######## design 1 ########
**Design 1: cells by drive strength**

Scale bar: 20 um.
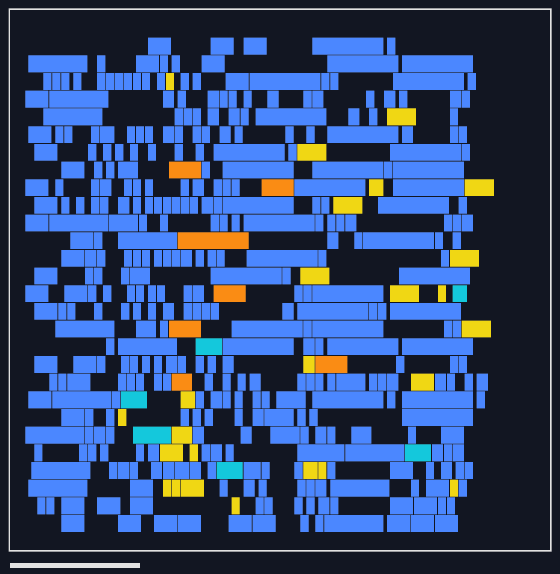

File: config.mk
export PLATFORM = sky130hd
export DESIGN_NAME = uc_sequencer_flat
export DESIGN_NICKNAME = d
export VERILOG_FILES = /design/src/rtl/uc_pkg.sv /design/src/rtl/uc_sequencer_if.sv /design/src/rtl/uc_stack.sv /design/src/rtl/uc_sequencer.sv /design/src/flat_wrapper.sv
export SDC_FILE = /design/constraint.sdc
export NUM_CORES = 1
export LEC_CHECK = 0
export ABC_AREA = 1
export CORE_MARGIN = 2
export CORE_UTILIZATION = 46
export CTS_CLUSTER_SIZE = 16
export DETAILED_ROUTE_END_ITERATION = 12
export PLACE_DENSITY_LB_ADDON = 0.12
export SLEW_MARGIN = 20
export SYNTH_ARGS = -nofsm -noshare
export SYNTH_HDL_FRONTEND = slang
export SYNTH_HIERARCHICAL = 1
export SYNTH_SLANG_ARGS = --single-unit
File: constraint.sdc
create_clock -name clk -period 7.1 [get_ports clk]
set_input_delay 1.42 -clock clk [delete_from_list [all_inputs] [get_ports clk]]
set_output_delay 1.42 -clock clk [all_outputs]
set_load 0.03 [all_outputs]
File: src/rtl/uc_pkg.sv
// Shared encodings for the microprogram sequencer and the microassembler:
// microword field positions, op/cond codes, FSM state constants.
package uc_pkg;

    localparam int UC_ADDR_WIDTH = 8;
    localparam int UC_DATA_WIDTH = 16;

    localparam int OP_MSB   = 15;
    localparam int OP_LSB   = 13;
    localparam int COND_MSB = 12;
    localparam int COND_LSB = 10;
    localparam int TGT_LSB  = 0;

    localparam logic [2:0] OP_NEXT = 3'd0;
    localparam logic [2:0] OP_JMP  = 3'd1;
    localparam logic [2:0] OP_CALL = 3'd2;
    localparam logic [2:0] OP_RET  = 3'd3;
    localparam logic [2:0] OP_DISP = 3'd4;
    localparam logic [2:0] OP_WAIT = 3'd5;
    localparam logic [2:0] OP_RST  = 3'd6;
    localparam logic [2:0] OP_HALT = 3'd7;

    localparam logic [2:0] COND_ALWAYS = 3'd0;
    localparam logic [2:0] COND_Z      = 3'd1;
    localparam logic [2:0] COND_N      = 3'd2;
    localparam logic [2:0] COND_C      = 3'd3;
    localparam logic [2:0] COND_V      = 3'd4;
    localparam logic [2:0] COND_NZ     = 3'd5;
    localparam logic [2:0] COND_NC     = 3'd6;
    localparam logic [2:0] COND_IRQ    = 3'd7;

    // ALU flag vector is {V,C,N,Z}
    localparam int FLAG_Z = 0;
    localparam int FLAG_N = 1;
    localparam int FLAG_C = 2;
    localparam int FLAG_V = 3;

    localparam logic [1:0] ST_FILL = 2'd0;
    localparam logic [1:0] ST_RUN  = 2'd1;
    localparam logic [1:0] ST_HALT = 2'd2;

endpackage

File: src/rtl/uc_sequencer_if.sv
// Sequencer bus: ROM address/data plus the decoder dispatch handshake.
interface uc_sequencer_if #(
    parameter int ADDR_WIDTH = uc_pkg::UC_ADDR_WIDTH,
    parameter int DATA_WIDTH = uc_pkg::UC_DATA_WIDTH
);
    logic [ADDR_WIDTH-1:0] adr_p;
    logic [DATA_WIDTH-1:0] uc_word;
    logic                  disp_valid;
    logic [ADDR_WIDTH-1:0] disp_addr;
    logic                  disp_ack;

    modport master (
        output adr_p,
        output disp_ack,
        input  uc_word,
        input  disp_valid,
        input  disp_addr
    );

    modport slave (
        input  adr_p,
        input  disp_ack,
        output uc_word,
        output disp_valid,
        output disp_addr
    );
endinterface

File: src/rtl/uc_stack.sv
// Micro-subroutine return stack: LIFO with combinational top-of-stack read.
module uc_stack #(
    parameter int DEPTH = 4,
    parameter int WIDTH = 8
) (
    input  logic             clk,
    input  logic             rst_n,
    input  logic             push,
    input  logic             pop,
    input  logic [WIDTH-1:0] din,
    output logic [WIDTH-1:0] dout,
    output logic             full,
    output logic             empty
);
    localparam int PW = $clog2(DEPTH);

    logic [WIDTH-1:0] mem [DEPTH];
    logic [PW:0]      sp;
    logic [PW-1:0]    top_idx;

    assign top_idx = sp[PW-1:0] - PW'(1);
    assign dout    = mem[top_idx];
    assign full    = (sp == (PW+1)'(DEPTH));
    assign empty   = (sp == '0);

    always_ff @(posedge clk or negedge rst_n) begin
        if (!rst_n) begin
            sp <= '0;
        end else if (push) begin
            sp <= sp + (PW+1)'(1);
        end else if (pop) begin
            sp <= sp - (PW+1)'(1);
        end
    end

    // Contents are deliberately left unreset; only the pointer matters.
    always_ff @(posedge clk) begin
        if (push) begin
            mem[sp[PW-1:0]] <= din;
        end
    end
endmodule

File: src/rtl/uc_sequencer.sv
// Microprogram sequencer: computes the next micro-address from the current
// microword, ALU flags and decoder dispatch, with a small return stack.
module uc_sequencer
    import uc_pkg::*;
#(
    parameter int ADDR_WIDTH  = UC_ADDR_WIDTH,
    parameter int DATA_WIDTH  = UC_DATA_WIDTH,
    parameter int STACK_DEPTH = 4
) (
    input  logic                  clk,
    input  logic                  rst_n,
    uc_sequencer_if.master        bus,
    input  logic [3:0]            flags,
    input  logic                  irq_pend,
    input  logic                  stall,
    output logic                  uc_valid,
    output logic                  halted,
    output logic                  stack_err
);
    logic [DATA_WIDTH-1:0] word;
    logic [2:0]            op;
    logic [2:0]            cond;
    logic [ADDR_WIDTH-1:0] target;
    logic [ADDR_WIDTH-1:0] adr_inc;
    logic [ADDR_WIDTH-1:0] adr_nxt;
    logic [ADDR_WIDTH-1:0] pop_data;
    logic [1:0]            state;
    logic [1:0]            state_nxt;
    logic                  cond_true;
    logic                  active;
    logic                  exec;
    logic                  err;
    logic                  push;
    logic                  pop;
    logic                  full;
    logic                  empty;
    logic                  unused_dp_bits;

    assign word    = bus.uc_word;
    assign op      = word[OP_MSB:OP_LSB];
    assign cond    = word[COND_MSB:COND_LSB];
    assign target  = word[TGT_LSB +: ADDR_WIDTH];
    assign adr_inc = bus.adr_p + ADDR_WIDTH'(1);

    // Bits between target and cond are datapath-owned
    assign unused_dp_bits = ^word[COND_LSB-1:TGT_LSB+ADDR_WIDTH];

    always_comb begin
        case (cond)
            COND_ALWAYS: cond_true = 1'b1;
            COND_Z:      cond_true = flags[FLAG_Z];
            COND_N:      cond_true = flags[FLAG_N];
            COND_C:      cond_true = flags[FLAG_C];
            COND_V:      cond_true = flags[FLAG_V];
            COND_NZ:     cond_true = !flags[FLAG_Z];
            COND_NC:     cond_true = !flags[FLAG_C];
            default:     cond_true = irq_pend;
        endcase
    end

    assign active = (state == ST_RUN) && !stall;
    assign exec   = active
                  && !((op == OP_DISP) && !bus.disp_valid)
                  && !((op == OP_WAIT) && !cond_true);

    assign uc_valid     = exec;
    assign bus.disp_ack = active && (op == OP_DISP) && bus.disp_valid;
    assign halted       = (state == ST_HALT);

    assign push = exec && cond_true && (op == OP_CALL) && !full;
    assign pop  = exec && cond_true && (op == OP_RET) && !empty;
    assign err  = exec && cond_true
                && (((op == OP_CALL) && full) || ((op == OP_RET) && empty));

    uc_stack #(
        .DEPTH (STACK_DEPTH),
        .WIDTH (ADDR_WIDTH)
    ) u_stack (
        .clk   (clk),
        .rst_n (rst_n),
        .push  (push),
        .pop   (pop),
        .din   (adr_inc),
        .dout  (pop_data),
        .full  (full),
        .empty (empty)
    );

    // Held DISP/WAIT and stack errors leave the micro-PC where it is.
    always_comb begin
        adr_nxt   = bus.adr_p;
        state_nxt = state;
        case (state)
            ST_FILL: state_nxt = ST_RUN;
            ST_RUN: begin
                if (exec) begin
                    case (op)
                        OP_NEXT, OP_WAIT: adr_nxt = adr_inc;
                        OP_JMP:  adr_nxt = cond_true ? target : adr_inc;
                        OP_CALL: begin
                            if (!cond_true)  adr_nxt = adr_inc;
                            else if (!full)  adr_nxt = target;
                        end
                        OP_RET: begin
                            if (!cond_true)  adr_nxt = adr_inc;
                            else if (!empty) adr_nxt = pop_data;
                        end
                        OP_DISP: adr_nxt = bus.disp_addr;
                        OP_RST:  adr_nxt = '0;
                        default: adr_nxt = bus.adr_p;
                    endcase
                    if (err || (op == OP_HALT)) state_nxt = ST_HALT;
                end
            end
            default: state_nxt = ST_HALT;
        endcase
    end

    always_ff @(posedge clk or negedge rst_n) begin
        if (!rst_n) begin
            state     <= ST_FILL;
            bus.adr_p <= '0;
            stack_err <= 1'b0;
        end else begin
            state     <= state_nxt;
            bus.adr_p <= adr_nxt;
            if (err) stack_err <= 1'b1;
        end
    end
endmodule

File: src/flat_wrapper.sv
// flat-port wrapper written by rule: the top's interface ports become plain ports
module uc_sequencer_flat import uc_pkg::*;
#(
    parameter int ADDR_WIDTH  = UC_ADDR_WIDTH,
    parameter int DATA_WIDTH  = UC_DATA_WIDTH,
    parameter int STACK_DEPTH = 4
)
  (clk, rst_n, flags, irq_pend, stall, uc_valid, halted, stack_err, bus_adr_p, bus_disp_ack, bus_uc_word, bus_disp_valid, bus_disp_addr);
  uc_sequencer_if #(.ADDR_WIDTH(ADDR_WIDTH), .DATA_WIDTH(DATA_WIDTH)) bus_i ();
  input  logic clk;
  input  logic rst_n;
  input  logic [3:0] flags;
  input  logic irq_pend;
  input  logic stall;
  output logic uc_valid;
  output logic halted;
  output logic stack_err;
  output wire logic [$bits(bus_i.adr_p)-1:0] bus_adr_p;
  output wire logic [$bits(bus_i.disp_ack)-1:0] bus_disp_ack;
  input wire logic [$bits(bus_i.uc_word)-1:0] bus_uc_word;
  input wire logic [$bits(bus_i.disp_valid)-1:0] bus_disp_valid;
  input wire logic [$bits(bus_i.disp_addr)-1:0] bus_disp_addr;
  assign bus_adr_p = bus_i.adr_p;
  assign bus_disp_ack = bus_i.disp_ack;
  assign bus_i.uc_word = bus_uc_word;
  assign bus_i.disp_valid = bus_disp_valid;
  assign bus_i.disp_addr = bus_disp_addr;
  uc_sequencer #(.ADDR_WIDTH(ADDR_WIDTH), .DATA_WIDTH(DATA_WIDTH), .STACK_DEPTH(STACK_DEPTH)) u_core (.clk(clk), .rst_n(rst_n), .bus(bus_i), .flags(flags), .irq_pend(irq_pend), .stall(stall), .uc_valid(uc_valid), .halted(halted), .stack_err(stack_err));
endmodule
######## design 2 ########
===== src/rtl/mem_arbiter_if.sv =====
// Bus bundle for mem_arbiter: CPU request port, debug/loader request port and the Memoria port.
// slave is the arbiter's view; master is the requester/memory side.
interface mem_arbiter_if #(
    parameter int ADDR_W = 32,
    parameter int DATA_W = 32
);
    logic              cpu_req;
    logic              cpu_wr;
    logic [ADDR_W-1:0] cpu_addr;
    logic [DATA_W-1:0] cpu_wdata;
    logic [DATA_W-1:0] cpu_rdata;
    logic              cpu_ack;
    logic              cpu_stall;

    logic              dbg_req;
    logic              dbg_wr;
    logic [ADDR_W-1:0] dbg_addr;
    logic [DATA_W-1:0] dbg_wdata;
    logic [DATA_W-1:0] dbg_rdata;
    logic              dbg_ack;

    logic [ADDR_W-1:0] mem_addr;
    logic              mem_wr;
    logic [DATA_W-1:0] mem_wdata;
    logic [DATA_W-1:0] mem_rdata;

    modport slave (
        input  cpu_req, cpu_wr, cpu_addr, cpu_wdata,
        output cpu_rdata, cpu_ack, cpu_stall,
        input  dbg_req, dbg_wr, dbg_addr, dbg_wdata,
        output dbg_rdata, dbg_ack,
        output mem_addr, mem_wr, mem_wdata,
        input  mem_rdata
    );

    modport master (
        output cpu_req, cpu_wr, cpu_addr, cpu_wdata,
        input  cpu_rdata, cpu_ack, cpu_stall,
        output dbg_req, dbg_wr, dbg_addr, dbg_wdata,
        input  dbg_rdata, dbg_ack,
        input  mem_addr, mem_wr, mem_wdata,
        output mem_rdata
    );
endinterface


===== src/rtl/mem_arbiter.sv =====
// mem_arbiter: shares the single Memoria port between the CPU datapath and a debug/loader port.
// Debug port and its starvation counter exist only when MEM_ARB_DBG_EN is defined.
module mem_arbiter #(
    parameter int ADDR_W       = 32,
    parameter int DATA_W       = 32,
    parameter int STARVE_LIMIT = 8
) (
    input  logic         clock,
    input  logic         reset,
    mem_arbiter_if.slave bus
);

    // state | meaning
    // IDLE  | arbitrate the request inputs sampled at the next edge
    // ACC   | latched address/data on the memory port, write strobe for writes
    // RESP  | owner's ack; Memoria read data passed through and captured
    typedef enum logic [1:0] {
        ST_IDLE = 2'd0,
        ST_ACC  = 2'd1,
        ST_RESP = 2'd2
    } state_t;

    localparam logic [7:0] LIMIT = 8'(STARVE_LIMIT);

    state_t            r_state;
    state_t            w_next;
    logic              r_wr;
    logic [ADDR_W-1:0] r_addr;
    logic [DATA_W-1:0] r_wdata;
    logic [DATA_W-1:0] r_cpu_rdata;

    logic              w_dbg_win;
    logic              w_grant_cpu;
    logic              w_grant_dbg;
    logic              w_owner_dbg;
    logic              w_mem_wr;
    logic              w_resp;
    logic              w_cpu_ack;
    logic              w_sel_wr;
    logic [ADDR_W-1:0] w_sel_addr;
    logic [DATA_W-1:0] w_sel_wdata;

    assign w_grant_cpu = (r_state == ST_IDLE) & bus.cpu_req & ~w_dbg_win;
    assign w_grant_dbg = (r_state == ST_IDLE) & w_dbg_win;

`ifdef MEM_ARB_DBG_EN
    logic [7:0]        r_starve;
    logic              r_owner_dbg;
    logic [DATA_W-1:0] r_dbg_rdata;
    logic              w_dbg_ack;

    // Debug wins only when alone or once the CPU has starved it LIMIT times in a row.
    assign w_dbg_win   = bus.dbg_req & (~bus.cpu_req | (r_starve == LIMIT));
    assign w_owner_dbg = r_owner_dbg;
    assign w_dbg_ack   = w_resp & r_owner_dbg;

    always_ff @(posedge clock or negedge reset) begin
        if (!reset) begin
            r_starve <= 8'd0;
        end else if (!bus.dbg_req || w_grant_dbg) begin
            r_starve <= 8'd0;
        end else if (w_grant_cpu && (r_starve != LIMIT)) begin
            r_starve <= r_starve + 8'd1;
        end
    end

    always_ff @(posedge clock or negedge reset) begin
        if (!reset) begin
            r_owner_dbg <= 1'b0;
        end else if (w_grant_cpu || w_grant_dbg) begin
            r_owner_dbg <= w_grant_dbg;
        end
    end

    always_ff @(posedge clock or negedge reset) begin
        if (!reset) begin
            r_dbg_rdata <= '0;
        end else if (w_dbg_ack && !r_wr) begin
            r_dbg_rdata <= bus.mem_rdata;
        end
    end

    assign bus.dbg_ack   = w_dbg_ack;
    assign bus.dbg_rdata = (w_dbg_ack && !r_wr) ? bus.mem_rdata : r_dbg_rdata;
    assign w_sel_wr      = w_grant_dbg ? bus.dbg_wr    : bus.cpu_wr;
    assign w_sel_addr    = w_grant_dbg ? bus.dbg_addr  : bus.cpu_addr;
    assign w_sel_wdata   = w_grant_dbg ? bus.dbg_wdata : bus.cpu_wdata;
`else
    logic w_unused;

    assign w_unused      = ^{bus.dbg_req, bus.dbg_wr, bus.dbg_addr, bus.dbg_wdata, w_grant_dbg, LIMIT};
    assign w_dbg_win     = 1'b0;
    assign w_owner_dbg   = 1'b0;
    assign bus.dbg_ack   = 1'b0;
    assign bus.dbg_rdata = '0;
    assign w_sel_wr      = bus.cpu_wr;
    assign w_sel_addr    = bus.cpu_addr;
    assign w_sel_wdata   = bus.cpu_wdata;
`endif

    always_ff @(posedge clock or negedge reset) begin
        if (!reset) begin
            r_state <= ST_IDLE;
        end else begin
            r_state <= w_next;
        end
    end

    always_comb begin
        w_next   = r_state;
        w_mem_wr = 1'b0;
        w_resp   = 1'b0;
        case (r_state)
            ST_IDLE: begin
                if (w_grant_cpu || w_grant_dbg) begin
                    w_next = ST_ACC;
                end
            end
            ST_ACC: begin
                w_mem_wr = r_wr;
                w_next   = ST_RESP;
            end
            ST_RESP: begin
                w_resp = 1'b1;
                w_next = ST_IDLE;
            end
            default: begin
                w_next = ST_IDLE;
            end
        endcase
    end

    // The memory port keeps the last granted access between transactions.
    always_ff @(posedge clock or negedge reset) begin
        if (!reset) begin
            r_wr    <= 1'b0;
            r_addr  <= '0;
            r_wdata <= '0;
        end else if (w_grant_cpu || w_grant_dbg) begin
            r_wr    <= w_sel_wr;
            r_addr  <= w_sel_addr;
            r_wdata <= w_sel_wdata;
        end
    end

    assign w_cpu_ack = w_resp & ~w_owner_dbg;

    always_ff @(posedge clock or negedge reset) begin
        if (!reset) begin
            r_cpu_rdata <= '0;
        end else if (w_cpu_ack && !r_wr) begin
            r_cpu_rdata <= bus.mem_rdata;
        end
    end

    assign bus.mem_addr  = r_addr;
    assign bus.mem_wdata = r_wdata;
    assign bus.mem_wr    = w_mem_wr;
    assign bus.cpu_ack   = w_cpu_ack;
    assign bus.cpu_rdata = (w_cpu_ack && !r_wr) ? bus.mem_rdata : r_cpu_rdata;
    assign bus.cpu_stall = bus.cpu_req & ~w_cpu_ack;

endmodule


===== src/flat_wrapper.sv =====
// flat-port wrapper written by rule: the top's interface ports become plain ports
module mem_arbiter_flat 
#(
    parameter int ADDR_W       = 32,
    parameter int DATA_W       = 32,
    parameter int STARVE_LIMIT = 8
)
  (clock, reset, bus_cpu_req, bus_cpu_wr, bus_cpu_addr, bus_cpu_wdata, bus_cpu_rdata, bus_cpu_ack, bus_cpu_stall, bus_dbg_req, bus_dbg_wr, bus_dbg_addr, bus_dbg_wdata, bus_dbg_rdata, bus_dbg_ack, bus_mem_addr, bus_mem_wr, bus_mem_wdata, bus_mem_rdata);
  mem_arbiter_if #(.ADDR_W(ADDR_W), .DATA_W(DATA_W)) bus_i ();
  input  logic clock;
  input  logic reset;
  input wire logic [$bits(bus_i.cpu_req)-1:0] bus_cpu_req;
  input wire logic [$bits(bus_i.cpu_wr)-1:0] bus_cpu_wr;
  input wire logic [$bits(bus_i.cpu_addr)-1:0] bus_cpu_addr;
  input wire logic [$bits(bus_i.cpu_wdata)-1:0] bus_cpu_wdata;
  output wire logic [$bits(bus_i.cpu_rdata)-1:0] bus_cpu_rdata;
  output wire logic [$bits(bus_i.cpu_ack)-1:0] bus_cpu_ack;
  output wire logic [$bits(bus_i.cpu_stall)-1:0] bus_cpu_stall;
  input wire logic [$bits(bus_i.dbg_req)-1:0] bus_dbg_req;
  input wire logic [$bits(bus_i.dbg_wr)-1:0] bus_dbg_wr;
  input wire logic [$bits(bus_i.dbg_addr)-1:0] bus_dbg_addr;
  input wire logic [$bits(bus_i.dbg_wdata)-1:0] bus_dbg_wdata;
  output wire logic [$bits(bus_i.dbg_rdata)-1:0] bus_dbg_rdata;
  output wire logic [$bits(bus_i.dbg_ack)-1:0] bus_dbg_ack;
  output wire logic [$bits(bus_i.mem_addr)-1:0] bus_mem_addr;
  output wire logic [$bits(bus_i.mem_wr)-1:0] bus_mem_wr;
  output wire logic [$bits(bus_i.mem_wdata)-1:0] bus_mem_wdata;
  input wire logic [$bits(bus_i.mem_rdata)-1:0] bus_mem_rdata;
  assign bus_i.cpu_req = bus_cpu_req;
  assign bus_i.cpu_wr = bus_cpu_wr;
  assign bus_i.cpu_addr = bus_cpu_addr;
  assign bus_i.cpu_wdata = bus_cpu_wdata;
  assign bus_cpu_rdata = bus_i.cpu_rdata;
  assign bus_cpu_ack = bus_i.cpu_ack;
  assign bus_cpu_stall = bus_i.cpu_stall;
  assign bus_i.dbg_req = bus_dbg_req;
  assign bus_i.dbg_wr = bus_dbg_wr;
  assign bus_i.dbg_addr = bus_dbg_addr;
  assign bus_i.dbg_wdata = bus_dbg_wdata;
  assign bus_dbg_rdata = bus_i.dbg_rdata;
  assign bus_dbg_ack = bus_i.dbg_ack;
  assign bus_mem_addr = bus_i.mem_addr;
  assign bus_mem_wr = bus_i.mem_wr;
  assign bus_mem_wdata = bus_i.mem_wdata;
  assign bus_i.mem_rdata = bus_mem_rdata;
  mem_arbiter #(.ADDR_W(ADDR_W), .DATA_W(DATA_W), .STARVE_LIMIT(STARVE_LIMIT)) u_core (.clock(clock), .reset(reset), .bus(bus_i));
endmodule

===== config.mk =====
export PLATFORM = sky130hd
export DESIGN_NAME = mem_arbiter_flat
export DESIGN_NICKNAME = d
export VERILOG_FILES = /design/src/rtl/mem_arbiter_if.sv /design/src/rtl/mem_arbiter.sv /design/src/flat_wrapper.sv
export SDC_FILE = /design/constraint.sdc
export NUM_CORES = 1
export LEC_CHECK = 0
export ABC_CLOCK_PERIOD_IN_PS = 1800
export CORE_MARGIN = 5
export CORE_UTILIZATION = 34
export DETAILED_ROUTE_END_ITERATION = 10
export PLACE_DENSITY = 0.81
export SLEW_MARGIN = 0
export SYNTH_ARGS = -nofsm -noshare
export SYNTH_HDL_FRONTEND = slang
export SYNTH_SLANG_ARGS = --single-unit
export TNS_END_PERCENT = 20

===== constraint.sdc =====
create_clock -name clock -period 1.8 [get_ports clock]
set_input_delay 0.27 -clock clock [delete_from_list [all_inputs] [get_ports clock]]
set_output_delay 0.27 -clock clock [all_outputs]
set_load 0.05 [all_outputs]

######## design 3 ########
<file path="src/rtl/cubehash_pkg.sv">
// Shared types and default round counts for the CubeHash sequencing controller.
package cubehash_pkg;

  typedef enum logic [2:0] {
    ARM    = 3'd0,
    IDLE   = 3'd1,
    ABSORB = 3'd2,
    FINAL  = 3'd3,
    OUT    = 3'd4,
    HOLD   = 3'd5
  } state_t;

  localparam int ROUNDS_DEF     = 16;
  localparam int FIN_ROUNDS_DEF = 160;
  localparam int CNT_W          = 8;

endpackage

</file>
<file path="src/rtl/cubehash_ctrl_if.sv">
// Block handshake plus round-datapath control bundle for cubehash_ctrl.
interface cubehash_ctrl_if;
  logic         blk_valid;
  logic [255:0] blk_data;
  logic         blk_last;
  logic         blk_ready;
  logic [255:0] msg;
  logic         done;
  logic         start1;
  logic         in_en;
  logic         stop_process;
  logic         xor_fin;
  logic         out_en;

  modport master (
    output blk_valid, blk_data, blk_last,
    input  blk_ready, msg, done, start1, in_en, stop_process, xor_fin, out_en
  );

  modport slave (
    input  blk_valid, blk_data, blk_last,
    output blk_ready, msg, done, start1, in_en, stop_process, xor_fin, out_en
  );
endinterface

</file>
<file path="src/rtl/cubehash_ctrl.sv">
// Sequences block absorption, finalization and output for a CubeHash round datapath.
// Every cycle with stop_process=0 is one datapath round.
module cubehash_ctrl
  import cubehash_pkg::*;
#(
  parameter int ROUNDS     = ROUNDS_DEF,
  parameter int FIN_ROUNDS = FIN_ROUNDS_DEF
) (
  input  logic            clk,
  input  logic            rst_n,
  cubehash_ctrl_if.slave  bus
);

  localparam logic [CNT_W-1:0] ABS_LAST = CNT_W'(ROUNDS - 1);
  localparam logic [CNT_W-1:0] FIN_LAST = CNT_W'(FIN_ROUNDS - 1);

  state_t           state_q, state_d;
  logic [CNT_W-1:0] cnt_q, cnt_d;
  logic             last_q, last_d;
  logic             ready, stop, start1, xor_fin, out_en;

  always_ff @(posedge clk or negedge rst_n) begin
    if (!rst_n) begin
      state_q <= ARM;
      cnt_q   <= '0;
      last_q  <= 1'b0;
    end else begin
      state_q <= state_d;
      cnt_q   <= cnt_d;
      last_q  <= last_d;
    end
  end

  always_comb begin
    state_d = state_q;
    cnt_d   = cnt_q;
    last_d  = last_q;
    ready   = 1'b0;
    stop    = 1'b1;
    start1  = 1'b0;
    xor_fin = 1'b0;
    out_en  = 1'b0;
    case (state_q)
      ARM: begin
        start1  = 1'b1;
        state_d = IDLE;
      end
      IDLE: begin
        start1 = 1'b1;
        ready  = 1'b1;
        stop   = ~bus.blk_valid;
        if (bus.blk_valid) begin
          last_d  = bus.blk_last;
          cnt_d   = '0;
          state_d = ABSORB;
        end
      end
      ABSORB: begin
        if (cnt_q != ABS_LAST) begin
          stop  = 1'b0;
          cnt_d = cnt_q + 1'b1;
        end else if (!last_q) begin
          // Last round of a non-final block: accept the next one or stall in place.
          ready = 1'b1;
          if (bus.blk_valid) begin
            stop   = 1'b0;
            last_d = bus.blk_last;
            cnt_d  = '0;
          end
        end else begin
          stop    = 1'b0;
          cnt_d   = '0;
          state_d = FINAL;
        end
      end
      FINAL: begin
        stop    = 1'b0;
        xor_fin = (cnt_q == '0);
        if (cnt_q == FIN_LAST) begin
          cnt_d   = '0;
          state_d = OUT;
        end else begin
          cnt_d = cnt_q + 1'b1;
        end
      end
      OUT: begin
        out_en  = 1'b1;
        state_d = HOLD;
      end
      HOLD: ;
      default: state_d = ARM;
    endcase
  end

  assign bus.blk_ready    = ready;
  assign bus.done         = bus.blk_valid & ready;
  assign bus.msg          = bus.blk_data;
  assign bus.start1       = start1;
  assign bus.in_en        = 1'b1;
  assign bus.stop_process = stop;
  assign bus.xor_fin      = xor_fin;
  assign bus.out_en       = out_en;

endmodule

</file>
<file path="src/flat_wrapper.sv">
// flat-port wrapper written by rule: the top's interface ports become plain ports
module cubehash_ctrl_flat import cubehash_pkg::*;
#(
  parameter int ROUNDS     = ROUNDS_DEF,
  parameter int FIN_ROUNDS = FIN_ROUNDS_DEF
)
  (clk, rst_n, bus_blk_valid, bus_blk_data, bus_blk_last, bus_blk_ready, bus_msg, bus_done, bus_start1, bus_in_en, bus_stop_process, bus_xor_fin, bus_out_en);
  cubehash_ctrl_if bus_i ();
  input  logic clk;
  input  logic rst_n;
  input wire logic [$bits(bus_i.blk_valid)-1:0] bus_blk_valid;
  input wire logic [$bits(bus_i.blk_data)-1:0] bus_blk_data;
  input wire logic [$bits(bus_i.blk_last)-1:0] bus_blk_last;
  output wire logic [$bits(bus_i.blk_ready)-1:0] bus_blk_ready;
  output wire logic [$bits(bus_i.msg)-1:0] bus_msg;
  output wire logic [$bits(bus_i.done)-1:0] bus_done;
  output wire logic [$bits(bus_i.start1)-1:0] bus_start1;
  output wire logic [$bits(bus_i.in_en)-1:0] bus_in_en;
  output wire logic [$bits(bus_i.stop_process)-1:0] bus_stop_process;
  output wire logic [$bits(bus_i.xor_fin)-1:0] bus_xor_fin;
  output wire logic [$bits(bus_i.out_en)-1:0] bus_out_en;
  assign bus_i.blk_valid = bus_blk_valid;
  assign bus_i.blk_data = bus_blk_data;
  assign bus_i.blk_last = bus_blk_last;
  assign bus_blk_ready = bus_i.blk_ready;
  assign bus_msg = bus_i.msg;
  assign bus_done = bus_i.done;
  assign bus_start1 = bus_i.start1;
  assign bus_in_en = bus_i.in_en;
  assign bus_stop_process = bus_i.stop_process;
  assign bus_xor_fin = bus_i.xor_fin;
  assign bus_out_en = bus_i.out_en;
  cubehash_ctrl #(.ROUNDS(ROUNDS), .FIN_ROUNDS(FIN_ROUNDS)) u_core (.clk(clk), .rst_n(rst_n), .bus(bus_i));
endmodule
</file>
<file path="config.mk">
export PLATFORM = sky130hd
export DESIGN_NAME = cubehash_ctrl_flat
export DESIGN_NICKNAME = d
export VERILOG_FILES = /design/src/rtl/cubehash_pkg.sv /design/src/rtl/cubehash_ctrl_if.sv /design/src/rtl/cubehash_ctrl.sv /design/src/flat_wrapper.sv
export SDC_FILE = /design/constraint.sdc
export NUM_CORES = 1
export LEC_CHECK = 0
export ABC_AREA = 1
export CAP_MARGIN = 15
export CORE_AREA = 2 2 204 206
export DETAILED_ROUTE_END_ITERATION = 6
export DIE_AREA = 0 0 206 208
export PLACE_DENSITY = 0.4
export SLEW_MARGIN = 20
export SYNTH_ARGS = -nofsm -noshare
export SYNTH_HDL_FRONTEND = slang
export SYNTH_SLANG_ARGS = --single-unit
</file>
<file path="constraint.sdc">
create_clock -name clk -period 2 [get_ports clk]
set_input_delay 0.5 -clock clk [delete_from_list [all_inputs] [get_ports clk]]
set_output_delay 0.5 -clock clk [all_outputs]
set_load 0.01 [all_outputs]
</file>
######## design 4 ########
[config.mk]
export PLATFORM = sky130hd
export DESIGN_NAME = mac_tree_pipeline_flat
export DESIGN_NICKNAME = d
export VERILOG_FILES = /design/src/rtl/mac_tree_pipeline_if.sv /design/src/rtl/mac_tree_pipeline.sv /design/src/flat_wrapper.sv
export SDC_FILE = /design/constraint.sdc
export NUM_CORES = 2
export LEC_CHECK = 0
export ABC_AREA = 1
export ABC_CLOCK_PERIOD_IN_PS = 16250
export CORE_AREA = 2 2 221 223
export CTS_CLUSTER_SIZE = 12
export DETAILED_ROUTE_END_ITERATION = 10
export DIE_AREA = 0 0 223 225
export HOLD_SLACK_MARGIN = 0.06
export PLACE_DENSITY = 0.81
export SLEW_MARGIN = 20
export SYNTH_ARGS = -nofsm -noshare
export SYNTH_HDL_FRONTEND = slang
export SYNTH_SLANG_ARGS = --single-unit
[constraint.sdc]
create_clock -name clk -period 16.25 [get_ports clk]
set_clock_uncertainty 0.1 [all_clocks]
set_input_delay 1.625 -clock clk [delete_from_list [all_inputs] [get_ports clk]]
set_output_delay 1.625 -clock clk [all_outputs]
set_load 0.01 [all_outputs]
[src/rtl/mac_tree_pipeline_if.sv]
// Operand/result stream bundle for mac_tree_pipeline: operand side (in/valid_in/ready_in),
// result side (out/valid_out/ready_out) and the pipeline fill level.
interface mac_tree_pipeline_if #(
  parameter int unsigned WIDTH      = 16,
  parameter int unsigned NUM_INPUTS = 8
);
  localparam int unsigned LATENCY = 2 + $clog2(NUM_INPUTS / 2);
  localparam int unsigned OCC_W   = $clog2(LATENCY + 1);

  logic [WIDTH-1:0] in [NUM_INPUTS];
  logic             valid_in;
  logic             ready_in;
  logic [WIDTH-1:0] out;
  logic             valid_out;
  logic             ready_out;
  logic [OCC_W-1:0] occupancy;

  modport master (
    output in, valid_in, ready_out,
    input  ready_in, out, valid_out, occupancy
  );

  modport slave (
    input  in, valid_in, ready_out,
    output ready_in, out, valid_out, occupancy
  );
endinterface

[src/rtl/mac_tree_pipeline.sv]
// Pipelined multiply-accumulate tree with per-stage valid/ready flow control.
// Stage 0 registers operands, stage 1 pairwise products, later stages halve by pairwise adds.
module mac_tree_pipeline #(
  parameter int unsigned WIDTH      = 16,
  parameter int unsigned NUM_INPUTS = 8
) (
  input  logic              clk,
  input  logic              rst,
  mac_tree_pipeline_if.slave bus
);
  localparam int unsigned LATENCY = 2 + $clog2(NUM_INPUTS / 2);
  localparam int unsigned OCC_W   = $clog2(LATENCY + 1);
  localparam int unsigned SLOTS   = 2 * NUM_INPUTS - 1;

  // All stages share one flat slot array: stage 0 at 0, stage k>=1 follows the halving sizes.
  function automatic int stage_off(input int k);
    if (k == 0) return 0;
    return int'(2 * NUM_INPUTS) - int'(NUM_INPUTS >> (k - 1));
  endfunction

  function automatic int stage_len(input int k);
    if (k == 0) return int'(NUM_INPUTS);
    return int'(NUM_INPUTS >> k);
  endfunction

  logic [WIDTH-1:0]   data_q [SLOTS];
  logic [WIDTH-1:0]   data_d [SLOTS];
  logic [LATENCY-1:0] v_q;
  logic [LATENCY-1:0] v_d;
  logic [LATENCY-1:0] en_c;
  logic [OCC_W-1:0]   occ_q;
  logic [OCC_W-1:0]   occ_d;

  // A stage may load when it is empty or every stage from it to the output can move.
  always_comb begin
    logic full;
    full = 1'b1;
    en_c = '0;
    for (int k = 0; k < int'(LATENCY); k++) begin
      full = 1'b1;
      for (int j = k; j < int'(LATENCY); j++) begin
        full = full & v_q[j];
      end
      en_c[k] = bus.ready_out | ~full;
    end
  end

  always_comb begin
    logic [WIDTH-1:0] a;
    logic [WIDTH-1:0] b;
    a      = '0;
    b      = '0;
    data_d = data_q;
    v_d    = v_q;
    occ_d  = '0;
    if (en_c[0]) begin
      v_d[0] = bus.valid_in;
      for (int i = 0; i < int'(NUM_INPUTS); i++) begin
        data_d[i] = bus.in[i];
      end
    end
    for (int k = 1; k < int'(LATENCY); k++) begin
      if (en_c[k]) begin
        v_d[k] = v_q[k-1];
        for (int j = 0; j < int'(NUM_INPUTS / 2); j++) begin
          if (j < stage_len(k)) begin
            a = data_q[stage_off(k - 1) + 2 * j];
            b = data_q[stage_off(k - 1) + 2 * j + 1];
            data_d[stage_off(k) + j] = (k == 1) ? WIDTH'(a * b) : WIDTH'(a + b);
          end
        end
      end
    end
    for (int k = 0; k < int'(LATENCY); k++) begin
      occ_d = occ_d + OCC_W'(v_d[k]);
    end
  end

  always_ff @(posedge clk or posedge rst) begin
    if (rst) begin
      for (int i = 0; i < int'(SLOTS); i++) begin
        data_q[i] <= '0;
      end
      v_q   <= '0;
      occ_q <= '0;
    end else begin
      data_q <= data_d;
      v_q    <= v_d;
      occ_q  <= occ_d;
    end
  end

  assign bus.ready_in  = en_c[0];
  assign bus.out       = data_q[SLOTS-1];
  assign bus.valid_out = v_q[LATENCY-1];
  assign bus.occupancy = occ_q;
endmodule

[src/flat_wrapper.sv]
// flat-port wrapper written by rule: the top's interface ports become plain ports
module mac_tree_pipeline_flat 
#(
  parameter int unsigned WIDTH      = 16,
  parameter int unsigned NUM_INPUTS = 8
)
  (clk, rst, bus_in, bus_valid_in, bus_ready_out, bus_ready_in, bus_out, bus_valid_out, bus_occupancy);
  mac_tree_pipeline_if #(.WIDTH(WIDTH), .NUM_INPUTS(NUM_INPUTS)) bus_i ();
  input  logic clk;
  input  logic rst;
  input wire logic [$bits(bus_i.in)-1:0] bus_in;
  input wire logic [$bits(bus_i.valid_in)-1:0] bus_valid_in;
  input wire logic [$bits(bus_i.ready_out)-1:0] bus_ready_out;
  output wire logic [$bits(bus_i.ready_in)-1:0] bus_ready_in;
  output wire logic [$bits(bus_i.out)-1:0] bus_out;
  output wire logic [$bits(bus_i.valid_out)-1:0] bus_valid_out;
  output wire logic [$bits(bus_i.occupancy)-1:0] bus_occupancy;
  assign bus_i.in = {>>{bus_in}};
  assign bus_i.valid_in = bus_valid_in;
  assign bus_i.ready_out = bus_ready_out;
  assign bus_ready_in = bus_i.ready_in;
  assign bus_out = bus_i.out;
  assign bus_valid_out = bus_i.valid_out;
  assign bus_occupancy = bus_i.occupancy;
  mac_tree_pipeline #(.WIDTH(WIDTH), .NUM_INPUTS(NUM_INPUTS)) u_core (.clk(clk), .rst(rst), .bus(bus_i));
endmodule
**Design 2: cells by drive strength**

Scale bar: 20 um.
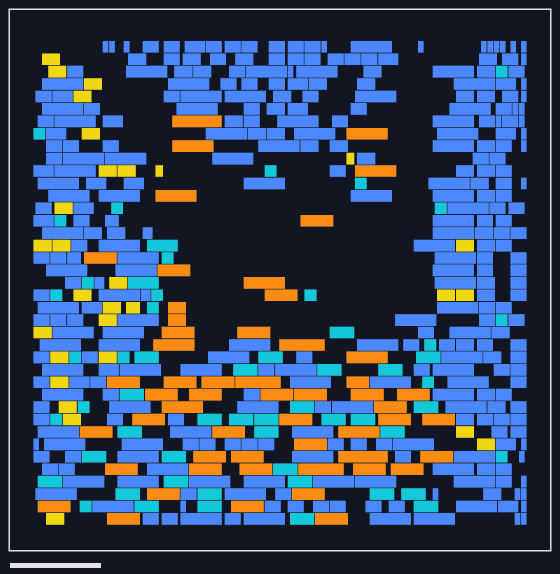
drive 2: drawn in yellow, cells 29, most used mux2_2. drive 6 and up: drawn in orange, cells 54, most used buf_12. drive 1 or less: drawn in blue, cells 325, most used clkdlybuf4s50_1. drive 3 to 4: drawn in cyan, cells 56, most used mux2_4.
area grow syn2layout: 74.2%
setup ws final: -0.250 ns
design area: 6930 um2
count of non-CTS buffers in the layout: 214

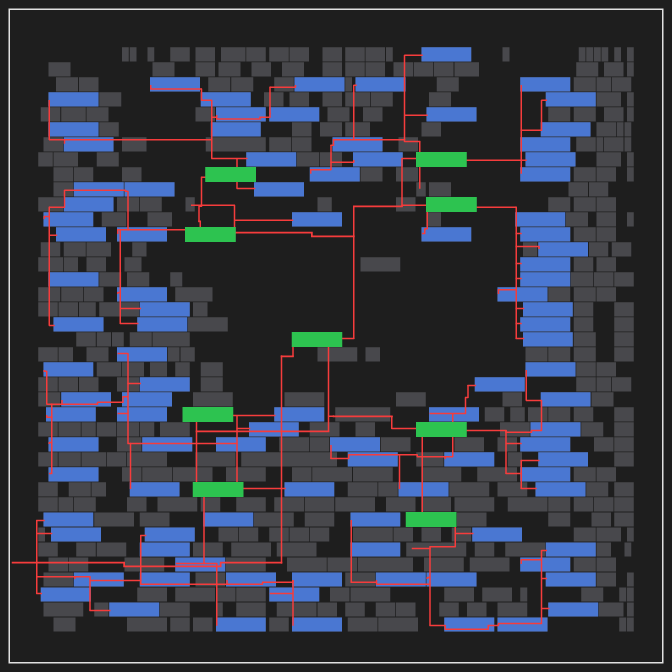
**Above:** design 2 (clock network drawn from the DEF).
clock wires: drawn in red, length 1130 um. cells driving clock nets: drawn in green, count 9. flip-flops: drawn in blue, count 99.
There are 10 routed clock nets. Position of the flops: spread over the die.

==> metrics.csv, design 2 <==
stage,metric,value,unit
clock_network,cts.root.buffer_cell,clkbuf_16,
die,taps,143,
route,postRouteAntennaNets,0,
clock_network,hold_buffers,1,
route,wirelength,10800,um
sta,rsz0062_at_grt,true,
placement,dp_cells,583,
route,dr_wl_met2,5580,um
sta,worst_slack,-0.250,ns
clock_network,tritoncts,done,
yosys,ff_type,dfrtp_1,
worst_setup_path,required,1.53,ns
worst_setup_path,path_class,flop to output port,
global_routing,grt_pass1_vias,3140,
route,met1_length,3870,um
yosys,synth-edff-count,0,
layout,final_cell_count_no_fill,607,
route,drt_iter0_drc,74,
sta,fin_hold_ws,0.433,ns
route,firstDrtPassIters,5,
clock_network,ctsHtreeMaxLevel,3,
outcome,outcome,"complete, but fails checks",
yosys,xor_share,0,
yosys,syn_area,3980,um2
die,die_y,118,um
die,coreArea,11500,um2
yosys,top_area_frac,0.622,
yosys,syn_area_per_cell,16.2,um2
route,drc,0,
sta,drv_slew,0,
worst_setup_path,crit_slowest_cell,dfrtp_1,
yosys,synthDistinctLibCells,12,
layout,comb_area_frac,0.202,
outcome,violations,setup timing,
placement,postPlaceCellArea,6310,um2
sta,post-route-period-util,1.14,
sta,setup_viol,32,
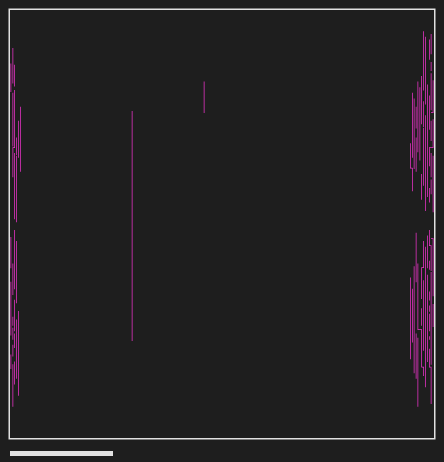
**Above:** design 3 (metal 4).
Scale bar: 50 um.
The wires run mostly vertical. The layer carries 1800 um of wire. The longest straight run is 112 um.
final WL: 9810 um
DR vias: 1340

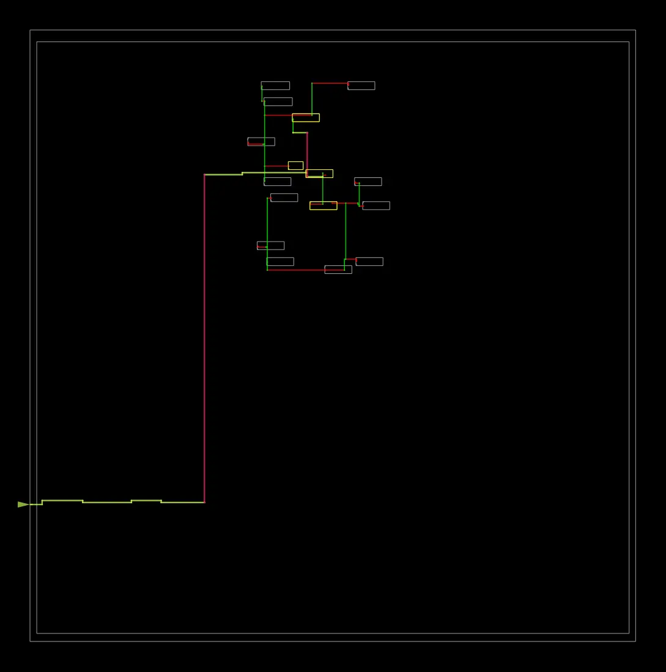
**Above:** design 3 (clock wiring as the flow saved it).
CTS sink cnt: 12
final-layout clock buffer total: 4
clock latency on the worst-skew pair: 0.25 ns

==> metrics.csv, design 3 <==
stage,metric,value,unit
outcome,outcome,"complete, no violations",
clock_network,cts_resized,35,
yosys,synth_seq_share,0.109,
sta,fin_hold_ws,0.492,ns
die,taps,532,
worst_setup_path,worst_ep_arrival_time,1.47,ns
sta,hold_viol,0,
route,drc,0,
yosys,xor_share,0,
global_routing,grt_pass1_vias,1533,
sta,rsz0062_at_grt,true,
worst_setup_path,critPathCapture,bus_stop_process,
min_path,min_to,u_core.last_q$_DFFE_PN0P_,
layout,largest_reg_flops,8,
worst_setup_path,path_cells,clkdlybuf4s50_1 -> inv_1 -> nand4_1 -> nand3_4 -> buf_6,
layout,layout_top_cells,"37 x nand2_1, 36 x buf_4, 11 x inv_1, 11 x nand3_1, 10 x dfrtp_1",
yosys,syn_area_per_cell,7.33,um2
worst_setup_path,crit_slowest_cell,clkdlybuf4s50_1,
min_path,min_path_cells,2,
layout,clk_share,0.0426,
worst_setup_path,cpPeakStageDelay,0.48,ns
yosys,synthCells,377,
yosys,yosys-top-cells-area,"buf_4 70%, dfrtp_1 11%, nand2_1 5.3%",
yosys,synthArstFlopShare,1.00,
layout,comb_area,584,um2
layout,drive_gt1_frac,0.462,
layout,seq-cell-share,0.145,
layout,nonClkBufAreaFrac,0.181,
yosys,ys_chip_area,2760,um2
yosys,ys_sh_simple,0.131,
run,cap_viol_max_count,0,
clock_network,tritoncts,done,
clock_network,ctsLongestPathBuffers,2,
layout,final-seq-area,303,um2
layout,fin_nets,434,
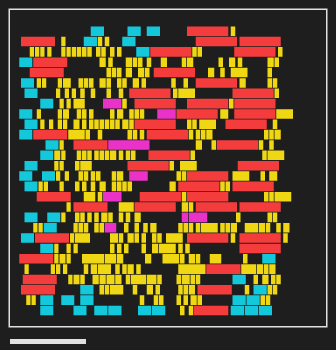
**Above:** design 1 (cells colored by class).
Scale bar: 20 um.
flops: drawn in red, cells 46. clock drivers and dummy loads: drawn in magenta, cells 8. other buffers and delay cells: drawn in cyan, cells 42. all other logic: drawn in yellow, cells 318.

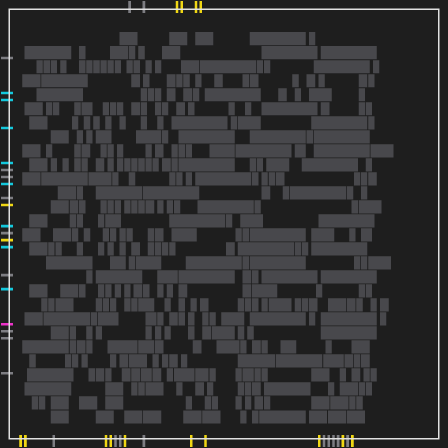
**Above:** design 1 (pin map).
Pins as bars across the die edge, other pins in gray.
`bus_uc_word`: drawn in yellow, pins 16, direction input, edge 10 bottom, 4 top, 2 left. `uc_valid`: drawn in magenta, pins 1, direction output, edge left. `bus_adr_p`: drawn in cyan, pins 8, direction output, edge left.
Die Height: 83.1 um
number of port buffers: 42
Die Wd: 83.1 um

About 'cells by drive strength' of design 1:
drive 1 or less: drawn in blue, cells 376, most used nand2_1. drive 6 and up: drawn in orange, cells 7, most used clkbuf_8. drive 3 to 4: drawn in cyan, cells 6, most used nand2_4. drive 2: drawn in yellow, cells 25, most used inv_2.
setup ws final: 2.16 ns
area grow syn2layout: 19.1%
count of non-CTS buffers in the layout: 42
design area: 3430 um2

==> metrics.csv, design 1 <==
stage,metric,value,unit
outcome,outcome,"complete, no violations",
layout,nFlopsAndLatches,46,
placement,dp_cells,481,
clock_network,tritoncts,done,
global_routing,use_met2,0.303,
layout,dominant-cell-class,registers,
worst_setup_path,worstReg2RegStart,u_core/u_stack/sp[0]$_DFFE_PN0P_,
worst_setup_path,critPathMostFrequentCell,clkdlybuf4s50_1,
placement,globalplace.congestion,0.851,
worst_setup_path,path_buffers,3,
global_routing,grt_pass1_wl,10500,um
clock_network,ctsHtreeMaxLevel,2,
layout,n_antenna_cell,0,
global_routing,grtUsageMet3,0.0278,
layout,clockBufferCount,5,
worst_setup_path,cp_num_cells,8,
sta,rsz0062_at_grt,false,
yosys,top_area_frac,0.334,
clock_network,hold_buffers,0,
sta,drv_slew,0,
layout,drive_gt1_frac,0.0918,
layout,comb_area_frac,0.365,
global_routing,grt_max_degree,22,
yosys,synthDistinctLibCells,29,
yosys,fp_nets,412,
route,met1_length,3030,um
layout,nMultiInputCombCells,255,
die,initCoreUtil,0.480,
die,row_count,28,
global_routing,antenna_found_initial,0,
worst_setup_path,setup.worst_path.start,bus_uc_word[11],
route,top_layer,met4,
global_routing,grt_pass1_vias,2230,
yosys,syn_area_per_cell,7.72,um2
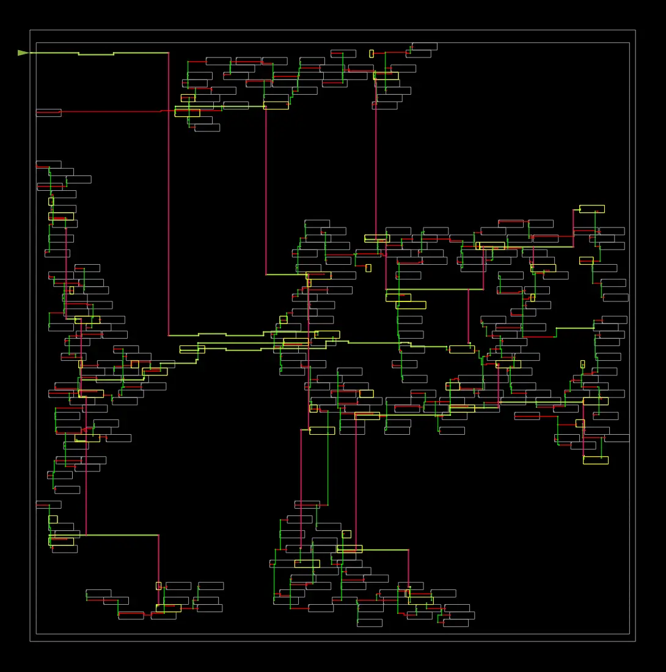
**Above:** design 4 (clock wiring as the flow saved it).
CTS sink cnt: 247

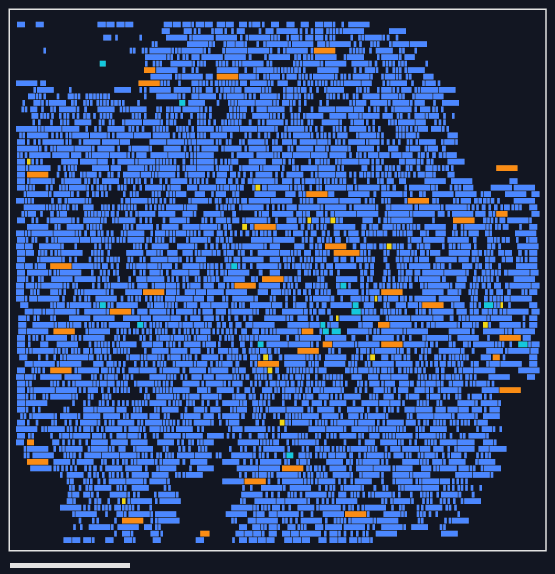
**Above:** design 4 (cells by drive strength).
Scale bar: 50 um.
drive 2: drawn in yellow, cells 15, most used or2_2. drive 3 to 4: drawn in cyan, cells 15, most used buf_4. drive 6 and up: drawn in orange, cells 38, most used clkbuf_16. drive 1 or less: drawn in blue, cells 3865, most used nand2_1.
design area: 31000 um2
area grow syn2layout: 8.81%
setup ws final: 9.52 ns
count of non-CTS buffers in the layout: 159

==> metrics.csv, design 4 <==
stage,metric,value,unit
outcome,outcome,"complete, no violations",
global_routing,gr-usage-met1,0.353,
placement,dp_cells,4497,
worst_setup_path,path_class,primary input to output port,
yosys,fp_nets,4589,
route,vias_per_cell,5.06,
layout,seq-cell-share,0.199,
layout,n_antenna_cell,1,
yosys,compound_area_frac,0.0484,
yosys,synth_seq_share,0.217,
yosys,xor_share,0.0221,
yosys,yosysMostFrequentCell,nand2_1,
route,wl_met3,3350,um
worst_setup_path,crit_slowest_cell,nor2_4,
placement,globalplace.congestion,0.900,
layout,inverters,914,
layout,fin_nets,4612,
placement,dp_hpwl,47900,um
sta,fin_hold_ws,0.384,ns
min_path,hp-class,flop to flop,
global_routing,antenna_found_initial,2,
worst_setup_path,critPathCapture,bus_ready_in,
yosys,ys_seq_elements,247,
worst_setup_path,setup.worst_path.start,bus_ready_out,
clock_network,hold_buffers,0,
sta,slew_headroom,0.413,
sta,hold_viol,0,
die,initCoreUtil,0.599,

######## design 5 ########
`src/rtl/pc_ctrl.sv`:
```
// rtl/pc_ctrl.sv - program counter with trap/return/jump/branch redirect and circular return-address stack
module pc_ctrl #(
    parameter int                WIDTH       = 32,
    parameter logic [WIDTH-1:0]  RESET_VEC   = '0,
    parameter logic [WIDTH-1:0]  TRAP_VEC    = 'h80,
    parameter int                INSTR_BYTES = 4,
    parameter int                RAS_DEPTH   = 4
) (
    input  logic             clk,
    input  logic             rst,
    input  logic             stall,
    input  logic             br_taken,
    input  logic [WIDTH-1:0] br_target,
    input  logic             jump,
    input  logic [WIDTH-1:0] jump_target,
    input  logic             call,
    input  logic             jr,
    input  logic [WIDTH-1:0] jr_target,
    input  logic             ret,
    input  logic             trap,
    output logic [WIDTH-1:0] pc,
    output logic [WIDTH-1:0] npc,
    output logic [WIDTH-1:0] epc,
    output logic             ras_empty,
    output logic             ras_full,
    output logic             ras_ovf,
    output logic             ras_unf
);
    localparam int PW = $clog2(RAS_DEPTH);
    localparam int CW = PW + 1;

    logic [WIDTH-1:0] pc_q, pc_d, epc_q, epc_d;
    logic [PW-1:0]    top_q, top_d;
    logic [CW-1:0]    cnt_q, cnt_d;
    logic             ovf_q, ovf_d, unf_q, unf_d;
    logic             wr_en;
    logic [PW-1:0]    wr_ptr;
    logic [WIDTH-1:0] ras_mem [RAS_DEPTH];

    assign npc       = pc_q + WIDTH'(INSTR_BYTES);
    assign pc        = pc_q;
    assign epc       = epc_q;
    assign ras_empty = (cnt_q == '0);
    assign ras_full  = (cnt_q == CW'(RAS_DEPTH));
    assign ras_ovf   = ovf_q;
    assign ras_unf   = unf_q;

    always_comb begin
        pc_d   = pc_q;
        epc_d  = epc_q;
        top_d  = top_q;
        cnt_d  = cnt_q;
        ovf_d  = ovf_q;
        unf_d  = unf_q;
        wr_en  = 1'b0;
        wr_ptr = top_q;
        if (trap) begin
            pc_d  = TRAP_VEC;
            epc_d = pc_q;
        end else if (!stall) begin
            if (ret) begin
                if (call && jump) begin
                    // ret wins the redirect while the call replaces the top entry in place
                    wr_en = 1'b1;
                    if (ras_empty) begin
                        pc_d  = jr_target;
                        cnt_d = CW'(1);
                        unf_d = 1'b1;
                    end else begin
                        pc_d = ras_mem[top_q];
                    end
                end else if (ras_empty) begin
                    pc_d  = jr_target;
                    unf_d = 1'b1;
                end else begin
                    pc_d  = ras_mem[top_q];
                    top_d = top_q - PW'(1);
                    cnt_d = cnt_q - CW'(1);
                end
            end else if (jr) begin
                pc_d = jr_target;
            end else if (jump) begin
                pc_d = jump_target;
                if (call) begin
                    wr_en  = 1'b1;
                    wr_ptr = top_q + PW'(1);
                    top_d  = top_q + PW'(1);
                    if (ras_full) ovf_d = 1'b1;
                    else          cnt_d = cnt_q + CW'(1);
                end
            end else if (br_taken) begin
                pc_d = br_target;
            end else begin
                pc_d = npc;
            end
        end
    end

    always_ff @(posedge clk or negedge rst) begin
        if (!rst) begin
            pc_q  <= RESET_VEC;
            epc_q <= '0;
            top_q <= '0;
            cnt_q <= '0;
            ovf_q <= 1'b0;
            unf_q <= 1'b0;
        end else begin
            pc_q  <= pc_d;
            epc_q <= epc_d;
            top_q <= top_d;
            cnt_q <= cnt_d;
            ovf_q <= ovf_d;
            unf_q <= unf_d;
        end
    end

    // Entries are never cleared; an empty count keeps stale contents unreachable.
    always_ff @(posedge clk) begin
        if (rst && wr_en) ras_mem[wr_ptr] <= npc;
    end
endmodule

```
`config.mk`:
```
export PLATFORM = sky130hd
export DESIGN_NAME = pc_ctrl
export DESIGN_NICKNAME = d
export VERILOG_FILES = /design/src/rtl/pc_ctrl.sv
export SDC_FILE = /design/constraint.sdc
export NUM_CORES = 1
export LEC_CHECK = 0
export ABC_AREA = 0
export CORE_MARGIN = 5
export CORE_UTILIZATION = 52
export CTS_CLUSTER_SIZE = 10
export DETAILED_ROUTE_END_ITERATION = 12
export MAX_ROUTING_LAYER = met4
export PLACE_DENSITY = 0.81
export SYNTH_ARGS = -nofsm -noshare
export SYNTH_HDL_FRONTEND = slang
export SYNTH_SLANG_ARGS = --single-unit
```
`constraint.sdc`:
```
create_clock -name clk -period 4.7 [get_ports clk]
set_input_delay 0.705 -clock clk [delete_from_list [all_inputs] [get_ports clk]]
set_output_delay 0.705 -clock clk [all_outputs]
set_load 0.1 [all_outputs]
```
######## design 6 ########
==> config.mk <==
export PLATFORM = sky130hd
export DESIGN_NAME = fifo_sync_1r1w
export DESIGN_NICKNAME = d
export VERILOG_FILES = /design/src/rtl/fifo_sync_1r1w.sv
export SDC_FILE = /design/constraint.sdc
export NUM_CORES = 1
export LEC_CHECK = 0
export CAP_MARGIN = 15
export CORE_MARGIN = 10
export CORE_UTILIZATION = 51
export CTS_CLUSTER_DIAMETER = 60
export CTS_CLUSTER_SIZE = 14
export DETAILED_ROUTE_END_ITERATION = 16
export PLACE_DENSITY = 0.74
export SLEW_MARGIN = 30
export SYNTH_ARGS = -nofsm -noshare
export SYNTH_HDL_FRONTEND = slang
export SYNTH_SLANG_ARGS = --single-unit
==> constraint.sdc <==
create_clock -name clk_i -period 3.6 [get_ports clk_i]
set_input_delay 1.08 -clock clk_i [delete_from_list [all_inputs] [get_ports clk_i]]
set_output_delay 1.08 -clock clk_i [all_outputs]
set_load 0.005 [all_outputs]
==> src/rtl/fifo_sync_1r1w.sv <==
// ---------------------------------------------------------------------------
// fifo_sync_1r1w
//   Single-clock FIFO, one write port (valid/ready) and one show-ahead read
//   port (valid/yumi). The head entry is always visible on data_o and the
//   entry behind it on next_data_o, so a consumer can look one entry ahead.
//   Status flags come only from the registered occupancy count, so there is
//   no combinational path from yumi_i to ready_o.
// ---------------------------------------------------------------------------
module fifo_sync_1r1w #(
    parameter int WIDTH = 8,
    parameter int DEPTH = 8    // power of two, >= 2
) (
    input  logic             clk_i,
    input  logic             reset_n_i,   // active-high despite the name
    input  logic [WIDTH-1:0] data_i,
    input  logic             valid_i,
    output logic             ready_o,
    output logic             valid_o,
    output logic [WIDTH-1:0] data_o,
    output logic [WIDTH-1:0] next_data_o,
    input  logic             yumi_i
);

    localparam int AW = $clog2(DEPTH);
    localparam logic [AW:0] FULL_COUNT = (AW+1)'(DEPTH);
    localparam logic [AW:0] TWO_COUNT  = (AW+1)'(2);

    logic [WIDTH-1:0] mem [DEPTH];
    logic [AW-1:0]    wr_ptr;
    logic [AW-1:0]    rd_ptr;
    logic [AW-1:0]    rd_ptr_next;
    logic [AW:0]      count;

    logic             enq;
    logic             deq;

    // Flags from registered state only; a full FIFO refuses a write even
    // when the same cycle pops, which keeps yumi_i off the ready_o path.
    assign ready_o = (count != FULL_COUNT);
    assign valid_o = (count != '0);

    // Accepted transfers; illegal pops (empty) and writes (full) are masked.
    assign enq = valid_i & ready_o;
    assign deq = yumi_i & valid_o;

    // DEPTH is a power of two, so the pointer wraps by natural overflow.
    assign rd_ptr_next = rd_ptr + AW'(1);

    // Show-ahead outputs forced to zero when the slot holds no live entry,
    // so stale array contents never leak out.
    assign data_o      = valid_o              ? mem[rd_ptr]      : '0;
    assign next_data_o = (count >= TWO_COUNT) ? mem[rd_ptr_next] : '0;

    // Storage write on accepted enqueue.
    // NOTE: the array is deliberately left out of reset; the count masks any
    // unwritten slot, and an unreset array maps onto plain flops or RAM.
    always_ff @(posedge clk_i) begin
        if (enq) begin
            mem[wr_ptr] <= data_i;
        end
    end

    // Pointer and occupancy bookkeeping; reset discards all entries at once.
    // NOTE: sequential state uses non-blocking assignments so every register
    // samples pre-edge values regardless of statement order.
    always_ff @(posedge clk_i or posedge reset_n_i) begin
        if (reset_n_i) begin
            wr_ptr <= '0;
            rd_ptr <= '0;
            count  <= '0;
        end else begin
            if (enq) begin
                wr_ptr <= wr_ptr + AW'(1);
            end
            if (deq) begin
                rd_ptr <= rd_ptr_next;
            end
            case ({enq, deq})
                2'b10:   count <= count + (AW+1)'(1);
                2'b01:   count <= count - (AW+1)'(1);
                default: count <= count;
            endcase
        end
    end

endmodule

**Design 6: clock wiring as the flow saved it**

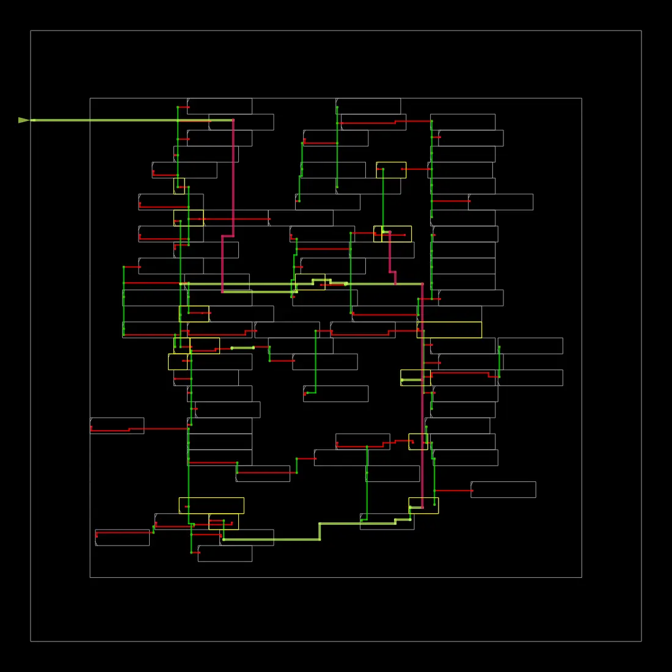
clock skew: 0.0117 ns
CTS sink cnt: 74
final-layout clock buffer total: 9
clk pwr: 0.687 mW
clock latency on the worst-skew pair: 0.35 ns

==> metrics.csv, design 6 <==
stage,metric,value,unit
layout,regMostFlops,mem,
global_routing,grt_overflow,0,
yosys,synthArstFlopShare,0.135,
sta,rsz0062_at_grt,false,
worst_setup_path,path_cells,buf_4 -> mux4_2 -> a22o_1 -> clkdlybuf4s50_1,
min_path,min-delay-start,wr_ptr[0]$_DFFE_PP0P_,
clock_network,cts_resized,0,
yosys,syn_area,3600,um2
die,row_count,30,
layout,largest_reg_flops,64,
power_and_ir_drop,p_switching,1.32,mW
outcome,outcome,"complete, no violations",
layout,dominant-cell-class,registers,
power_and_ir_drop,switching_share,0.331,
layout,finalCoreUtilization,0.622,
route,dr_wl_met2,3690,um
power_and_ir_drop,cellInternalPower,2.66,mW
route,drc,0,
worst_setup_path,worstReg2RegStart,count[0]$_DFFE_PP0P_,
placement,postPlaceCellArea,4030,um2
worst_setup_path,endpoint_kind,output port,
power_and_ir_drop,p_comb_frac,0.513,
route,met1_length,2690,um
worst_setup_path,worst_ep_arrival_time,2.40,ns
worst_setup_path,path_class,flop to output port,
worst_setup_path,setup.worst_path.start,rd_ptr[1]$_DFFE_PP0P_,
route,wl_met3,626,um
layout,comb_area_frac,0.309,
worst_setup_path,crit_slowest_cell,dfrtp_1,
clock_network,cts_buffers,9,
die,io_pins,30,
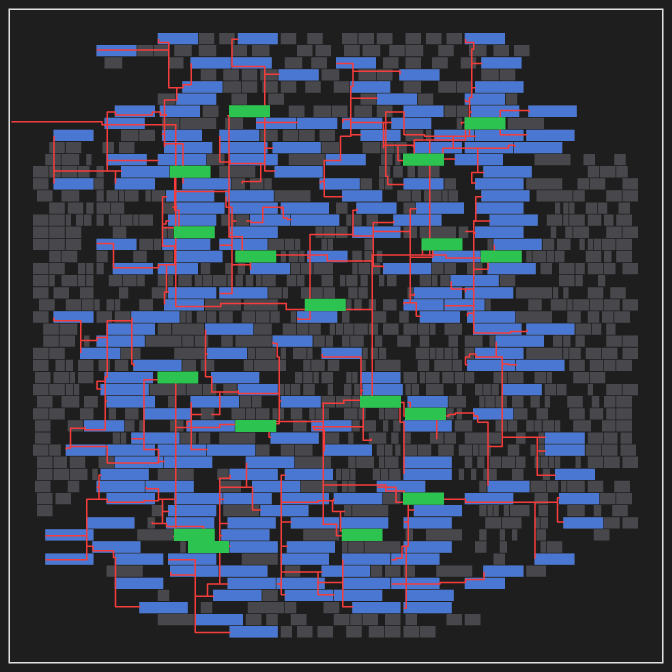
**Above:** design 5 (clock network drawn from the DEF).
cells driving clock nets: drawn in green, count 17. clock wires: drawn in red, length 2100 um. flip-flops: drawn in blue, count 199.
There are 18 routed clock nets.

==> metrics.csv, design 5 <==
stage,metric,value,unit
power_and_ir_drop,largestPowerGroup,combinational cells,
yosys,synthArstFlopShare,0.357,
power_and_ir_drop,p_clk_frac,0.229,
layout,regMostFlops,ras_mem,
route,dr_wl_met2,14100,um
worst_setup_path,path_class,flop to output port,
layout,nFlopsAndLatches,199,
yosys,xor_share,0.0190,
global_routing,grt_overflow,0,
route,top_layer,met4,
worst_setup_path,path_buffers,1,
power_and_ir_drop,irDropWorstVdd,0.000325,V
worst_setup_path,setup.worst_path.start,pc[2]$_DFFE_PN0P_,
min_path,min_path_cells,1,
die,coreArea,18500,um2
worst_setup_path,reg2regPathDepth,7,
layout,nonClkBufAreaFrac,0.171,
route,wl_per_cell,25.1,um
worst_setup_path,worstReg2RegEnd,pc[21]$_DFFE_PN0P_,
clock_network,post_cts_buffers,0,
yosys,synthCells,745,
clock_network,cts_sinks,199,
layout,final_cell_count_no_fill,1171,
yosys,syn_area,9690,um2
sta,fin_hold_ws,0.508,ns
die,die_y,147,um
yosys,top_area_cell,edfxtp_1,
yosys,synth-edff-count,128,
power_and_ir_drop,seq_power,2.23,mW
layout,clockBufferCount,20,
die,die_w,147,um
die,row_count,50,
global_routing,gr-usage-met1,0.367,
min_path,min_to,epc[14]$_DFFE_PN0P_,
route,met1_length,11200,um
run,warnings,28,
clock_network,hold_buffers,0,
clock_network,cts.root.buffer_cell,clkbuf_16,
die,initCoreUtil,0.523,
yosys,ff_type,edfxtp_1,
yosys,top_area_frac,0.397,
outcome,outcome,"complete, no violations",

==> notes/layouts.md <==
Pictures saved along the way, in no particular order.

Cells by drive strength.
picture 1
Scale bar: 20 um.
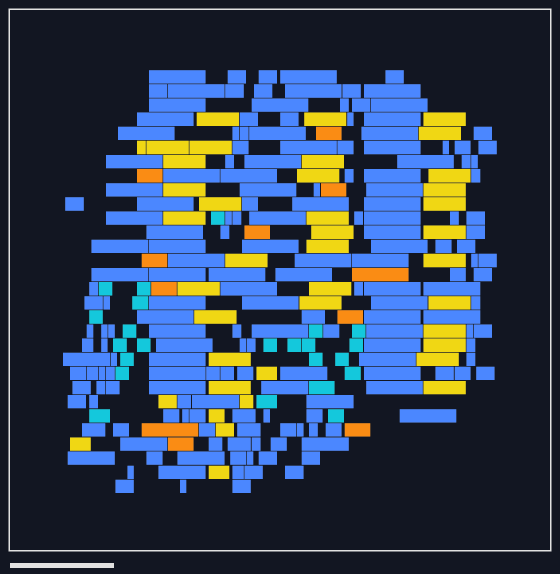
picture 2
Scale bar: 50 um.
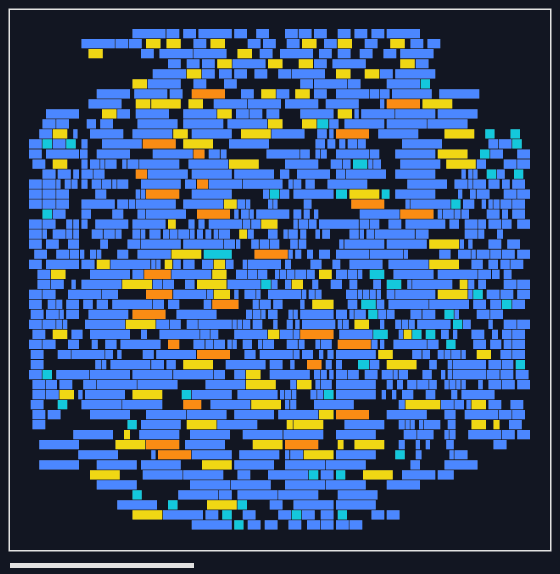
Design 5 is picture 2.
Design 6 is picture 1.


######## design 7 ########
**Design 7: clock network drawn from the DEF**

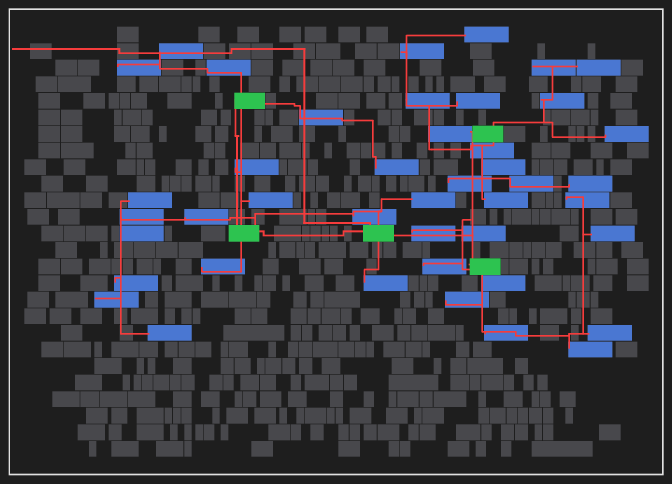

===== src/rtl/tree_pkg.sv =====
// Shared types and helpers for the tree-node gather path: default widths,
// the tagged queue entry, and the round-robin pointer increment.
package tree_pkg;

   localparam int N_CHILD = 5;
   localparam int DATA_W  = 8;
   localparam int IDX_W   = (N_CHILD > 1) ? $clog2(N_CHILD) : 1;

   typedef struct packed {
      logic [IDX_W-1:0]  idx;
      logic [DATA_W-1:0] data;
   } gather_entry_t;

   // Advance a child pointer, wrapping back to 0 after the last child.
   function automatic logic [IDX_W-1:0] rr_next(input logic [IDX_W-1:0] ptr);
      if (int'(ptr) >= N_CHILD - 1)
         return '0;
      else
         return ptr + 1'b1;
   endfunction

endpackage


===== src/rtl/tree_gather_fifo2.sv =====
// Two-entry FIFO of tagged gather entries; slot 0 is always the head so the
// parent sees a registered word that holds steady until it is popped.
module tree_gather_fifo2
   import tree_pkg::*;
(
   input  logic          clk,
   input  logic          rst,
   input  logic          push,
   input  gather_entry_t din,
   input  logic          pop,
   output gather_entry_t head,
   output logic [1:0]    count
);

   gather_entry_t slot0;
   gather_entry_t slot1;

   assign head = slot0;

   // Writes land in the first free slot after the pop (if any) is accounted for.
   always_ff @(posedge clk) begin
      if (rst) begin
         slot0 <= '0;
         slot1 <= '0;
         count <= 2'd0;
      end else begin
         unique case ({push, pop})
            2'b10: begin
               if (count == 2'd0)
                  slot0 <= din;
               else
                  slot1 <= din;
               count <= count + 2'd1;
            end
            2'b01: begin
               slot0 <= slot1;
               count <= count - 2'd1;
            end
            2'b11: begin
               if (count == 2'd2) begin
                  slot0 <= slot1;
                  slot1 <= din;
               end else begin
                  slot0 <= din;
               end
            end
            default: begin
            end
         endcase
      end
   end

endmodule


===== src/rtl/tree_node_gather.sv =====
// Fan-in collector for one tree node: round-robin arbitration over the child
// streams, tagging each accepted word with its child index into a 2-deep queue.
module tree_node_gather
   import tree_pkg::*;
#(
   parameter int DATA_W  = tree_pkg::DATA_W,
   parameter int N_CHILD = tree_pkg::N_CHILD,
   parameter int IDX_W   = tree_pkg::IDX_W
) (
   input  logic                      clk,
   input  logic                      rst,
   input  logic [N_CHILD-1:0]        child_valid,
   input  logic [N_CHILD*DATA_W-1:0] child_data,
   output logic [N_CHILD-1:0]        child_ready,
   output logic                      par_valid,
   output logic [DATA_W-1:0]         par_data,
   output logic [IDX_W-1:0]          par_idx,
   input  logic                      par_ready,
   output logic [15:0]               accept_cnt
);

   logic [IDX_W-1:0] rr_ptr;
   logic [IDX_W-1:0] cand;
   logic             found;
   logic             space;
   logic             grant;
   logic             pop;
   logic [1:0]       count;
   gather_entry_t    push_entry;
   gather_entry_t    head;

   // Scan children starting at the pointer; the first valid one wins.
   always_comb begin
      found = 1'b0;
      cand  = '0;
      for (int k = 0; k < N_CHILD; k++) begin
         int j;
         j = int'(rr_ptr) + k;
         if (j >= N_CHILD)
            j = j - N_CHILD;
         if (!found && child_valid[j]) begin
            found = 1'b1;
            cand  = IDX_W'(j);
         end
      end
   end

   // A pop in the same cycle frees a slot, so a full queue can still take a word.
   assign space      = (count < 2'd2) || (count == 2'd2 && par_ready);
   assign grant      = found && space && !rst;
   assign child_ready = grant ? (N_CHILD'(1) << cand) : '0;
   assign pop        = par_valid && par_ready;

   assign push_entry.idx  = cand;
   assign push_entry.data = child_data[cand*DATA_W +: DATA_W];

   always_ff @(posedge clk) begin
      if (rst) begin
         rr_ptr     <= '0;
         accept_cnt <= 16'd0;
      end else if (grant) begin
         rr_ptr     <= rr_next(cand);
         accept_cnt <= accept_cnt + 16'd1;
      end
   end

   tree_gather_fifo2 u_fifo (
      .clk   (clk),
      .rst   (rst),
      .push  (grant),
      .din   (push_entry),
      .pop   (pop),
      .head  (head),
      .count (count)
   );

   assign par_valid = (count != 2'd0);
   assign par_data  = head.data;
   assign par_idx   = head.idx;

endmodule

===== config.mk =====
export PLATFORM = sky130hd
export DESIGN_NAME = tree_node_gather
export DESIGN_NICKNAME = d
export VERILOG_FILES = /design/src/rtl/tree_pkg.sv /design/src/rtl/tree_gather_fifo2.sv /design/src/rtl/tree_node_gather.sv
export SDC_FILE = /design/constraint.sdc
export NUM_CORES = 1
export LEC_CHECK = 0
export CORE_ASPECT_RATIO = 0.7
export CORE_MARGIN = 2
export CORE_UTILIZATION = 50
export DETAILED_ROUTE_END_ITERATION = 10
export PLACE_DENSITY_LB_ADDON = 0.1
export SYNTH_ARGS = -nofsm -noshare
export SYNTH_HDL_FRONTEND = slang
export SYNTH_SLANG_ARGS = --single-unit

===== constraint.sdc =====
create_clock -name clk -period 14 [get_ports clk]
set_input_delay 2.8 -clock clk [delete_from_list [all_inputs] [get_ports clk]]
set_output_delay 2.8 -clock clk [all_outputs]
set_load 0.05 [all_outputs]

######## design 8 ########
[config.mk]
export PLATFORM = sky130hd
export DESIGN_NAME = uart_rx_flat
export DESIGN_NICKNAME = d
export VERILOG_FILES = /design/src/rtl/uart_rx_if.sv /design/src/rtl/uart_rx.sv /design/src/flat_wrapper.sv
export SDC_FILE = /design/constraint.sdc
export NUM_CORES = 1
export LEC_CHECK = 0
export ABC_CLOCK_PERIOD_IN_PS = 4230
export CAP_MARGIN = 30
export CORE_ASPECT_RATIO = 2
export CORE_MARGIN = 2
export CORE_UTILIZATION = 25
export CTS_CLUSTER_DIAMETER = 50
export DETAILED_ROUTE_END_ITERATION = 7
export PLACE_DENSITY = 0.5
export SETUP_SLACK_MARGIN = 0.05
export SYNTH_ARGS = -nofsm -noshare
export SYNTH_HDL_FRONTEND = slang
export SYNTH_SLANG_ARGS = --single-unit
[constraint.sdc]
create_clock -name clk -period 4.23 [get_ports clk]
set_input_delay 0.846 -clock clk [delete_from_list [all_inputs] [get_ports clk]]
set_output_delay 0.846 -clock clk [all_outputs]
set_load 0.01 [all_outputs]
[src/rtl/uart_rx_if.sv]
// Receive-side bundle between the serial pin, the 8N1 deframer and the byte consumer.
// The deframer takes the master view; the line driver / consumer takes the slave view.
interface uart_rx_if;
    logic       rx;
    logic       rx_ready;
    logic [7:0] rx_data;
    logic       frame_err;
    logic       busy;

    modport master (
        input  rx,
        output rx_ready,
        output rx_data,
        output frame_err,
        output busy
    );

    modport slave (
        output rx,
        input  rx_ready,
        input  rx_data,
        input  frame_err,
        input  busy
    );
endinterface

[src/rtl/uart_rx.sv]
// Oversampling 8N1 receiver: two-flop synchronizer on the pin, then a deframing FSM
// that emits a one-cycle rx_ready per good byte or frame_err per bad stop bit.
module uart_rx #(
    parameter int CLKS_PER_BIT = 434,
    parameter int HALF_BIT     = CLKS_PER_BIT / 2
) (
    input  logic     clk,
    input  logic     rst,
    uart_rx_if.master bus
);
    localparam int CW = $clog2(CLKS_PER_BIT);
    localparam logic [CW-1:0] LAST_CNT = CW'(CLKS_PER_BIT - 1);
    localparam logic [CW-1:0] HALF_CNT = CW'(HALF_BIT - 1);

    localparam logic [2:0] IDLE  = 3'd0;
    localparam logic [2:0] START = 3'd1;
    localparam logic [2:0] DATA  = 3'd2;
    localparam logic [2:0] STOP  = 3'd3;
    localparam logic [2:0] BREAK = 3'd4;

    logic          r_s1;
    logic          r_rx_s;
    logic [2:0]    r_state;
    logic [CW-1:0] r_cnt;
    logic [2:0]    r_bidx;
    logic [7:0]    r_sh;
    logic [7:0]    r_data;
    logic          r_ready;
    logic          r_ferr;

    logic w_bit_end;
    logic w_half;

    assign w_bit_end = (r_cnt == LAST_CNT);
    assign w_half    = (r_cnt == HALF_CNT);

    always_ff @(posedge clk) begin
        if (rst) begin
            r_s1    <= 1'b1;
            r_rx_s  <= 1'b1;
            r_state <= IDLE;
            r_cnt   <= '0;
            r_bidx  <= '0;
            r_sh    <= '0;
            r_data  <= '0;
            r_ready <= 1'b0;
            r_ferr  <= 1'b0;
        end else begin
            r_s1    <= bus.rx;
            r_rx_s  <= r_s1;
            r_ready <= 1'b0;
            r_ferr  <= 1'b0;
            case (r_state)
                IDLE: begin
                    if (!r_rx_s) begin
                        r_state <= START;
                        r_cnt   <= '0;
                    end
                end
                START: begin
                    // Re-check the line mid start bit so short glitches are dropped.
                    if (w_half) begin
                        if (!r_rx_s) begin
                            r_state <= DATA;
                            r_cnt   <= '0;
                            r_bidx  <= '0;
                        end else begin
                            r_state <= IDLE;
                        end
                    end else begin
                        r_cnt <= r_cnt + 1'b1;
                    end
                end
                DATA: begin
                    if (w_bit_end) begin
                        r_sh  <= {r_rx_s, r_sh[7:1]};
                        r_cnt <= '0;
                        if (r_bidx == 3'd7) r_state <= STOP;
                        else                r_bidx  <= r_bidx + 3'd1;
                    end else begin
                        r_cnt <= r_cnt + 1'b1;
                    end
                end
                STOP: begin
                    if (w_bit_end) begin
                        r_cnt <= '0;
                        if (r_rx_s) begin
                            r_data  <= r_sh;
                            r_ready <= 1'b1;
                            r_state <= IDLE;
                        end else begin
                            r_ferr  <= 1'b1;
                            r_state <= BREAK;
                        end
                    end else begin
                        r_cnt <= r_cnt + 1'b1;
                    end
                end
                BREAK: begin
                    // Wait out a held-low line so it yields one frame_err only.
                    if (r_rx_s) r_state <= IDLE;
                end
                default: r_state <= IDLE;
            endcase
        end
    end

    assign bus.rx_ready  = r_ready;
    assign bus.rx_data   = r_data;
    assign bus.frame_err = r_ferr;
    assign bus.busy      = (r_state != IDLE);
endmodule
[src/flat_wrapper.sv]
// flat-port wrapper written by rule: the top's interface ports become plain ports
module uart_rx_flat 
#(
    parameter int CLKS_PER_BIT = 434,
    parameter int HALF_BIT     = CLKS_PER_BIT / 2
)
  (clk, rst, bus_rx, bus_rx_ready, bus_rx_data, bus_frame_err, bus_busy);
  uart_rx_if bus_i ();
  input  logic clk;
  input  logic rst;
  input wire logic [$bits(bus_i.rx)-1:0] bus_rx;
  output wire logic [$bits(bus_i.rx_ready)-1:0] bus_rx_ready;
  output wire logic [$bits(bus_i.rx_data)-1:0] bus_rx_data;
  output wire logic [$bits(bus_i.frame_err)-1:0] bus_frame_err;
  output wire logic [$bits(bus_i.busy)-1:0] bus_busy;
  assign bus_i.rx = bus_rx;
  assign bus_rx_ready = bus_i.rx_ready;
  assign bus_rx_data = bus_i.rx_data;
  assign bus_frame_err = bus_i.frame_err;
  assign bus_busy = bus_i.busy;
  uart_rx #(.CLKS_PER_BIT(CLKS_PER_BIT), .HALF_BIT(HALF_BIT)) u_core (.clk(clk), .rst(rst), .bus(bus_i));
endmodule
######## design 9 ########
===== src/rtl/pal_cfg_pkg.sv =====
// Shared types and chain-length constants for the PAL configuration loader.
package pal_cfg_pkg;

  typedef enum logic [2:0] {
    ST_IDLE,
    ST_FETCH,
    ST_SHIFT_LO,
    ST_SHIFT_HI,
    ST_DONE
  } state_e;

  function automatic int cfg_bits_calc(input int n, input int p, input int m);
    return 2 * n * p + p * m;
  endfunction

  localparam int PAL_N        = 8;
  localparam int PAL_P        = 10;
  localparam int PAL_M        = 4;
  localparam int CFG_BITS_DEF = cfg_bits_calc(PAL_N, PAL_P, PAL_M);

endpackage


===== src/rtl/pal_cfg_clkgen.sv =====
// Half-period timer for cfg_clk: down-counter reloaded on terminal count or on clear.
module pal_cfg_clkgen #(
  parameter int CLK_DIV = 2
) (
  input  logic clk,
  input  logic res_n,
  input  logic clr_i,
  input  logic en_i,
  output logic phase_end_o
);

  localparam int CW = (CLK_DIV > 1) ? $clog2(CLK_DIV) : 1;
  localparam logic [CW-1:0] RELOAD = CW'(CLK_DIV - 1);

  logic [CW-1:0] cnt_q;

  assign phase_end_o = en_i && (cnt_q == '0);

  always_ff @(posedge clk or negedge res_n) begin
    if (!res_n) begin
      cnt_q <= RELOAD;
    end else if (clr_i || phase_end_o) begin
      cnt_q <= RELOAD;
    end else if (en_i) begin
      cnt_q <= cnt_q - 1'b1;
    end
  end

endmodule


===== src/rtl/pal_cfg_loader.sv =====
// Serialises handshaked config bytes LSB-first onto the PAL cfg chain with cfg_clk/cfg_en.
//   state    | meaning
//   IDLE     | no load; waits for start
//   FETCH    | byte_ready high, cfg_clk low; waits for a byte
//   SHIFT_LO | cfg_clk low, cfg_out settling, CLK_DIV cycles
//   SHIFT_HI | cfg_clk high, chain samples cfg_out, CLK_DIV cycles
//   DONE     | CFG_BITS shifted; done high until start or abort
module pal_cfg_loader
  import pal_cfg_pkg::*;
#(
  parameter int CFG_BITS = CFG_BITS_DEF,
  parameter int CLK_DIV  = 2
) (
  input  logic                              clk,
  input  logic                              res_n,
  input  logic                              start,
  input  logic                              abort,
  input  logic [7:0]                        byte_data,
  input  logic                              byte_valid,
  output logic                              byte_ready,
  output logic                              cfg_clk,
  output logic                              cfg_en,
  output logic                              cfg_out,
  output logic                              busy,
  output logic                              done,
  output logic [$clog2(CFG_BITS+1)-1:0]     bit_count
);

  localparam int BCW = $clog2(CFG_BITS + 1);

  state_e         state_q;
  logic [7:0]     sreg_q;
  logic [3:0]     bits_left_q;
  logic [BCW-1:0] bit_count_q;
  logic           byte_ready_q;
  logic           cfg_clk_q;
  logic           cfg_en_q;
  logic           cfg_out_q;
  logic           busy_q;
  logic           done_q;

  logic           accept;
  logic           phase_end;
  logic           shifting;
  logic           last_bit;
  int             rem_bits;
  logic [3:0]     load_len;

  assign accept   = (state_q == ST_FETCH) && byte_valid && !abort;
  assign shifting = (state_q == ST_SHIFT_LO) || (state_q == ST_SHIFT_HI);
  assign last_bit = (bit_count_q == BCW'(CFG_BITS - 1));

  // The final byte of a chain that is not a multiple of 8 only contributes its low bits.
  always_comb begin
    rem_bits = CFG_BITS - int'(bit_count_q);
    load_len = 4'd8;
    if (rem_bits < 8) load_len = 4'(rem_bits);
  end

  pal_cfg_clkgen #(
    .CLK_DIV (CLK_DIV)
  ) u_clkgen (
    .clk         (clk),
    .res_n       (res_n),
    .clr_i       (accept),
    .en_i        (shifting),
    .phase_end_o (phase_end)
  );

  always_ff @(posedge clk or negedge res_n) begin
    if (!res_n) begin
      state_q      <= ST_IDLE;
      sreg_q       <= '0;
      bits_left_q  <= '0;
      bit_count_q  <= '0;
      byte_ready_q <= 1'b0;
      cfg_clk_q    <= 1'b0;
      cfg_en_q     <= 1'b0;
      cfg_out_q    <= 1'b0;
      busy_q       <= 1'b0;
      done_q       <= 1'b0;
    end else if (abort) begin
      state_q      <= ST_IDLE;
      byte_ready_q <= 1'b0;
      cfg_clk_q    <= 1'b0;
      cfg_en_q     <= 1'b0;
      busy_q       <= 1'b0;
      done_q       <= 1'b0;
    end else begin
      case (state_q)
        ST_IDLE, ST_DONE: begin
          if (start) begin
            bit_count_q  <= '0;
            done_q       <= 1'b0;
            busy_q       <= 1'b1;
            cfg_en_q     <= 1'b1;
            byte_ready_q <= 1'b1;
            state_q      <= ST_FETCH;
          end
        end
        ST_FETCH: begin
          if (byte_valid) begin
            sreg_q       <= byte_data;
            bits_left_q  <= load_len;
            cfg_out_q    <= byte_data[0];
            byte_ready_q <= 1'b0;
            state_q      <= ST_SHIFT_LO;
          end
        end
        ST_SHIFT_LO: begin
          if (phase_end) begin
            cfg_clk_q <= 1'b1;
            state_q   <= ST_SHIFT_HI;
          end
        end
        ST_SHIFT_HI: begin
          if (phase_end) begin
            cfg_clk_q   <= 1'b0;
            bit_count_q <= bit_count_q + 1'b1;
            bits_left_q <= bits_left_q - 1'b1;
            sreg_q      <= sreg_q >> 1;
            if (last_bit) begin
              cfg_en_q <= 1'b0;
              busy_q   <= 1'b0;
              done_q   <= 1'b1;
              state_q  <= ST_DONE;
            end else if (bits_left_q == 4'd1) begin
              byte_ready_q <= 1'b1;
              state_q      <= ST_FETCH;
            end else begin
              cfg_out_q <= sreg_q[1];
              state_q   <= ST_SHIFT_LO;
            end
          end
        end
        default: state_q <= ST_IDLE;
      endcase
    end
  end

  assign byte_ready = byte_ready_q;
  assign cfg_clk    = cfg_clk_q;
  assign cfg_en     = cfg_en_q;
  assign cfg_out    = cfg_out_q;
  assign busy       = busy_q;
  assign done       = done_q;
  assign bit_count  = bit_count_q;

endmodule


===== config.mk =====
export PLATFORM = sky130hd
export DESIGN_NAME = pal_cfg_loader
export DESIGN_NICKNAME = d
export VERILOG_FILES = /design/src/rtl/pal_cfg_pkg.sv /design/src/rtl/pal_cfg_clkgen.sv /design/src/rtl/pal_cfg_loader.sv
export SDC_FILE = /design/constraint.sdc
export NUM_CORES = 1
export LEC_CHECK = 0
export ABC_CLOCK_PERIOD_IN_PS = 3400
export CAP_MARGIN = 0
export CORE_MARGIN = 3
export CORE_UTILIZATION = 52
export DETAILED_ROUTE_END_ITERATION = 6
export PLACE_DENSITY_LB_ADDON = 0.08
export SETUP_SLACK_MARGIN = 0.4
export SLEW_MARGIN = 20
export SYNTH_ARGS = -nofsm -noshare
export SYNTH_HDL_FRONTEND = slang
export SYNTH_SLANG_ARGS = --single-unit

===== constraint.sdc =====
create_clock -name clk -period 3.4 [get_ports clk]
set_clock_uncertainty 0.15 [all_clocks]
set_input_delay 0.68 -clock clk [delete_from_list [all_inputs] [get_ports clk]]
set_output_delay 0.68 -clock clk [all_outputs]
set_load 0.005 [all_outputs]

**Design 9: clock wiring as the flow saved it**

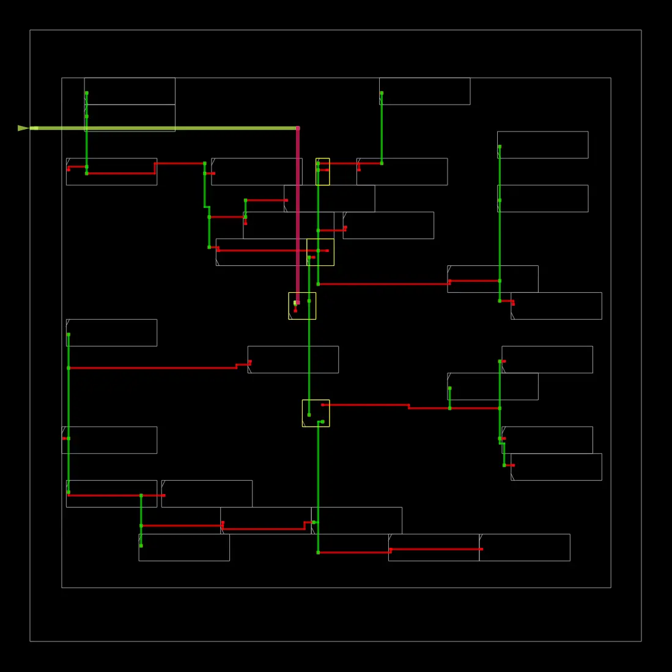
clock latency on the worst-skew pair: 0.32 ns
final-layout clock buffer total: 4
flop count: 28
clk pwr: 0.141 mW
CTS sink cnt: 28

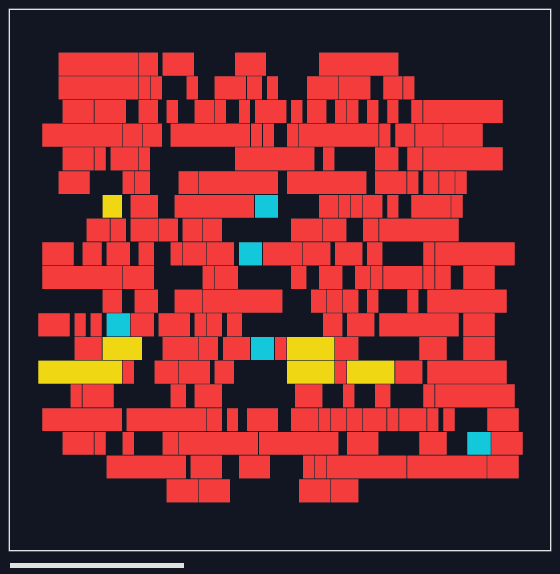
**Above:** design 9 (cells by drive strength).
Scale bar: 20 um.
drive 2: drawn in yellow, cells 6, most used a2111oi_2. drive 3 to 4: drawn in cyan, cells 5, most used clkbuf_4. drive 1 or less: drawn in red, cells 190, most used dfrtp_1.
design area: 1930 um2
count of non-CTS buffers in the layout: 28

==> metrics.csv, design 9 <==
stage,metric,value,unit
outcome,outcome,"complete, no violations",
route,vias,1376,
min_path,min-delay-start,sreg_q[7]$_DFFE_PN0P_,
route,dr_wl_met2,1640,um
die,initCoreUtil,0.566,
worst_setup_path,setup.worst_path.start,abort,
placement,dp_hpwl,2560,um
worst_setup_path,startpoint_type,primary input,
yosys,ys_sh_simple,0.235,
power_and_ir_drop,irDropWorstVdd,0.000280,V
sta,worstMarginPinSlew,0.625,ns
sta,setup_viol,0,
die,io_pins,27,
worst_setup_path,endpoint_kind,flop,
yosys,ys_warn_count,0,
yosys,synthCells,180,
layout,inverters,9,
min_path,min_path_cells,2,
min_path,min_to,sreg_q[7]$_DFFE_PN0P_,
yosys,fp_nets,197,
sta,fin_hold_ws,0.340,ns
yosys,top_logic_kind,simple AND/OR/NAND/NOR gates,
layout,comb_area_frac,0.434,
route,vias_per_cell,5.66,
worst_setup_path,worstReg2RegEnd,bits_left_q[1]$_DFFE_PN0P_,
sta,post-route-period-util,0.685,
layout,seq-cell-share,0.364,
worst_setup_path,crit_slowest_cell,o211a_1,
power_and_ir_drop,finalPower,0.809,mW
worst_setup_path,cpPeakStageDelay,0.60,ns
clock_network,cts_buffers,3,
yosys,compound_area_frac,0.198,
die,die_y,62.0,um
sta,rsz0062_at_grt,false,
route,wl_per_cell,14.3,um
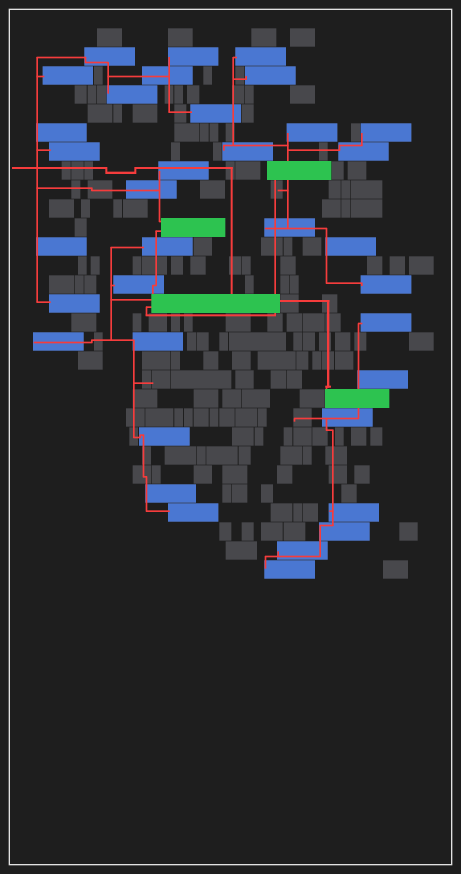
**Above:** design 8 (clock network drawn from the DEF).
flip-flops: drawn in blue, count 35. clock wires: drawn in red, length 453 um. cells driving clock nets: drawn in green, count 5.
There are 6 routed clock nets.

==> metrics.csv, design 8 <==
stage,metric,value,unit
power_and_ir_drop,p_per_area,352,nW/um2
clock_network,hold_buffers,0,
clock_network,cts_sinks,35,
die,coreArea,6830,um2
worst_setup_path,reg2regPathDepth,6,
route,wl_met3,160,um
layout,finalCoreUtilization,0.296,
outcome,outcome,"complete, no violations",
worst_setup_path,setup.worst_path.start,u_core.r_state[2]$_SDFFE_PP0P_,
global_routing,antenna_found_initial,0,
layout,lay_top_count,dfxtp_1,
worst_setup_path,path_buffers,2,
power_and_ir_drop,largestPowerGroup,clock,
die,die_w,63.1,um
placement,postPlaceCellArea,1880,um2
sta,rsz0062_at_grt,false,
sta,hold_viol,0,
yosys,synthCells,199,
placement,io_buffers,13,
layout,comb_area,907,um2
worst_setup_path,cpPeakStageDelay,0.56,ns
layout,regMostFlops,u_core.r_cnt,
power_and_ir_drop,powerComb,0.0262,mW
yosys,ys_chip_area,1750,um2
clock_network,tritoncts,done,
sta,worst_slack,1.71,ns
sta,fin_worst_skew,0.00508,ns
yosys,synth_stat.cells,199,
sta,fmax,0.397,GHz
worst_setup_path,critPathCapture,bus_busy,
run,cap_viol_max_count,0,
route,met1_length,1740,um
yosys,yosys-top-cells-area,"dfxtp_1 40%, nand2_1 5.8%, nor2_1 5.2%",
yosys,yosysMostFrequentCell,dfxtp_1,
power_and_ir_drop,p_seq_frac,0.472,
global_routing,grt_max_degree,32,
sta,fin_crit,2.52,ns
clock_network,cts.root.buffer_cell,clkbuf_16,
yosys,syn_area_per_cell,8.78,um2
power_and_ir_drop,p_switching,0.154,mW
route,vias,1444,
worst_setup_path,path_cells,inv_1 -> nand2_1 -> clkdlybuf4s50_1,
die,taps,90,
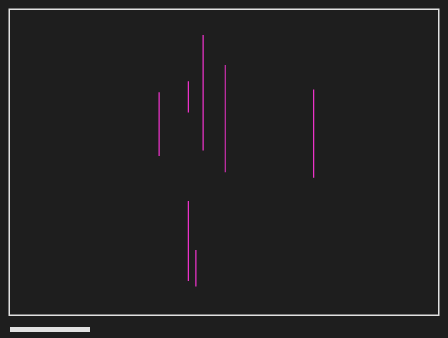
**Above:** design 7 (metal 4).
Scale bar: 20 um.
The layer holds 1.2% of the routed length. 6 nets have wire on it. The layer carries 129 um of wire. The wires run mostly vertical.
final WL: 10400 um
DR vias: 3789

About 'clock network drawn from the DEF' of design 7:
cells driving clock nets: drawn in green, count 5. flip-flops: drawn in blue, count 43. clock wires: drawn in red, length 600 um.
There are 6 routed clock nets.

==> metrics.csv, design 7 <==
stage,metric,value,unit
worst_setup_path,crit_slowest_cell,clkdlybuf4s50_1,
power_and_ir_drop,irDropWorstVdd,0.000166,V
worst_setup_path,worstReg2RegEnd,u_fifo.slot1[3]$_SDFFE_PP0P_,
sta,drv_slew,0,
layout,finalCoreUtilization,0.633,
sta,worstMarginPinSlew,1.16,ns
yosys,syn_area_per_cell,7.92,um2
worst_setup_path,worstReg2RegStart,rr_ptr[1]$_SDFFE_PP0P_,
die,row_count,26,
worst_setup_path,endpoint_kind,output port,
outcome,outcome,"complete, no violations",
layout,final_cell_count_no_fill,629,
yosys,synthArstFlopShare,0,
sta,fin_worst_skew,0.00946,ns
worst_setup_path,reg2regPathDepth,15,
yosys,mux_area_frac,0.0883,
worst_setup_path,cp_max_fo,20,
power_and_ir_drop,p_switching,0.577,mW
global_routing,use_met2,0.353,
route,wl_met3,1150,um
layout,comb_area_frac,0.569,

==> notes/layouts.md <==
Pictures saved along the way, in no particular order.

Pin map.
Pins as bars across the die edge, other pins in gray.
(a)
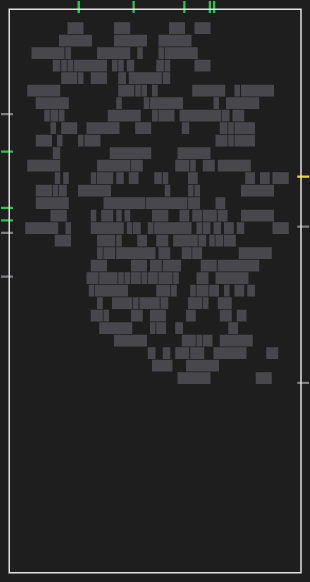
(b)
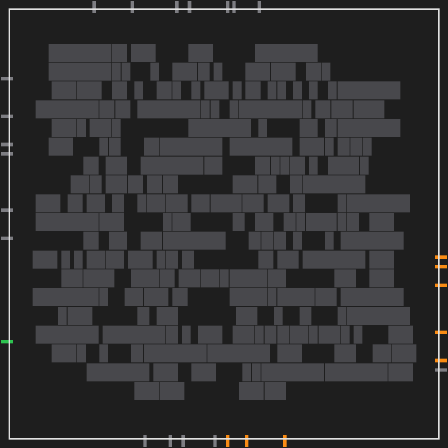
(c)
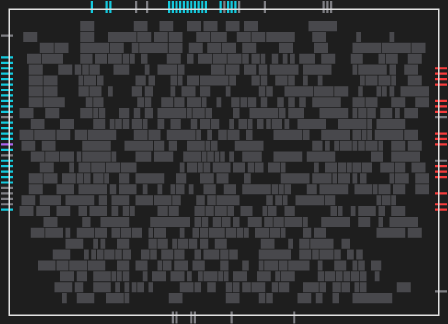
design 7: (c)
design 8: (a)
design 9: (b)
Of these, most pins: (c)
Of these, fewest pins: (a)


######## design 10 ########
`src/rtl/uart_crc_pkg.sv`:
```
// -----------------------------------------------------------------------------
// uart_crc_pkg
// Shared definitions for the CRC-8 UART transmitter/receiver pair: default
// clock and oversampling figures, frame length, CRC-8 polynomial and seed,
// the transmitter FSM state type and a one-bit CRC update helper.
// -----------------------------------------------------------------------------
package uart_crc_pkg;

  localparam int CLK_FREQ          = 50_000_000;
  localparam int OVERSAMPLING_RATE = 16;
  localparam int FRAME_BITS        = 18;  // start + 8 data + 8 crc + stop

  localparam logic [7:0] CRC8_POLY = 8'h07;  // x^8 + x^2 + x + 1
  localparam logic [7:0] CRC8_INIT = 8'h00;

  typedef enum logic [2:0] {
    ST_IDLE,
    ST_CRC_CALC,
    ST_START,
    ST_DATA,
    ST_CRC_BITS,
    ST_STOP
  } tx_state_e;

  // One MSB-first step: shift left and fold in the polynomial when the bit
  // falling out of the register differs from the incoming data bit.
  function automatic logic [7:0] crc8_step(input logic [7:0] crc, input logic d);
    crc8_step = {crc[6:0], 1'b0} ^ ((crc[7] ^ d) ? CRC8_POLY : 8'h00);
  endfunction

endpackage

```
`src/rtl/uart_crc_transmitter_if.sv`:
```
// -----------------------------------------------------------------------------
// uart_crc_transmitter_if
// Host-side bundle of the CRC-8 UART transmitter.
//   tx_data  [7:0]  byte to send (host -> transmitter)
//   tx_valid        send request (host -> transmitter)
//   tx_ready        transmitter idle, will accept (transmitter -> host)
//   tx_out          serial line, idles high (transmitter -> line)
//   tx_busy         frame in progress
//   crc_out  [7:0]  CRC of the byte in flight / last byte sent
//   tx_done         one-cycle pulse at end of the stop bit
// master = host, slave = transmitter.
// -----------------------------------------------------------------------------
interface uart_crc_transmitter_if;

  logic [7:0] tx_data;
  logic       tx_valid;
  logic       tx_ready;
  logic       tx_out;
  logic       tx_busy;
  logic [7:0] crc_out;
  logic       tx_done;

  modport master (
    output tx_data, tx_valid,
    input  tx_ready, tx_out, tx_busy, crc_out, tx_done
  );

  modport slave (
    input  tx_data, tx_valid,
    output tx_ready, tx_out, tx_busy, crc_out, tx_done
  );

endinterface

```
`src/rtl/crc8_serial.sv`:
```
// -----------------------------------------------------------------------------
// crc8_serial
// Bit-serial CRC-8 (poly 0x07, seed 0x00, MSB first, no reflection, no final
// XOR). Consumes one bit per cycle while en is high.
//   clk        system clock
//   reset      synchronous active-low reset
//   clr        reload the seed (wins over en)
//   en         consume din this cycle
//   din        next message bit, most significant first
//   crc  [7:0] running CRC register
// -----------------------------------------------------------------------------
module crc8_serial
  import uart_crc_pkg::*;
(
  input  logic       clk,
  input  logic       reset,
  input  logic       clr,
  input  logic       en,
  input  logic       din,
  output logic [7:0] crc
);

  // NOTE: state registers use non-blocking assignments so every flop samples
  // the pre-edge values regardless of block evaluation order.
  always_ff @(posedge clk) begin
    if (!reset) begin
      crc <= CRC8_INIT;
    end else if (clr) begin
      crc <= CRC8_INIT;
    end else if (en) begin
      crc <= crc8_step(crc, din);
    end
  end

endmodule

```
`src/rtl/uart_crc_transmitter.sv`:
```
// -----------------------------------------------------------------------------
// uart_crc_transmitter
// Accepts a byte on a valid/ready handshake, computes its CRC-8 over 8 cycles,
// then sends start(0), 8 data bits, 8 CRC bits and stop(1), all LSB first, at
// the receiver's bit period BAUD_DIV*OVERSAMPLING_RATE clocks.
//   clk    system clock
//   reset  synchronous active-low reset
//   bus    slave side of uart_crc_transmitter_if (handshake, line, status)
// -----------------------------------------------------------------------------
module uart_crc_transmitter #(
  parameter int BAUD_RATE         = 9600,
  parameter int CLK_FREQ          = uart_crc_pkg::CLK_FREQ,
  parameter int OVERSAMPLING_RATE = uart_crc_pkg::OVERSAMPLING_RATE
) (
  input  logic                   clk,
  input  logic                   reset,
  uart_crc_transmitter_if.slave  bus
);

  import uart_crc_pkg::*;

  // The bit period is derived exactly as the receiver derives it (truncated
  // oversample divider times the oversampling rate), so both ends agree even
  // when CLK_FREQ is not an exact multiple of the line rate.
  localparam int BAUD_DIV     = CLK_FREQ / (BAUD_RATE * OVERSAMPLING_RATE);
  localparam int CLKS_PER_BIT = BAUD_DIV * OVERSAMPLING_RATE;
  localparam int CW           = (CLKS_PER_BIT > 1) ? $clog2(CLKS_PER_BIT) : 1;
  localparam logic [CW-1:0] CNT_LAST = CW'(CLKS_PER_BIT - 1);

  tx_state_e     state_q;
  logic [7:0]    data_q;
  logic [2:0]    bit_idx_q;
  logic [CW-1:0] cnt_q;
  logic          tx_out_q;
  logic          tx_ready_q;
  logic          tx_busy_q;
  logic          tx_done_q;

  logic          accept;
  logic          bit_end;
  logic          crc_clr;
  logic          crc_en;
  logic          crc_din;
  logic [7:0]    crc_w;

  // NOTE: every signal assigned in always_comb gets a value on every path,
  // otherwise synthesis infers a latch to hold the old value.
  always_comb begin
    accept  = (state_q == ST_IDLE) && tx_ready_q && bus.tx_valid;
    bit_end = (cnt_q == CNT_LAST);
    crc_clr = accept;
    crc_en  = (state_q == ST_CRC_CALC);
    // CRC consumes the latched byte MSB first while bit_idx counts up.
    crc_din = data_q[3'd7 - bit_idx_q];
  end

  crc8_serial u_crc (
    .clk   (clk),
    .reset (reset),
    .clr   (crc_clr),
    .en    (crc_en),
    .din   (crc_din),
    .crc   (crc_w)
  );

  // Each state loads the line value of the *next* bit on its final cycle, so
  // tx_out is a plain flop and changes exactly on bit boundaries.
  always_ff @(posedge clk) begin
    if (!reset) begin
      state_q    <= ST_IDLE;
      data_q     <= '0;
      bit_idx_q  <= '0;
      cnt_q      <= '0;
      tx_out_q   <= 1'b1;
      tx_ready_q <= 1'b1;
      tx_busy_q  <= 1'b0;
      tx_done_q  <= 1'b0;
    end else begin
      tx_done_q <= 1'b0;
      unique case (state_q)
        ST_IDLE: begin
          if (accept) begin
            data_q     <= bus.tx_data;
            bit_idx_q  <= '0;
            cnt_q      <= '0;
            tx_ready_q <= 1'b0;
            tx_busy_q  <= 1'b1;
            state_q    <= ST_CRC_CALC;
          end
        end
        ST_CRC_CALC: begin
          // bit_idx wraps 7 -> 0 on the way into START.
          bit_idx_q <= bit_idx_q + 3'd1;
          if (bit_idx_q == 3'd7) begin
            tx_out_q <= 1'b0;
            state_q  <= ST_START;
          end
        end
        ST_START: begin
          if (bit_end) begin
            cnt_q    <= '0;
            tx_out_q <= data_q[0];
            state_q  <= ST_DATA;
          end else begin
            cnt_q <= cnt_q + 1'b1;
          end
        end
        ST_DATA: begin
          if (bit_end) begin
            cnt_q     <= '0;
            bit_idx_q <= bit_idx_q + 3'd1;
            if (bit_idx_q == 3'd7) begin
              tx_out_q <= crc_w[0];
              state_q  <= ST_CRC_BITS;
            end else begin
              tx_out_q <= data_q[bit_idx_q + 3'd1];
            end
          end else begin
            cnt_q <= cnt_q + 1'b1;
          end
        end
        ST_CRC_BITS: begin
          if (bit_end) begin
            cnt_q     <= '0;
            bit_idx_q <= bit_idx_q + 3'd1;
            if (bit_idx_q == 3'd7) begin
              tx_out_q <= 1'b1;
              state_q  <= ST_STOP;
            end else begin
              tx_out_q <= crc_w[bit_idx_q + 3'd1];
            end
          end else begin
            cnt_q <= cnt_q + 1'b1;
          end
        end
        ST_STOP: begin
          if (bit_end) begin
            cnt_q      <= '0;
            tx_done_q  <= 1'b1;
            tx_ready_q <= 1'b1;
            tx_busy_q  <= 1'b0;
            state_q    <= ST_IDLE;
          end else begin
            cnt_q <= cnt_q + 1'b1;
          end
        end
        default: begin
          state_q <= ST_IDLE;
        end
      endcase
    end
  end

  assign bus.tx_out   = tx_out_q;
  assign bus.tx_ready = tx_ready_q;
  assign bus.tx_busy  = tx_busy_q;
  assign bus.tx_done  = tx_done_q;
  assign bus.crc_out  = crc_w;

endmodule

```
`src/flat_wrapper.sv`:
```
// flat-port wrapper written by rule: the top's interface ports become plain ports
module uart_crc_transmitter_flat import uart_crc_pkg::*;
#(
  parameter int BAUD_RATE         = 9600,
  parameter int CLK_FREQ          = uart_crc_pkg::CLK_FREQ,
  parameter int OVERSAMPLING_RATE = uart_crc_pkg::OVERSAMPLING_RATE
)
  (clk, reset, bus_tx_data, bus_tx_valid, bus_tx_ready, bus_tx_out, bus_tx_busy, bus_crc_out, bus_tx_done);
  uart_crc_transmitter_if bus_i ();
  input  logic clk;
  input  logic reset;
  input wire logic [$bits(bus_i.tx_data)-1:0] bus_tx_data;
  input wire logic [$bits(bus_i.tx_valid)-1:0] bus_tx_valid;
  output wire logic [$bits(bus_i.tx_ready)-1:0] bus_tx_ready;
  output wire logic [$bits(bus_i.tx_out)-1:0] bus_tx_out;
  output wire logic [$bits(bus_i.tx_busy)-1:0] bus_tx_busy;
  output wire logic [$bits(bus_i.crc_out)-1:0] bus_crc_out;
  output wire logic [$bits(bus_i.tx_done)-1:0] bus_tx_done;
  assign bus_i.tx_data = bus_tx_data;
  assign bus_i.tx_valid = bus_tx_valid;
  assign bus_tx_ready = bus_i.tx_ready;
  assign bus_tx_out = bus_i.tx_out;
  assign bus_tx_busy = bus_i.tx_busy;
  assign bus_crc_out = bus_i.crc_out;
  assign bus_tx_done = bus_i.tx_done;
  uart_crc_transmitter #(.BAUD_RATE(BAUD_RATE), .CLK_FREQ(CLK_FREQ), .OVERSAMPLING_RATE(OVERSAMPLING_RATE)) u_core (.clk(clk), .reset(reset), .bus(bus_i));
endmodule
```
`config.mk`:
```
export PLATFORM = sky130hd
export DESIGN_NAME = uart_crc_transmitter_flat
export DESIGN_NICKNAME = d
export VERILOG_FILES = /design/src/rtl/uart_crc_pkg.sv /design/src/rtl/uart_crc_transmitter_if.sv /design/src/rtl/crc8_serial.sv /design/src/rtl/uart_crc_transmitter.sv /design/src/flat_wrapper.sv
export SDC_FILE = /design/constraint.sdc
export NUM_CORES = 1
export LEC_CHECK = 0
export ABC_CLOCK_PERIOD_IN_PS = 3700
export CAP_MARGIN = 30
export CORE_AREA = 8 8 95 97
export CTS_CLUSTER_DIAMETER = 120
export DETAILED_ROUTE_END_ITERATION = 10
export DIE_AREA = 0 0 103 105
export PLACE_DENSITY = 0.52
export SYNTH_ARGS = -nofsm -noshare
export SYNTH_HDL_FRONTEND = slang
export SYNTH_SLANG_ARGS = --single-unit
```
`constraint.sdc`:
```
create_clock -name clk -period 3.7 [get_ports clk]
set_input_delay 0.37 -clock clk [delete_from_list [all_inputs] [get_ports clk]]
set_output_delay 0.37 -clock clk [all_outputs]
set_load 0.005 [all_outputs]
```
######## design 11 ########
===== config.mk =====
export PLATFORM = sky130hd
export DESIGN_NAME = harp_voice_mixer_flat
export DESIGN_NICKNAME = d
export VERILOG_FILES = /design/src/rtl/harp_voice_mixer_pkg.sv /design/src/rtl/harp_voice_mixer_if.sv /design/src/rtl/harp_voice_mixer_debounce.sv /design/src/rtl/harp_voice_mixer.sv /design/src/flat_wrapper.sv
export SDC_FILE = /design/constraint.sdc
export NUM_CORES = 1
export LEC_CHECK = 0
export ABC_AREA = 1
export CORE_UTILIZATION = 40
export CTS_CLUSTER_DIAMETER = 100
export DETAILED_ROUTE_END_ITERATION = 8
export MAX_ROUTING_LAYER = met4
export PLACE_DENSITY = 0.55
export SETUP_SLACK_MARGIN = 0.5
export SKIP_CTS_REPAIR_TIMING = 1
export SLEW_MARGIN = 40
export SYNTH_ARGS = -nofsm -noshare
export SYNTH_HDL_FRONTEND = slang
export SYNTH_SLANG_ARGS = --single-unit

===== constraint.sdc =====
create_clock -name clk -period 2.2 [get_ports clk]
set_input_delay 0.22 -clock clk [delete_from_list [all_inputs] [get_ports clk]]
set_output_delay 0.22 -clock clk [all_outputs]
set_load 0.05 [all_outputs]

===== src/rtl/harp_voice_mixer_pkg.sv =====
// harp_voice_mixer_pkg: shared constants, pitch table, FSM states and saturation helper for the harp mixer
package harp_pkg;
  localparam int NUM_VOICES_DEF = 8;
  localparam int AMP = 4096;
  localparam int ENV_STEP = 4;
  localparam logic [7:0][23:0] PHASE_INC = {
    24'd387529, 24'd345249, 24'd307582, 24'd258645,
    24'd230426, 24'd193764, 24'd172624, 24'd153791
  };
  typedef enum logic [1:0] {IDLE, ACCUM, SCALE, OUTPUT} state_t;
  function automatic logic signed [15:0] sat16(input logic signed [18:0] x);
    return (x > 19'sd32767) ? 16'sh7fff : (x < -19'sd32768) ? 16'sh8000 : x[15:0];
  endfunction
endpackage


===== src/rtl/harp_voice_mixer_if.sv =====
// harp_voice_mixer_if: valid/ready sample stream from the mixer to the audio core
interface harp_voice_mixer_if;
  logic signed [15:0] sample_data;
  logic sample_valid;
  logic sample_ready;
  modport master(output sample_data, output sample_valid, input sample_ready);
  modport slave(input sample_data, input sample_valid, output sample_ready);
endinterface


===== src/rtl/harp_voice_mixer_debounce.sv =====
// harp_beam_debounce: two-flop synchronizer and consecutive-cycle debouncer for one laser beam
module harp_beam_debounce #(
  parameter int DEBOUNCE_CYCLES = 50000
) (
  input  logic clk,
  input  logic reset,
  input  logic i_beam,
  output logic o_active
);
  localparam int CW = $clog2(DEBOUNCE_CYCLES + 1);
  logic [1:0] r_sync;
  logic [CW-1:0] r_cnt;
  logic r_active;
  // synchronize the beam, then accept a change only after it persists unbroken
  always_ff @(posedge clk) begin
    if (reset) begin
      r_sync <= '0;
      r_cnt <= '0;
      r_active <= 1'b0;
    end else begin
      r_sync <= {r_sync[0], i_beam};
      if (r_sync[1] == r_active) r_cnt <= '0;
      else if (r_cnt == CW'(DEBOUNCE_CYCLES - 1)) begin
        r_active <= r_sync[1];
        r_cnt <= '0;
      end else r_cnt <= r_cnt + 1'b1;
    end
  end
  assign o_active = r_active;
endmodule


===== src/rtl/harp_voice_mixer.sv =====
// harp_voice_mixer: square-wave harp voices summed per sample tick; optional envelope via HARP_ENVELOPE_EN
module harp_voice_mixer
  import harp_pkg::*;
#(
  parameter int NUM_VOICES = NUM_VOICES_DEF,
  parameter int PHASE_W = 24,
  parameter int DEBOUNCE_CYCLES = 50000
) (
  input  logic clk,
  input  logic reset,
  input  logic sample_tick,
  input  logic [NUM_VOICES-1:0] beam_broken,
  harp_voice_mixer_if.master aud,
  output logic [NUM_VOICES-1:0] voice_active,
  output logic [7:0] overrun_cnt
);
  localparam int IDX_W = NUM_VOICES > 1 ? $clog2(NUM_VOICES) : 1;
  state_t r_state, w_next;
  logic [IDX_W-1:0] r_idx;
  logic signed [18:0] r_acc;
  logic signed [15:0] r_data;
  logic [7:0] r_ovr;
  logic [PHASE_W-1:0] r_phase [NUM_VOICES];
  logic [NUM_VOICES-1:0] w_gate;
  logic signed [18:0] w_contrib [NUM_VOICES];
  logic w_xfer, w_start, w_drop;
  assign w_xfer = aud.sample_valid && aud.sample_ready;
  for (genvar v = 0; v < NUM_VOICES; v++) begin : g_db
    harp_beam_debounce #(.DEBOUNCE_CYCLES(DEBOUNCE_CYCLES)) u_db (
      .clk(clk), .reset(reset), .i_beam(beam_broken[v]), .o_active(voice_active[v])
    );
  end
`ifdef HARP_ENVELOPE_EN
  logic [7:0] r_env [NUM_VOICES];
  logic signed [27:0] w_prod [NUM_VOICES];
  // envelope ramps once per sample tick toward 255 while held and toward 0 after release
  always_ff @(posedge clk) begin
    for (int i = 0; i < NUM_VOICES; i++)
      if (reset) r_env[i] <= '0;
      else if (sample_tick)
        r_env[i] <= voice_active[i]
          ? (r_env[i] > 8'(255 - ENV_STEP) ? 8'd255 : r_env[i] + 8'(ENV_STEP))
          : (r_env[i] < 8'(ENV_STEP) ? 8'd0 : r_env[i] - 8'(ENV_STEP));
  end
  // a voice keeps sounding through its release tail; contribution is the square scaled by env/256
  always_comb begin
    for (int i = 0; i < NUM_VOICES; i++) begin
      w_gate[i] = voice_active[i] || r_env[i] != 8'd0;
      w_prod[i] = $signed(28'(r_phase[i][PHASE_W-1] ? -AMP : AMP)) * $signed({20'd0, r_env[i]});
      w_contrib[i] = w_gate[i] ? 19'(w_prod[i] >>> 8) : 19'sd0;
    end
  end
`else
  // plain gate: full-amplitude square while the beam is broken, silence otherwise
  always_comb begin
    for (int i = 0; i < NUM_VOICES; i++) begin
      w_gate[i] = voice_active[i];
      w_contrib[i] = !w_gate[i] ? 19'sd0 : r_phase[i][PHASE_W-1] ? -19'(AMP) : 19'(AMP);
    end
  end
`endif
  // silent voices sit at phase 0 so every note starts on its positive half; a voice advances in its slot
  always_ff @(posedge clk) begin
    for (int i = 0; i < NUM_VOICES; i++)
      if (reset || !w_gate[i]) r_phase[i] <= '0;
      else if (r_state == ACCUM && r_idx == IDX_W'(i))
        r_phase[i] <= r_phase[i] + PHASE_W'(PHASE_INC[i]);
  end
  // state register
  always_ff @(posedge clk) r_state <= reset ? IDLE : w_next;
  // next state plus start/drop strobes for the datapath and overrun counter
  always_comb begin
    w_next = r_state;
    w_start = 1'b0;
    w_drop = 1'b0;
    unique case (r_state)
      IDLE: begin
        w_start = sample_tick;
        w_next = sample_tick ? ACCUM : IDLE;
      end
      ACCUM: begin
        w_drop = sample_tick;
        w_next = r_idx == IDX_W'(NUM_VOICES - 1) ? SCALE : ACCUM;
      end
      SCALE: begin
        w_drop = sample_tick;
        w_next = OUTPUT;
      end
      OUTPUT: begin
        w_start = sample_tick;
        w_drop = sample_tick && !w_xfer;
        w_next = sample_tick ? ACCUM : w_xfer ? IDLE : OUTPUT;
      end
      default: w_next = IDLE;
    endcase
  end
  // one voice summed per ACCUM cycle, saturated in SCALE, overruns counted up to 255
  always_ff @(posedge clk) begin
    if (reset) begin
      r_idx <= '0;
      r_acc <= '0;
      r_data <= '0;
      r_ovr <= '0;
    end else begin
      if (w_start) begin
        r_idx <= '0;
        r_acc <= '0;
      end else if (r_state == ACCUM) begin
        r_acc <= r_acc + w_contrib[r_idx];
        r_idx <= r_idx + 1'b1;
      end
      if (r_state == SCALE) r_data <= sat16(r_acc);
      if (w_drop && r_ovr != 8'hff) r_ovr <= r_ovr + 1'b1;
    end
  end
  assign aud.sample_data = r_data;
  assign aud.sample_valid = r_state == OUTPUT;
  assign overrun_cnt = r_ovr;
endmodule


===== src/flat_wrapper.sv =====
// flat-port wrapper written by rule: the top's interface ports become plain ports
module harp_voice_mixer_flat import harp_pkg::*;
#(
  parameter int NUM_VOICES = NUM_VOICES_DEF,
  parameter int PHASE_W = 24,
  parameter int DEBOUNCE_CYCLES = 50000
)
  (clk, reset, sample_tick, beam_broken, voice_active, overrun_cnt, aud_sample_data, aud_sample_valid, aud_sample_ready);
  harp_voice_mixer_if aud_i ();
  input  logic clk;
  input  logic reset;
  input  logic sample_tick;
  input  logic [NUM_VOICES-1:0] beam_broken;
  output logic [NUM_VOICES-1:0] voice_active;
  output logic [7:0] overrun_cnt;
  output wire logic [$bits(aud_i.sample_data)-1:0] aud_sample_data;
  output wire logic [$bits(aud_i.sample_valid)-1:0] aud_sample_valid;
  input wire logic [$bits(aud_i.sample_ready)-1:0] aud_sample_ready;
  assign aud_sample_data = aud_i.sample_data;
  assign aud_sample_valid = aud_i.sample_valid;
  assign aud_i.sample_ready = aud_sample_ready;
  harp_voice_mixer #(.NUM_VOICES(NUM_VOICES), .PHASE_W(PHASE_W), .DEBOUNCE_CYCLES(DEBOUNCE_CYCLES)) u_core (.clk(clk), .reset(reset), .sample_tick(sample_tick), .beam_broken(beam_broken), .aud(aud_i), .voice_active(voice_active), .overrun_cnt(overrun_cnt));
endmodule


==> gallery <==
Clock network drawn from the DEF.
Plate I
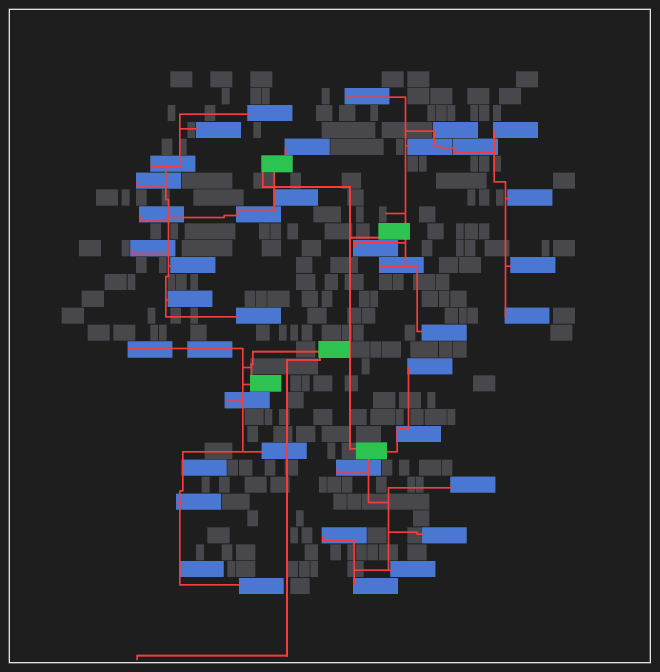
Plate II
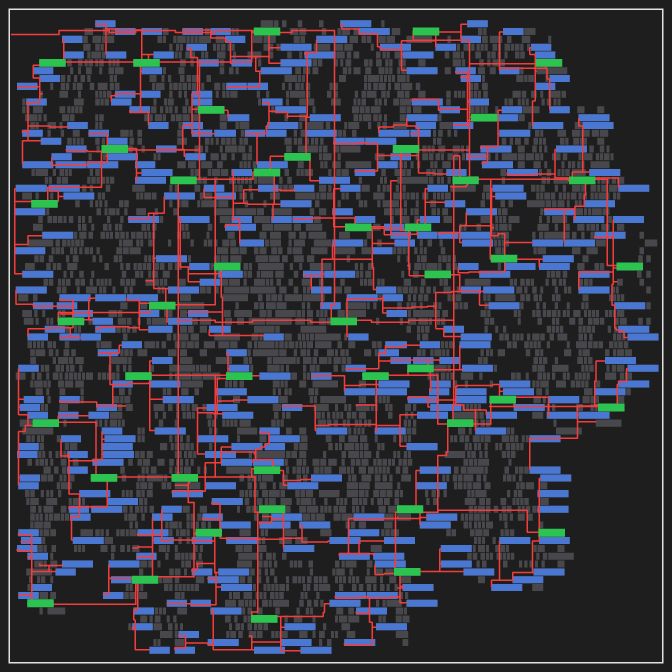
- design 11 = Plate II
- design 10 = Plate I
Of these, most sequential cells: Plate II

**Design 10: cells colored by class**

Scale bar: 20 um.
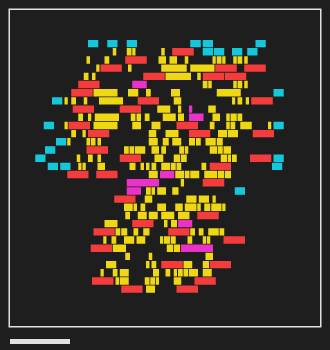
clock drivers and dummy loads: drawn in magenta, cells 8. all other logic: drawn in yellow, cells 192. flops: drawn in red, cells 39. other buffers and delay cells: drawn in cyan, cells 22.

==> metrics.csv, design 10 <==
stage,metric,value,unit
layout,nFlopsAndLatches,39,
power_and_ir_drop,pg_clk,0.426,mW
layout,buffers,22,
sta,setup_viol,0,
min_path,min_to,u_core.data_q[2]$_SDFFE_PN0P_,
clock_network,post_cts_buffers,0,
die,coreArea,7530,um2
clock_network,clk_pin_slew,0.08,ns
yosys,synth_stat.cells,251,
sta,hold_viol,0,
sta,fin_worst_skew,0.0104,ns
yosys,fp_nets,265,
placement,io_buffers,22,
route,met1_length,2710,um
global_routing,gr-usage-met1,0.141,
layout,n_fill_cell,832,
worst_setup_path,cp_max_fo,18,
power_and_ir_drop,irDropWorstVdd,0.000226,V
yosys,ys_seq_elements,39,
placement,postPlaceCellArea,2430,um2
power_and_ir_drop,p_switching,0.558,mW
layout,inverters,3,
route,wl_per_cell,14.7,um
worst_setup_path,setup.worst_path.start,u_core.state_q[1]$_SDFFE_PN0P_,
power_and_ir_drop,seq_power,0.566,mW
worst_setup_path,worstReg2RegStart,u_core.state_q[1]$_SDFFE_PN0P_,
clock_network,hold_buffers,0,
placement,dp_cells,355,
yosys,netlist_top_cells_count,"39 x dfxtp_1, 39 x nand2_1, 26 x a21oi_1",
yosys,synthArstFlopShare,0,
power_and_ir_drop,p_leak,0.841,nW
die,initCoreUtil,0.291,
worst_setup_path,critPathCapture,u_core.cnt_q[5]$_SDFFE_PN0P_,
power_and_ir_drop,p_clk_frac,0.276,
route,vias_per_cell,5.25,
outcome,outcome,"complete, no violations",
die,row_count,32,
route,drc,0,
run,warnings,26,
global_routing,busiest_layer,met2,
power_and_ir_drop,p_seq_frac,0.367,
layout,clockBufferCount,6,
yosys,ff_type,dfxtp_1,
sta,fmax,0.451,GHz
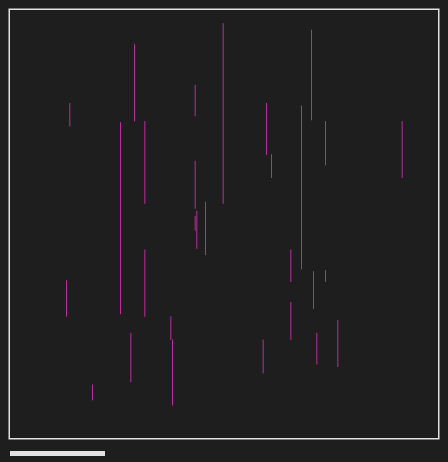
**Above:** design 11 (metal 4).
Scale bar: 50 um.
The layer carries 872 um of wire. The wires run mostly vertical. The layer holds 1.8% of the routed length.
DR vias: 17856
final WL: 48100 um

==> metrics.csv, design 11 <==
stage,metric,value,unit
outcome,outcome,"complete, but fails checks",
outcome,violations,setup timing,
yosys,syn_area,20100,um2
route,wl_met3,2160,um
sta,post-route-period-util,1.01,
layout,layout_top_cells,"484 x nand2_1, 344 x nor2_1, 341 x inv_1, 210 x a21oi_1, 184 x edfxtp_1",
sta,setup_viol,1,
worst_setup_path,path_cells,buf_6 -> nand2_2 -> o21ai_1 -> o221ai_1 -> nand2_2 -> ha_4 -> fa_2 -> inv_2 -> nor3_2 -> nor2_1 -> nand3_1 -> nand4_1 -> nand2_1 -> nor2_1,
route,drc,0,
yosys,synthDistinctLibCells,60,
run,cap_viol_max_count,0,
layout,nFlopsAndLatches,361,
power_and_ir_drop,p_comb_frac,0.021,
global_routing,antenna_found_initial,0,
die,taps,664,
global_routing,busiest_layer,met2,
route,met1_length,22600,um
layout,clk_share,0.0612,
sta,worst_slack,-0.0132,ns
worst_setup_path,cp_num_cells,14,
route,vias_per_cell,5.00,
yosys,compound_area_frac,0.115,
worst_setup_path,cp_max_fo,6,


## Gallery

Clock network drawn from the DEF.
shot_01.png
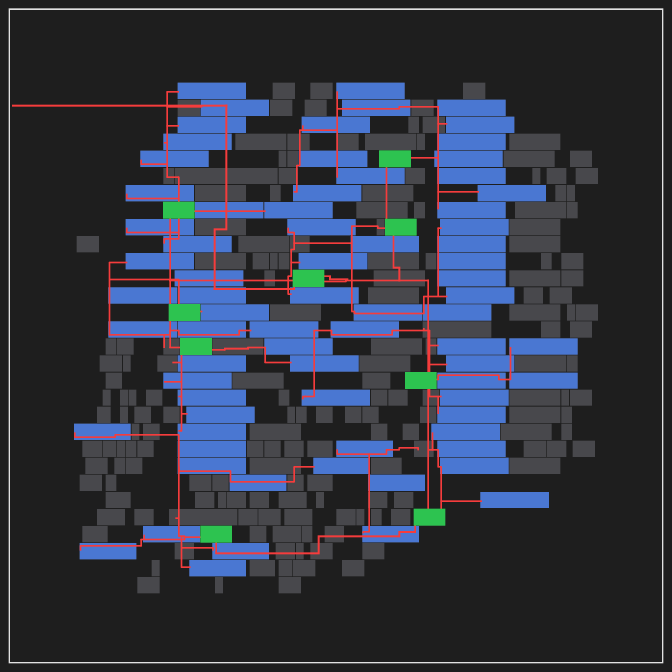
shot_02.png
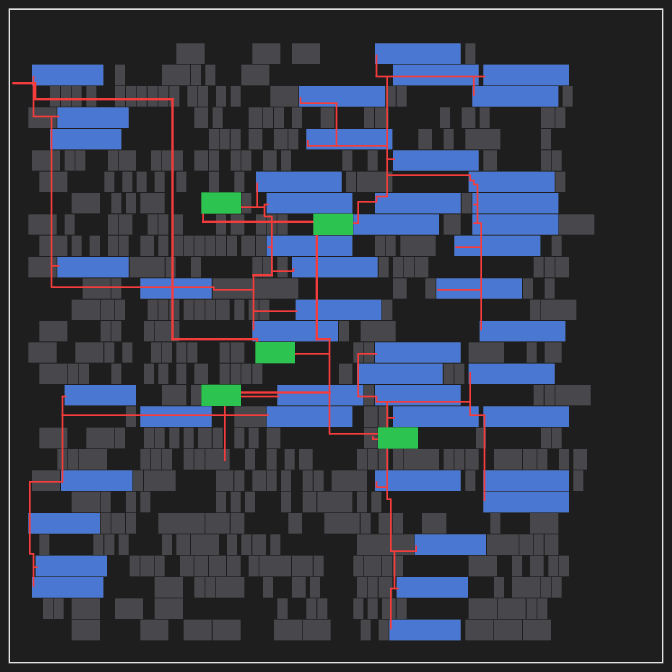
shot_03.png
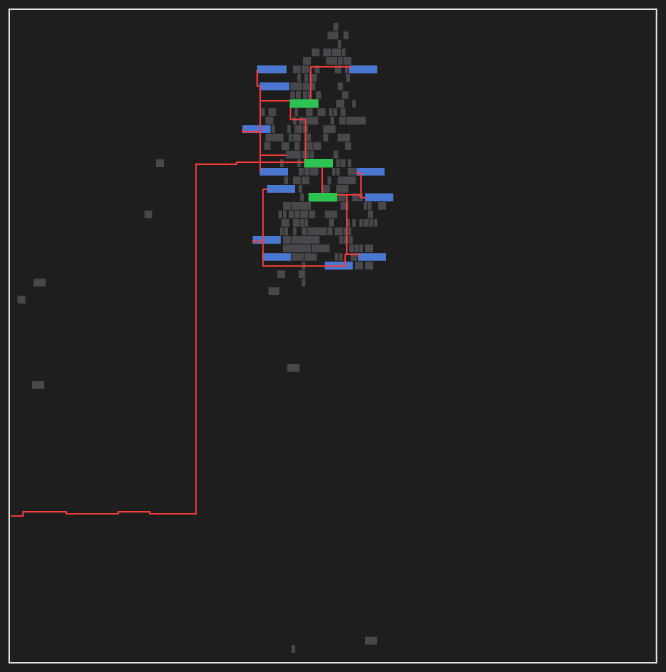
shot_04.png
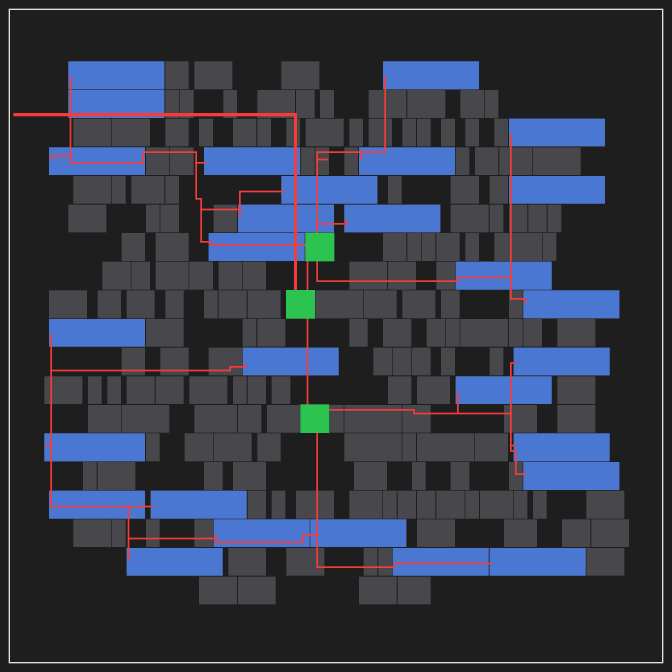
shot_05.png
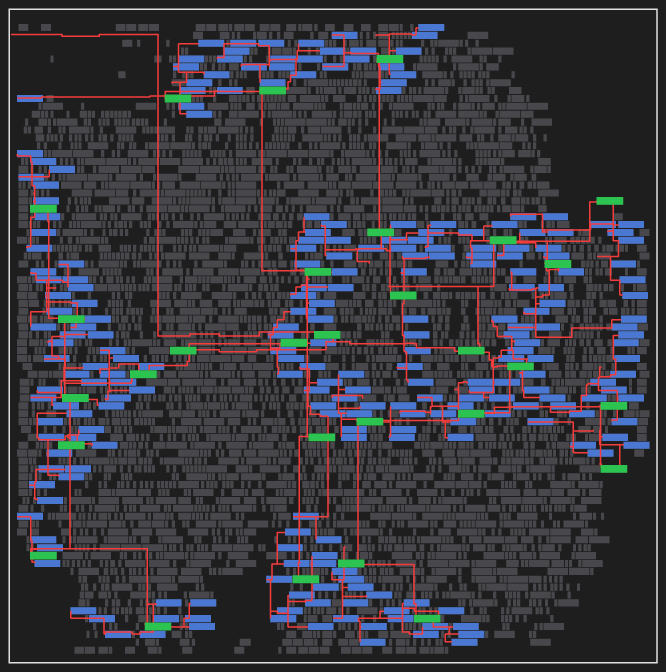
- shot_04.png = design 9
- shot_05.png = design 4
- shot_02.png = design 1
- shot_03.png = design 3
- shot_01.png = design 6
- most sequential cells: shot_05.png


==> layout pictures side by side <==
Clock wiring as the flow saved it.
image #1
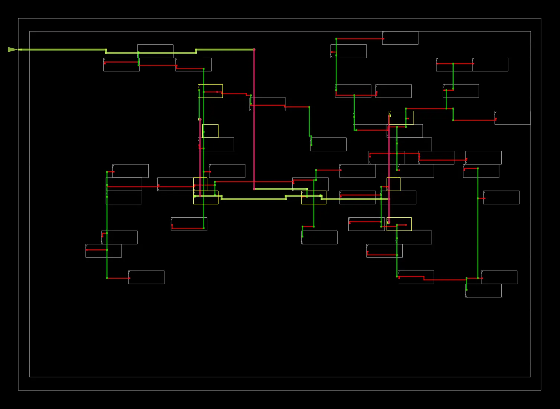
image #2
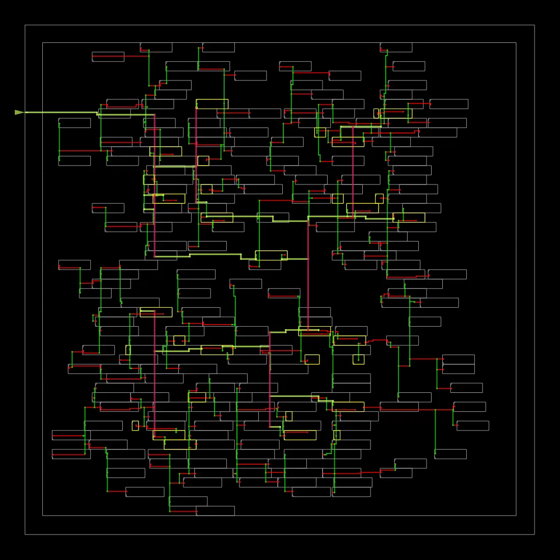
image #3
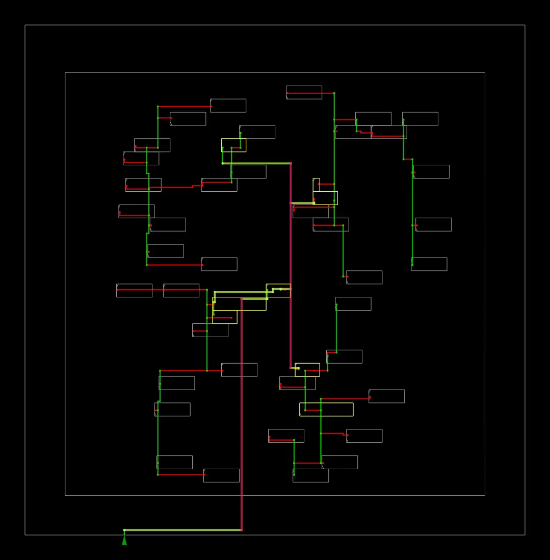
image #4
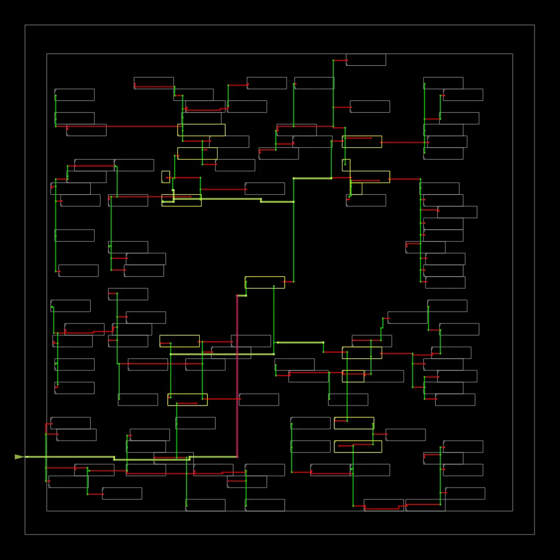
image #5
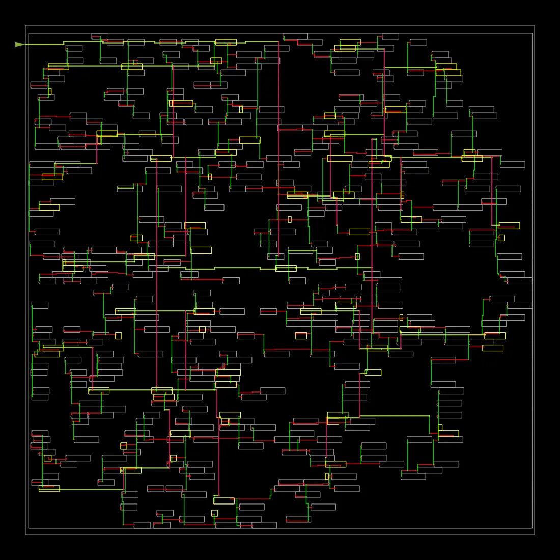
image #6
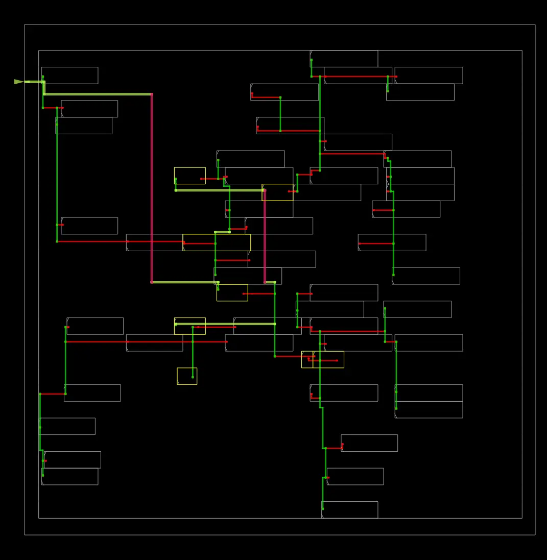
Image #4 is design 2.
Image #3 is design 10.
Image #6 is design 1.
Image #2 is design 5.
Image #1 is design 7.
Image #5 is design 11.
The one with the most clock buffers is image #5.

No activity file was given, so power comes from the tool's default toggle rates.
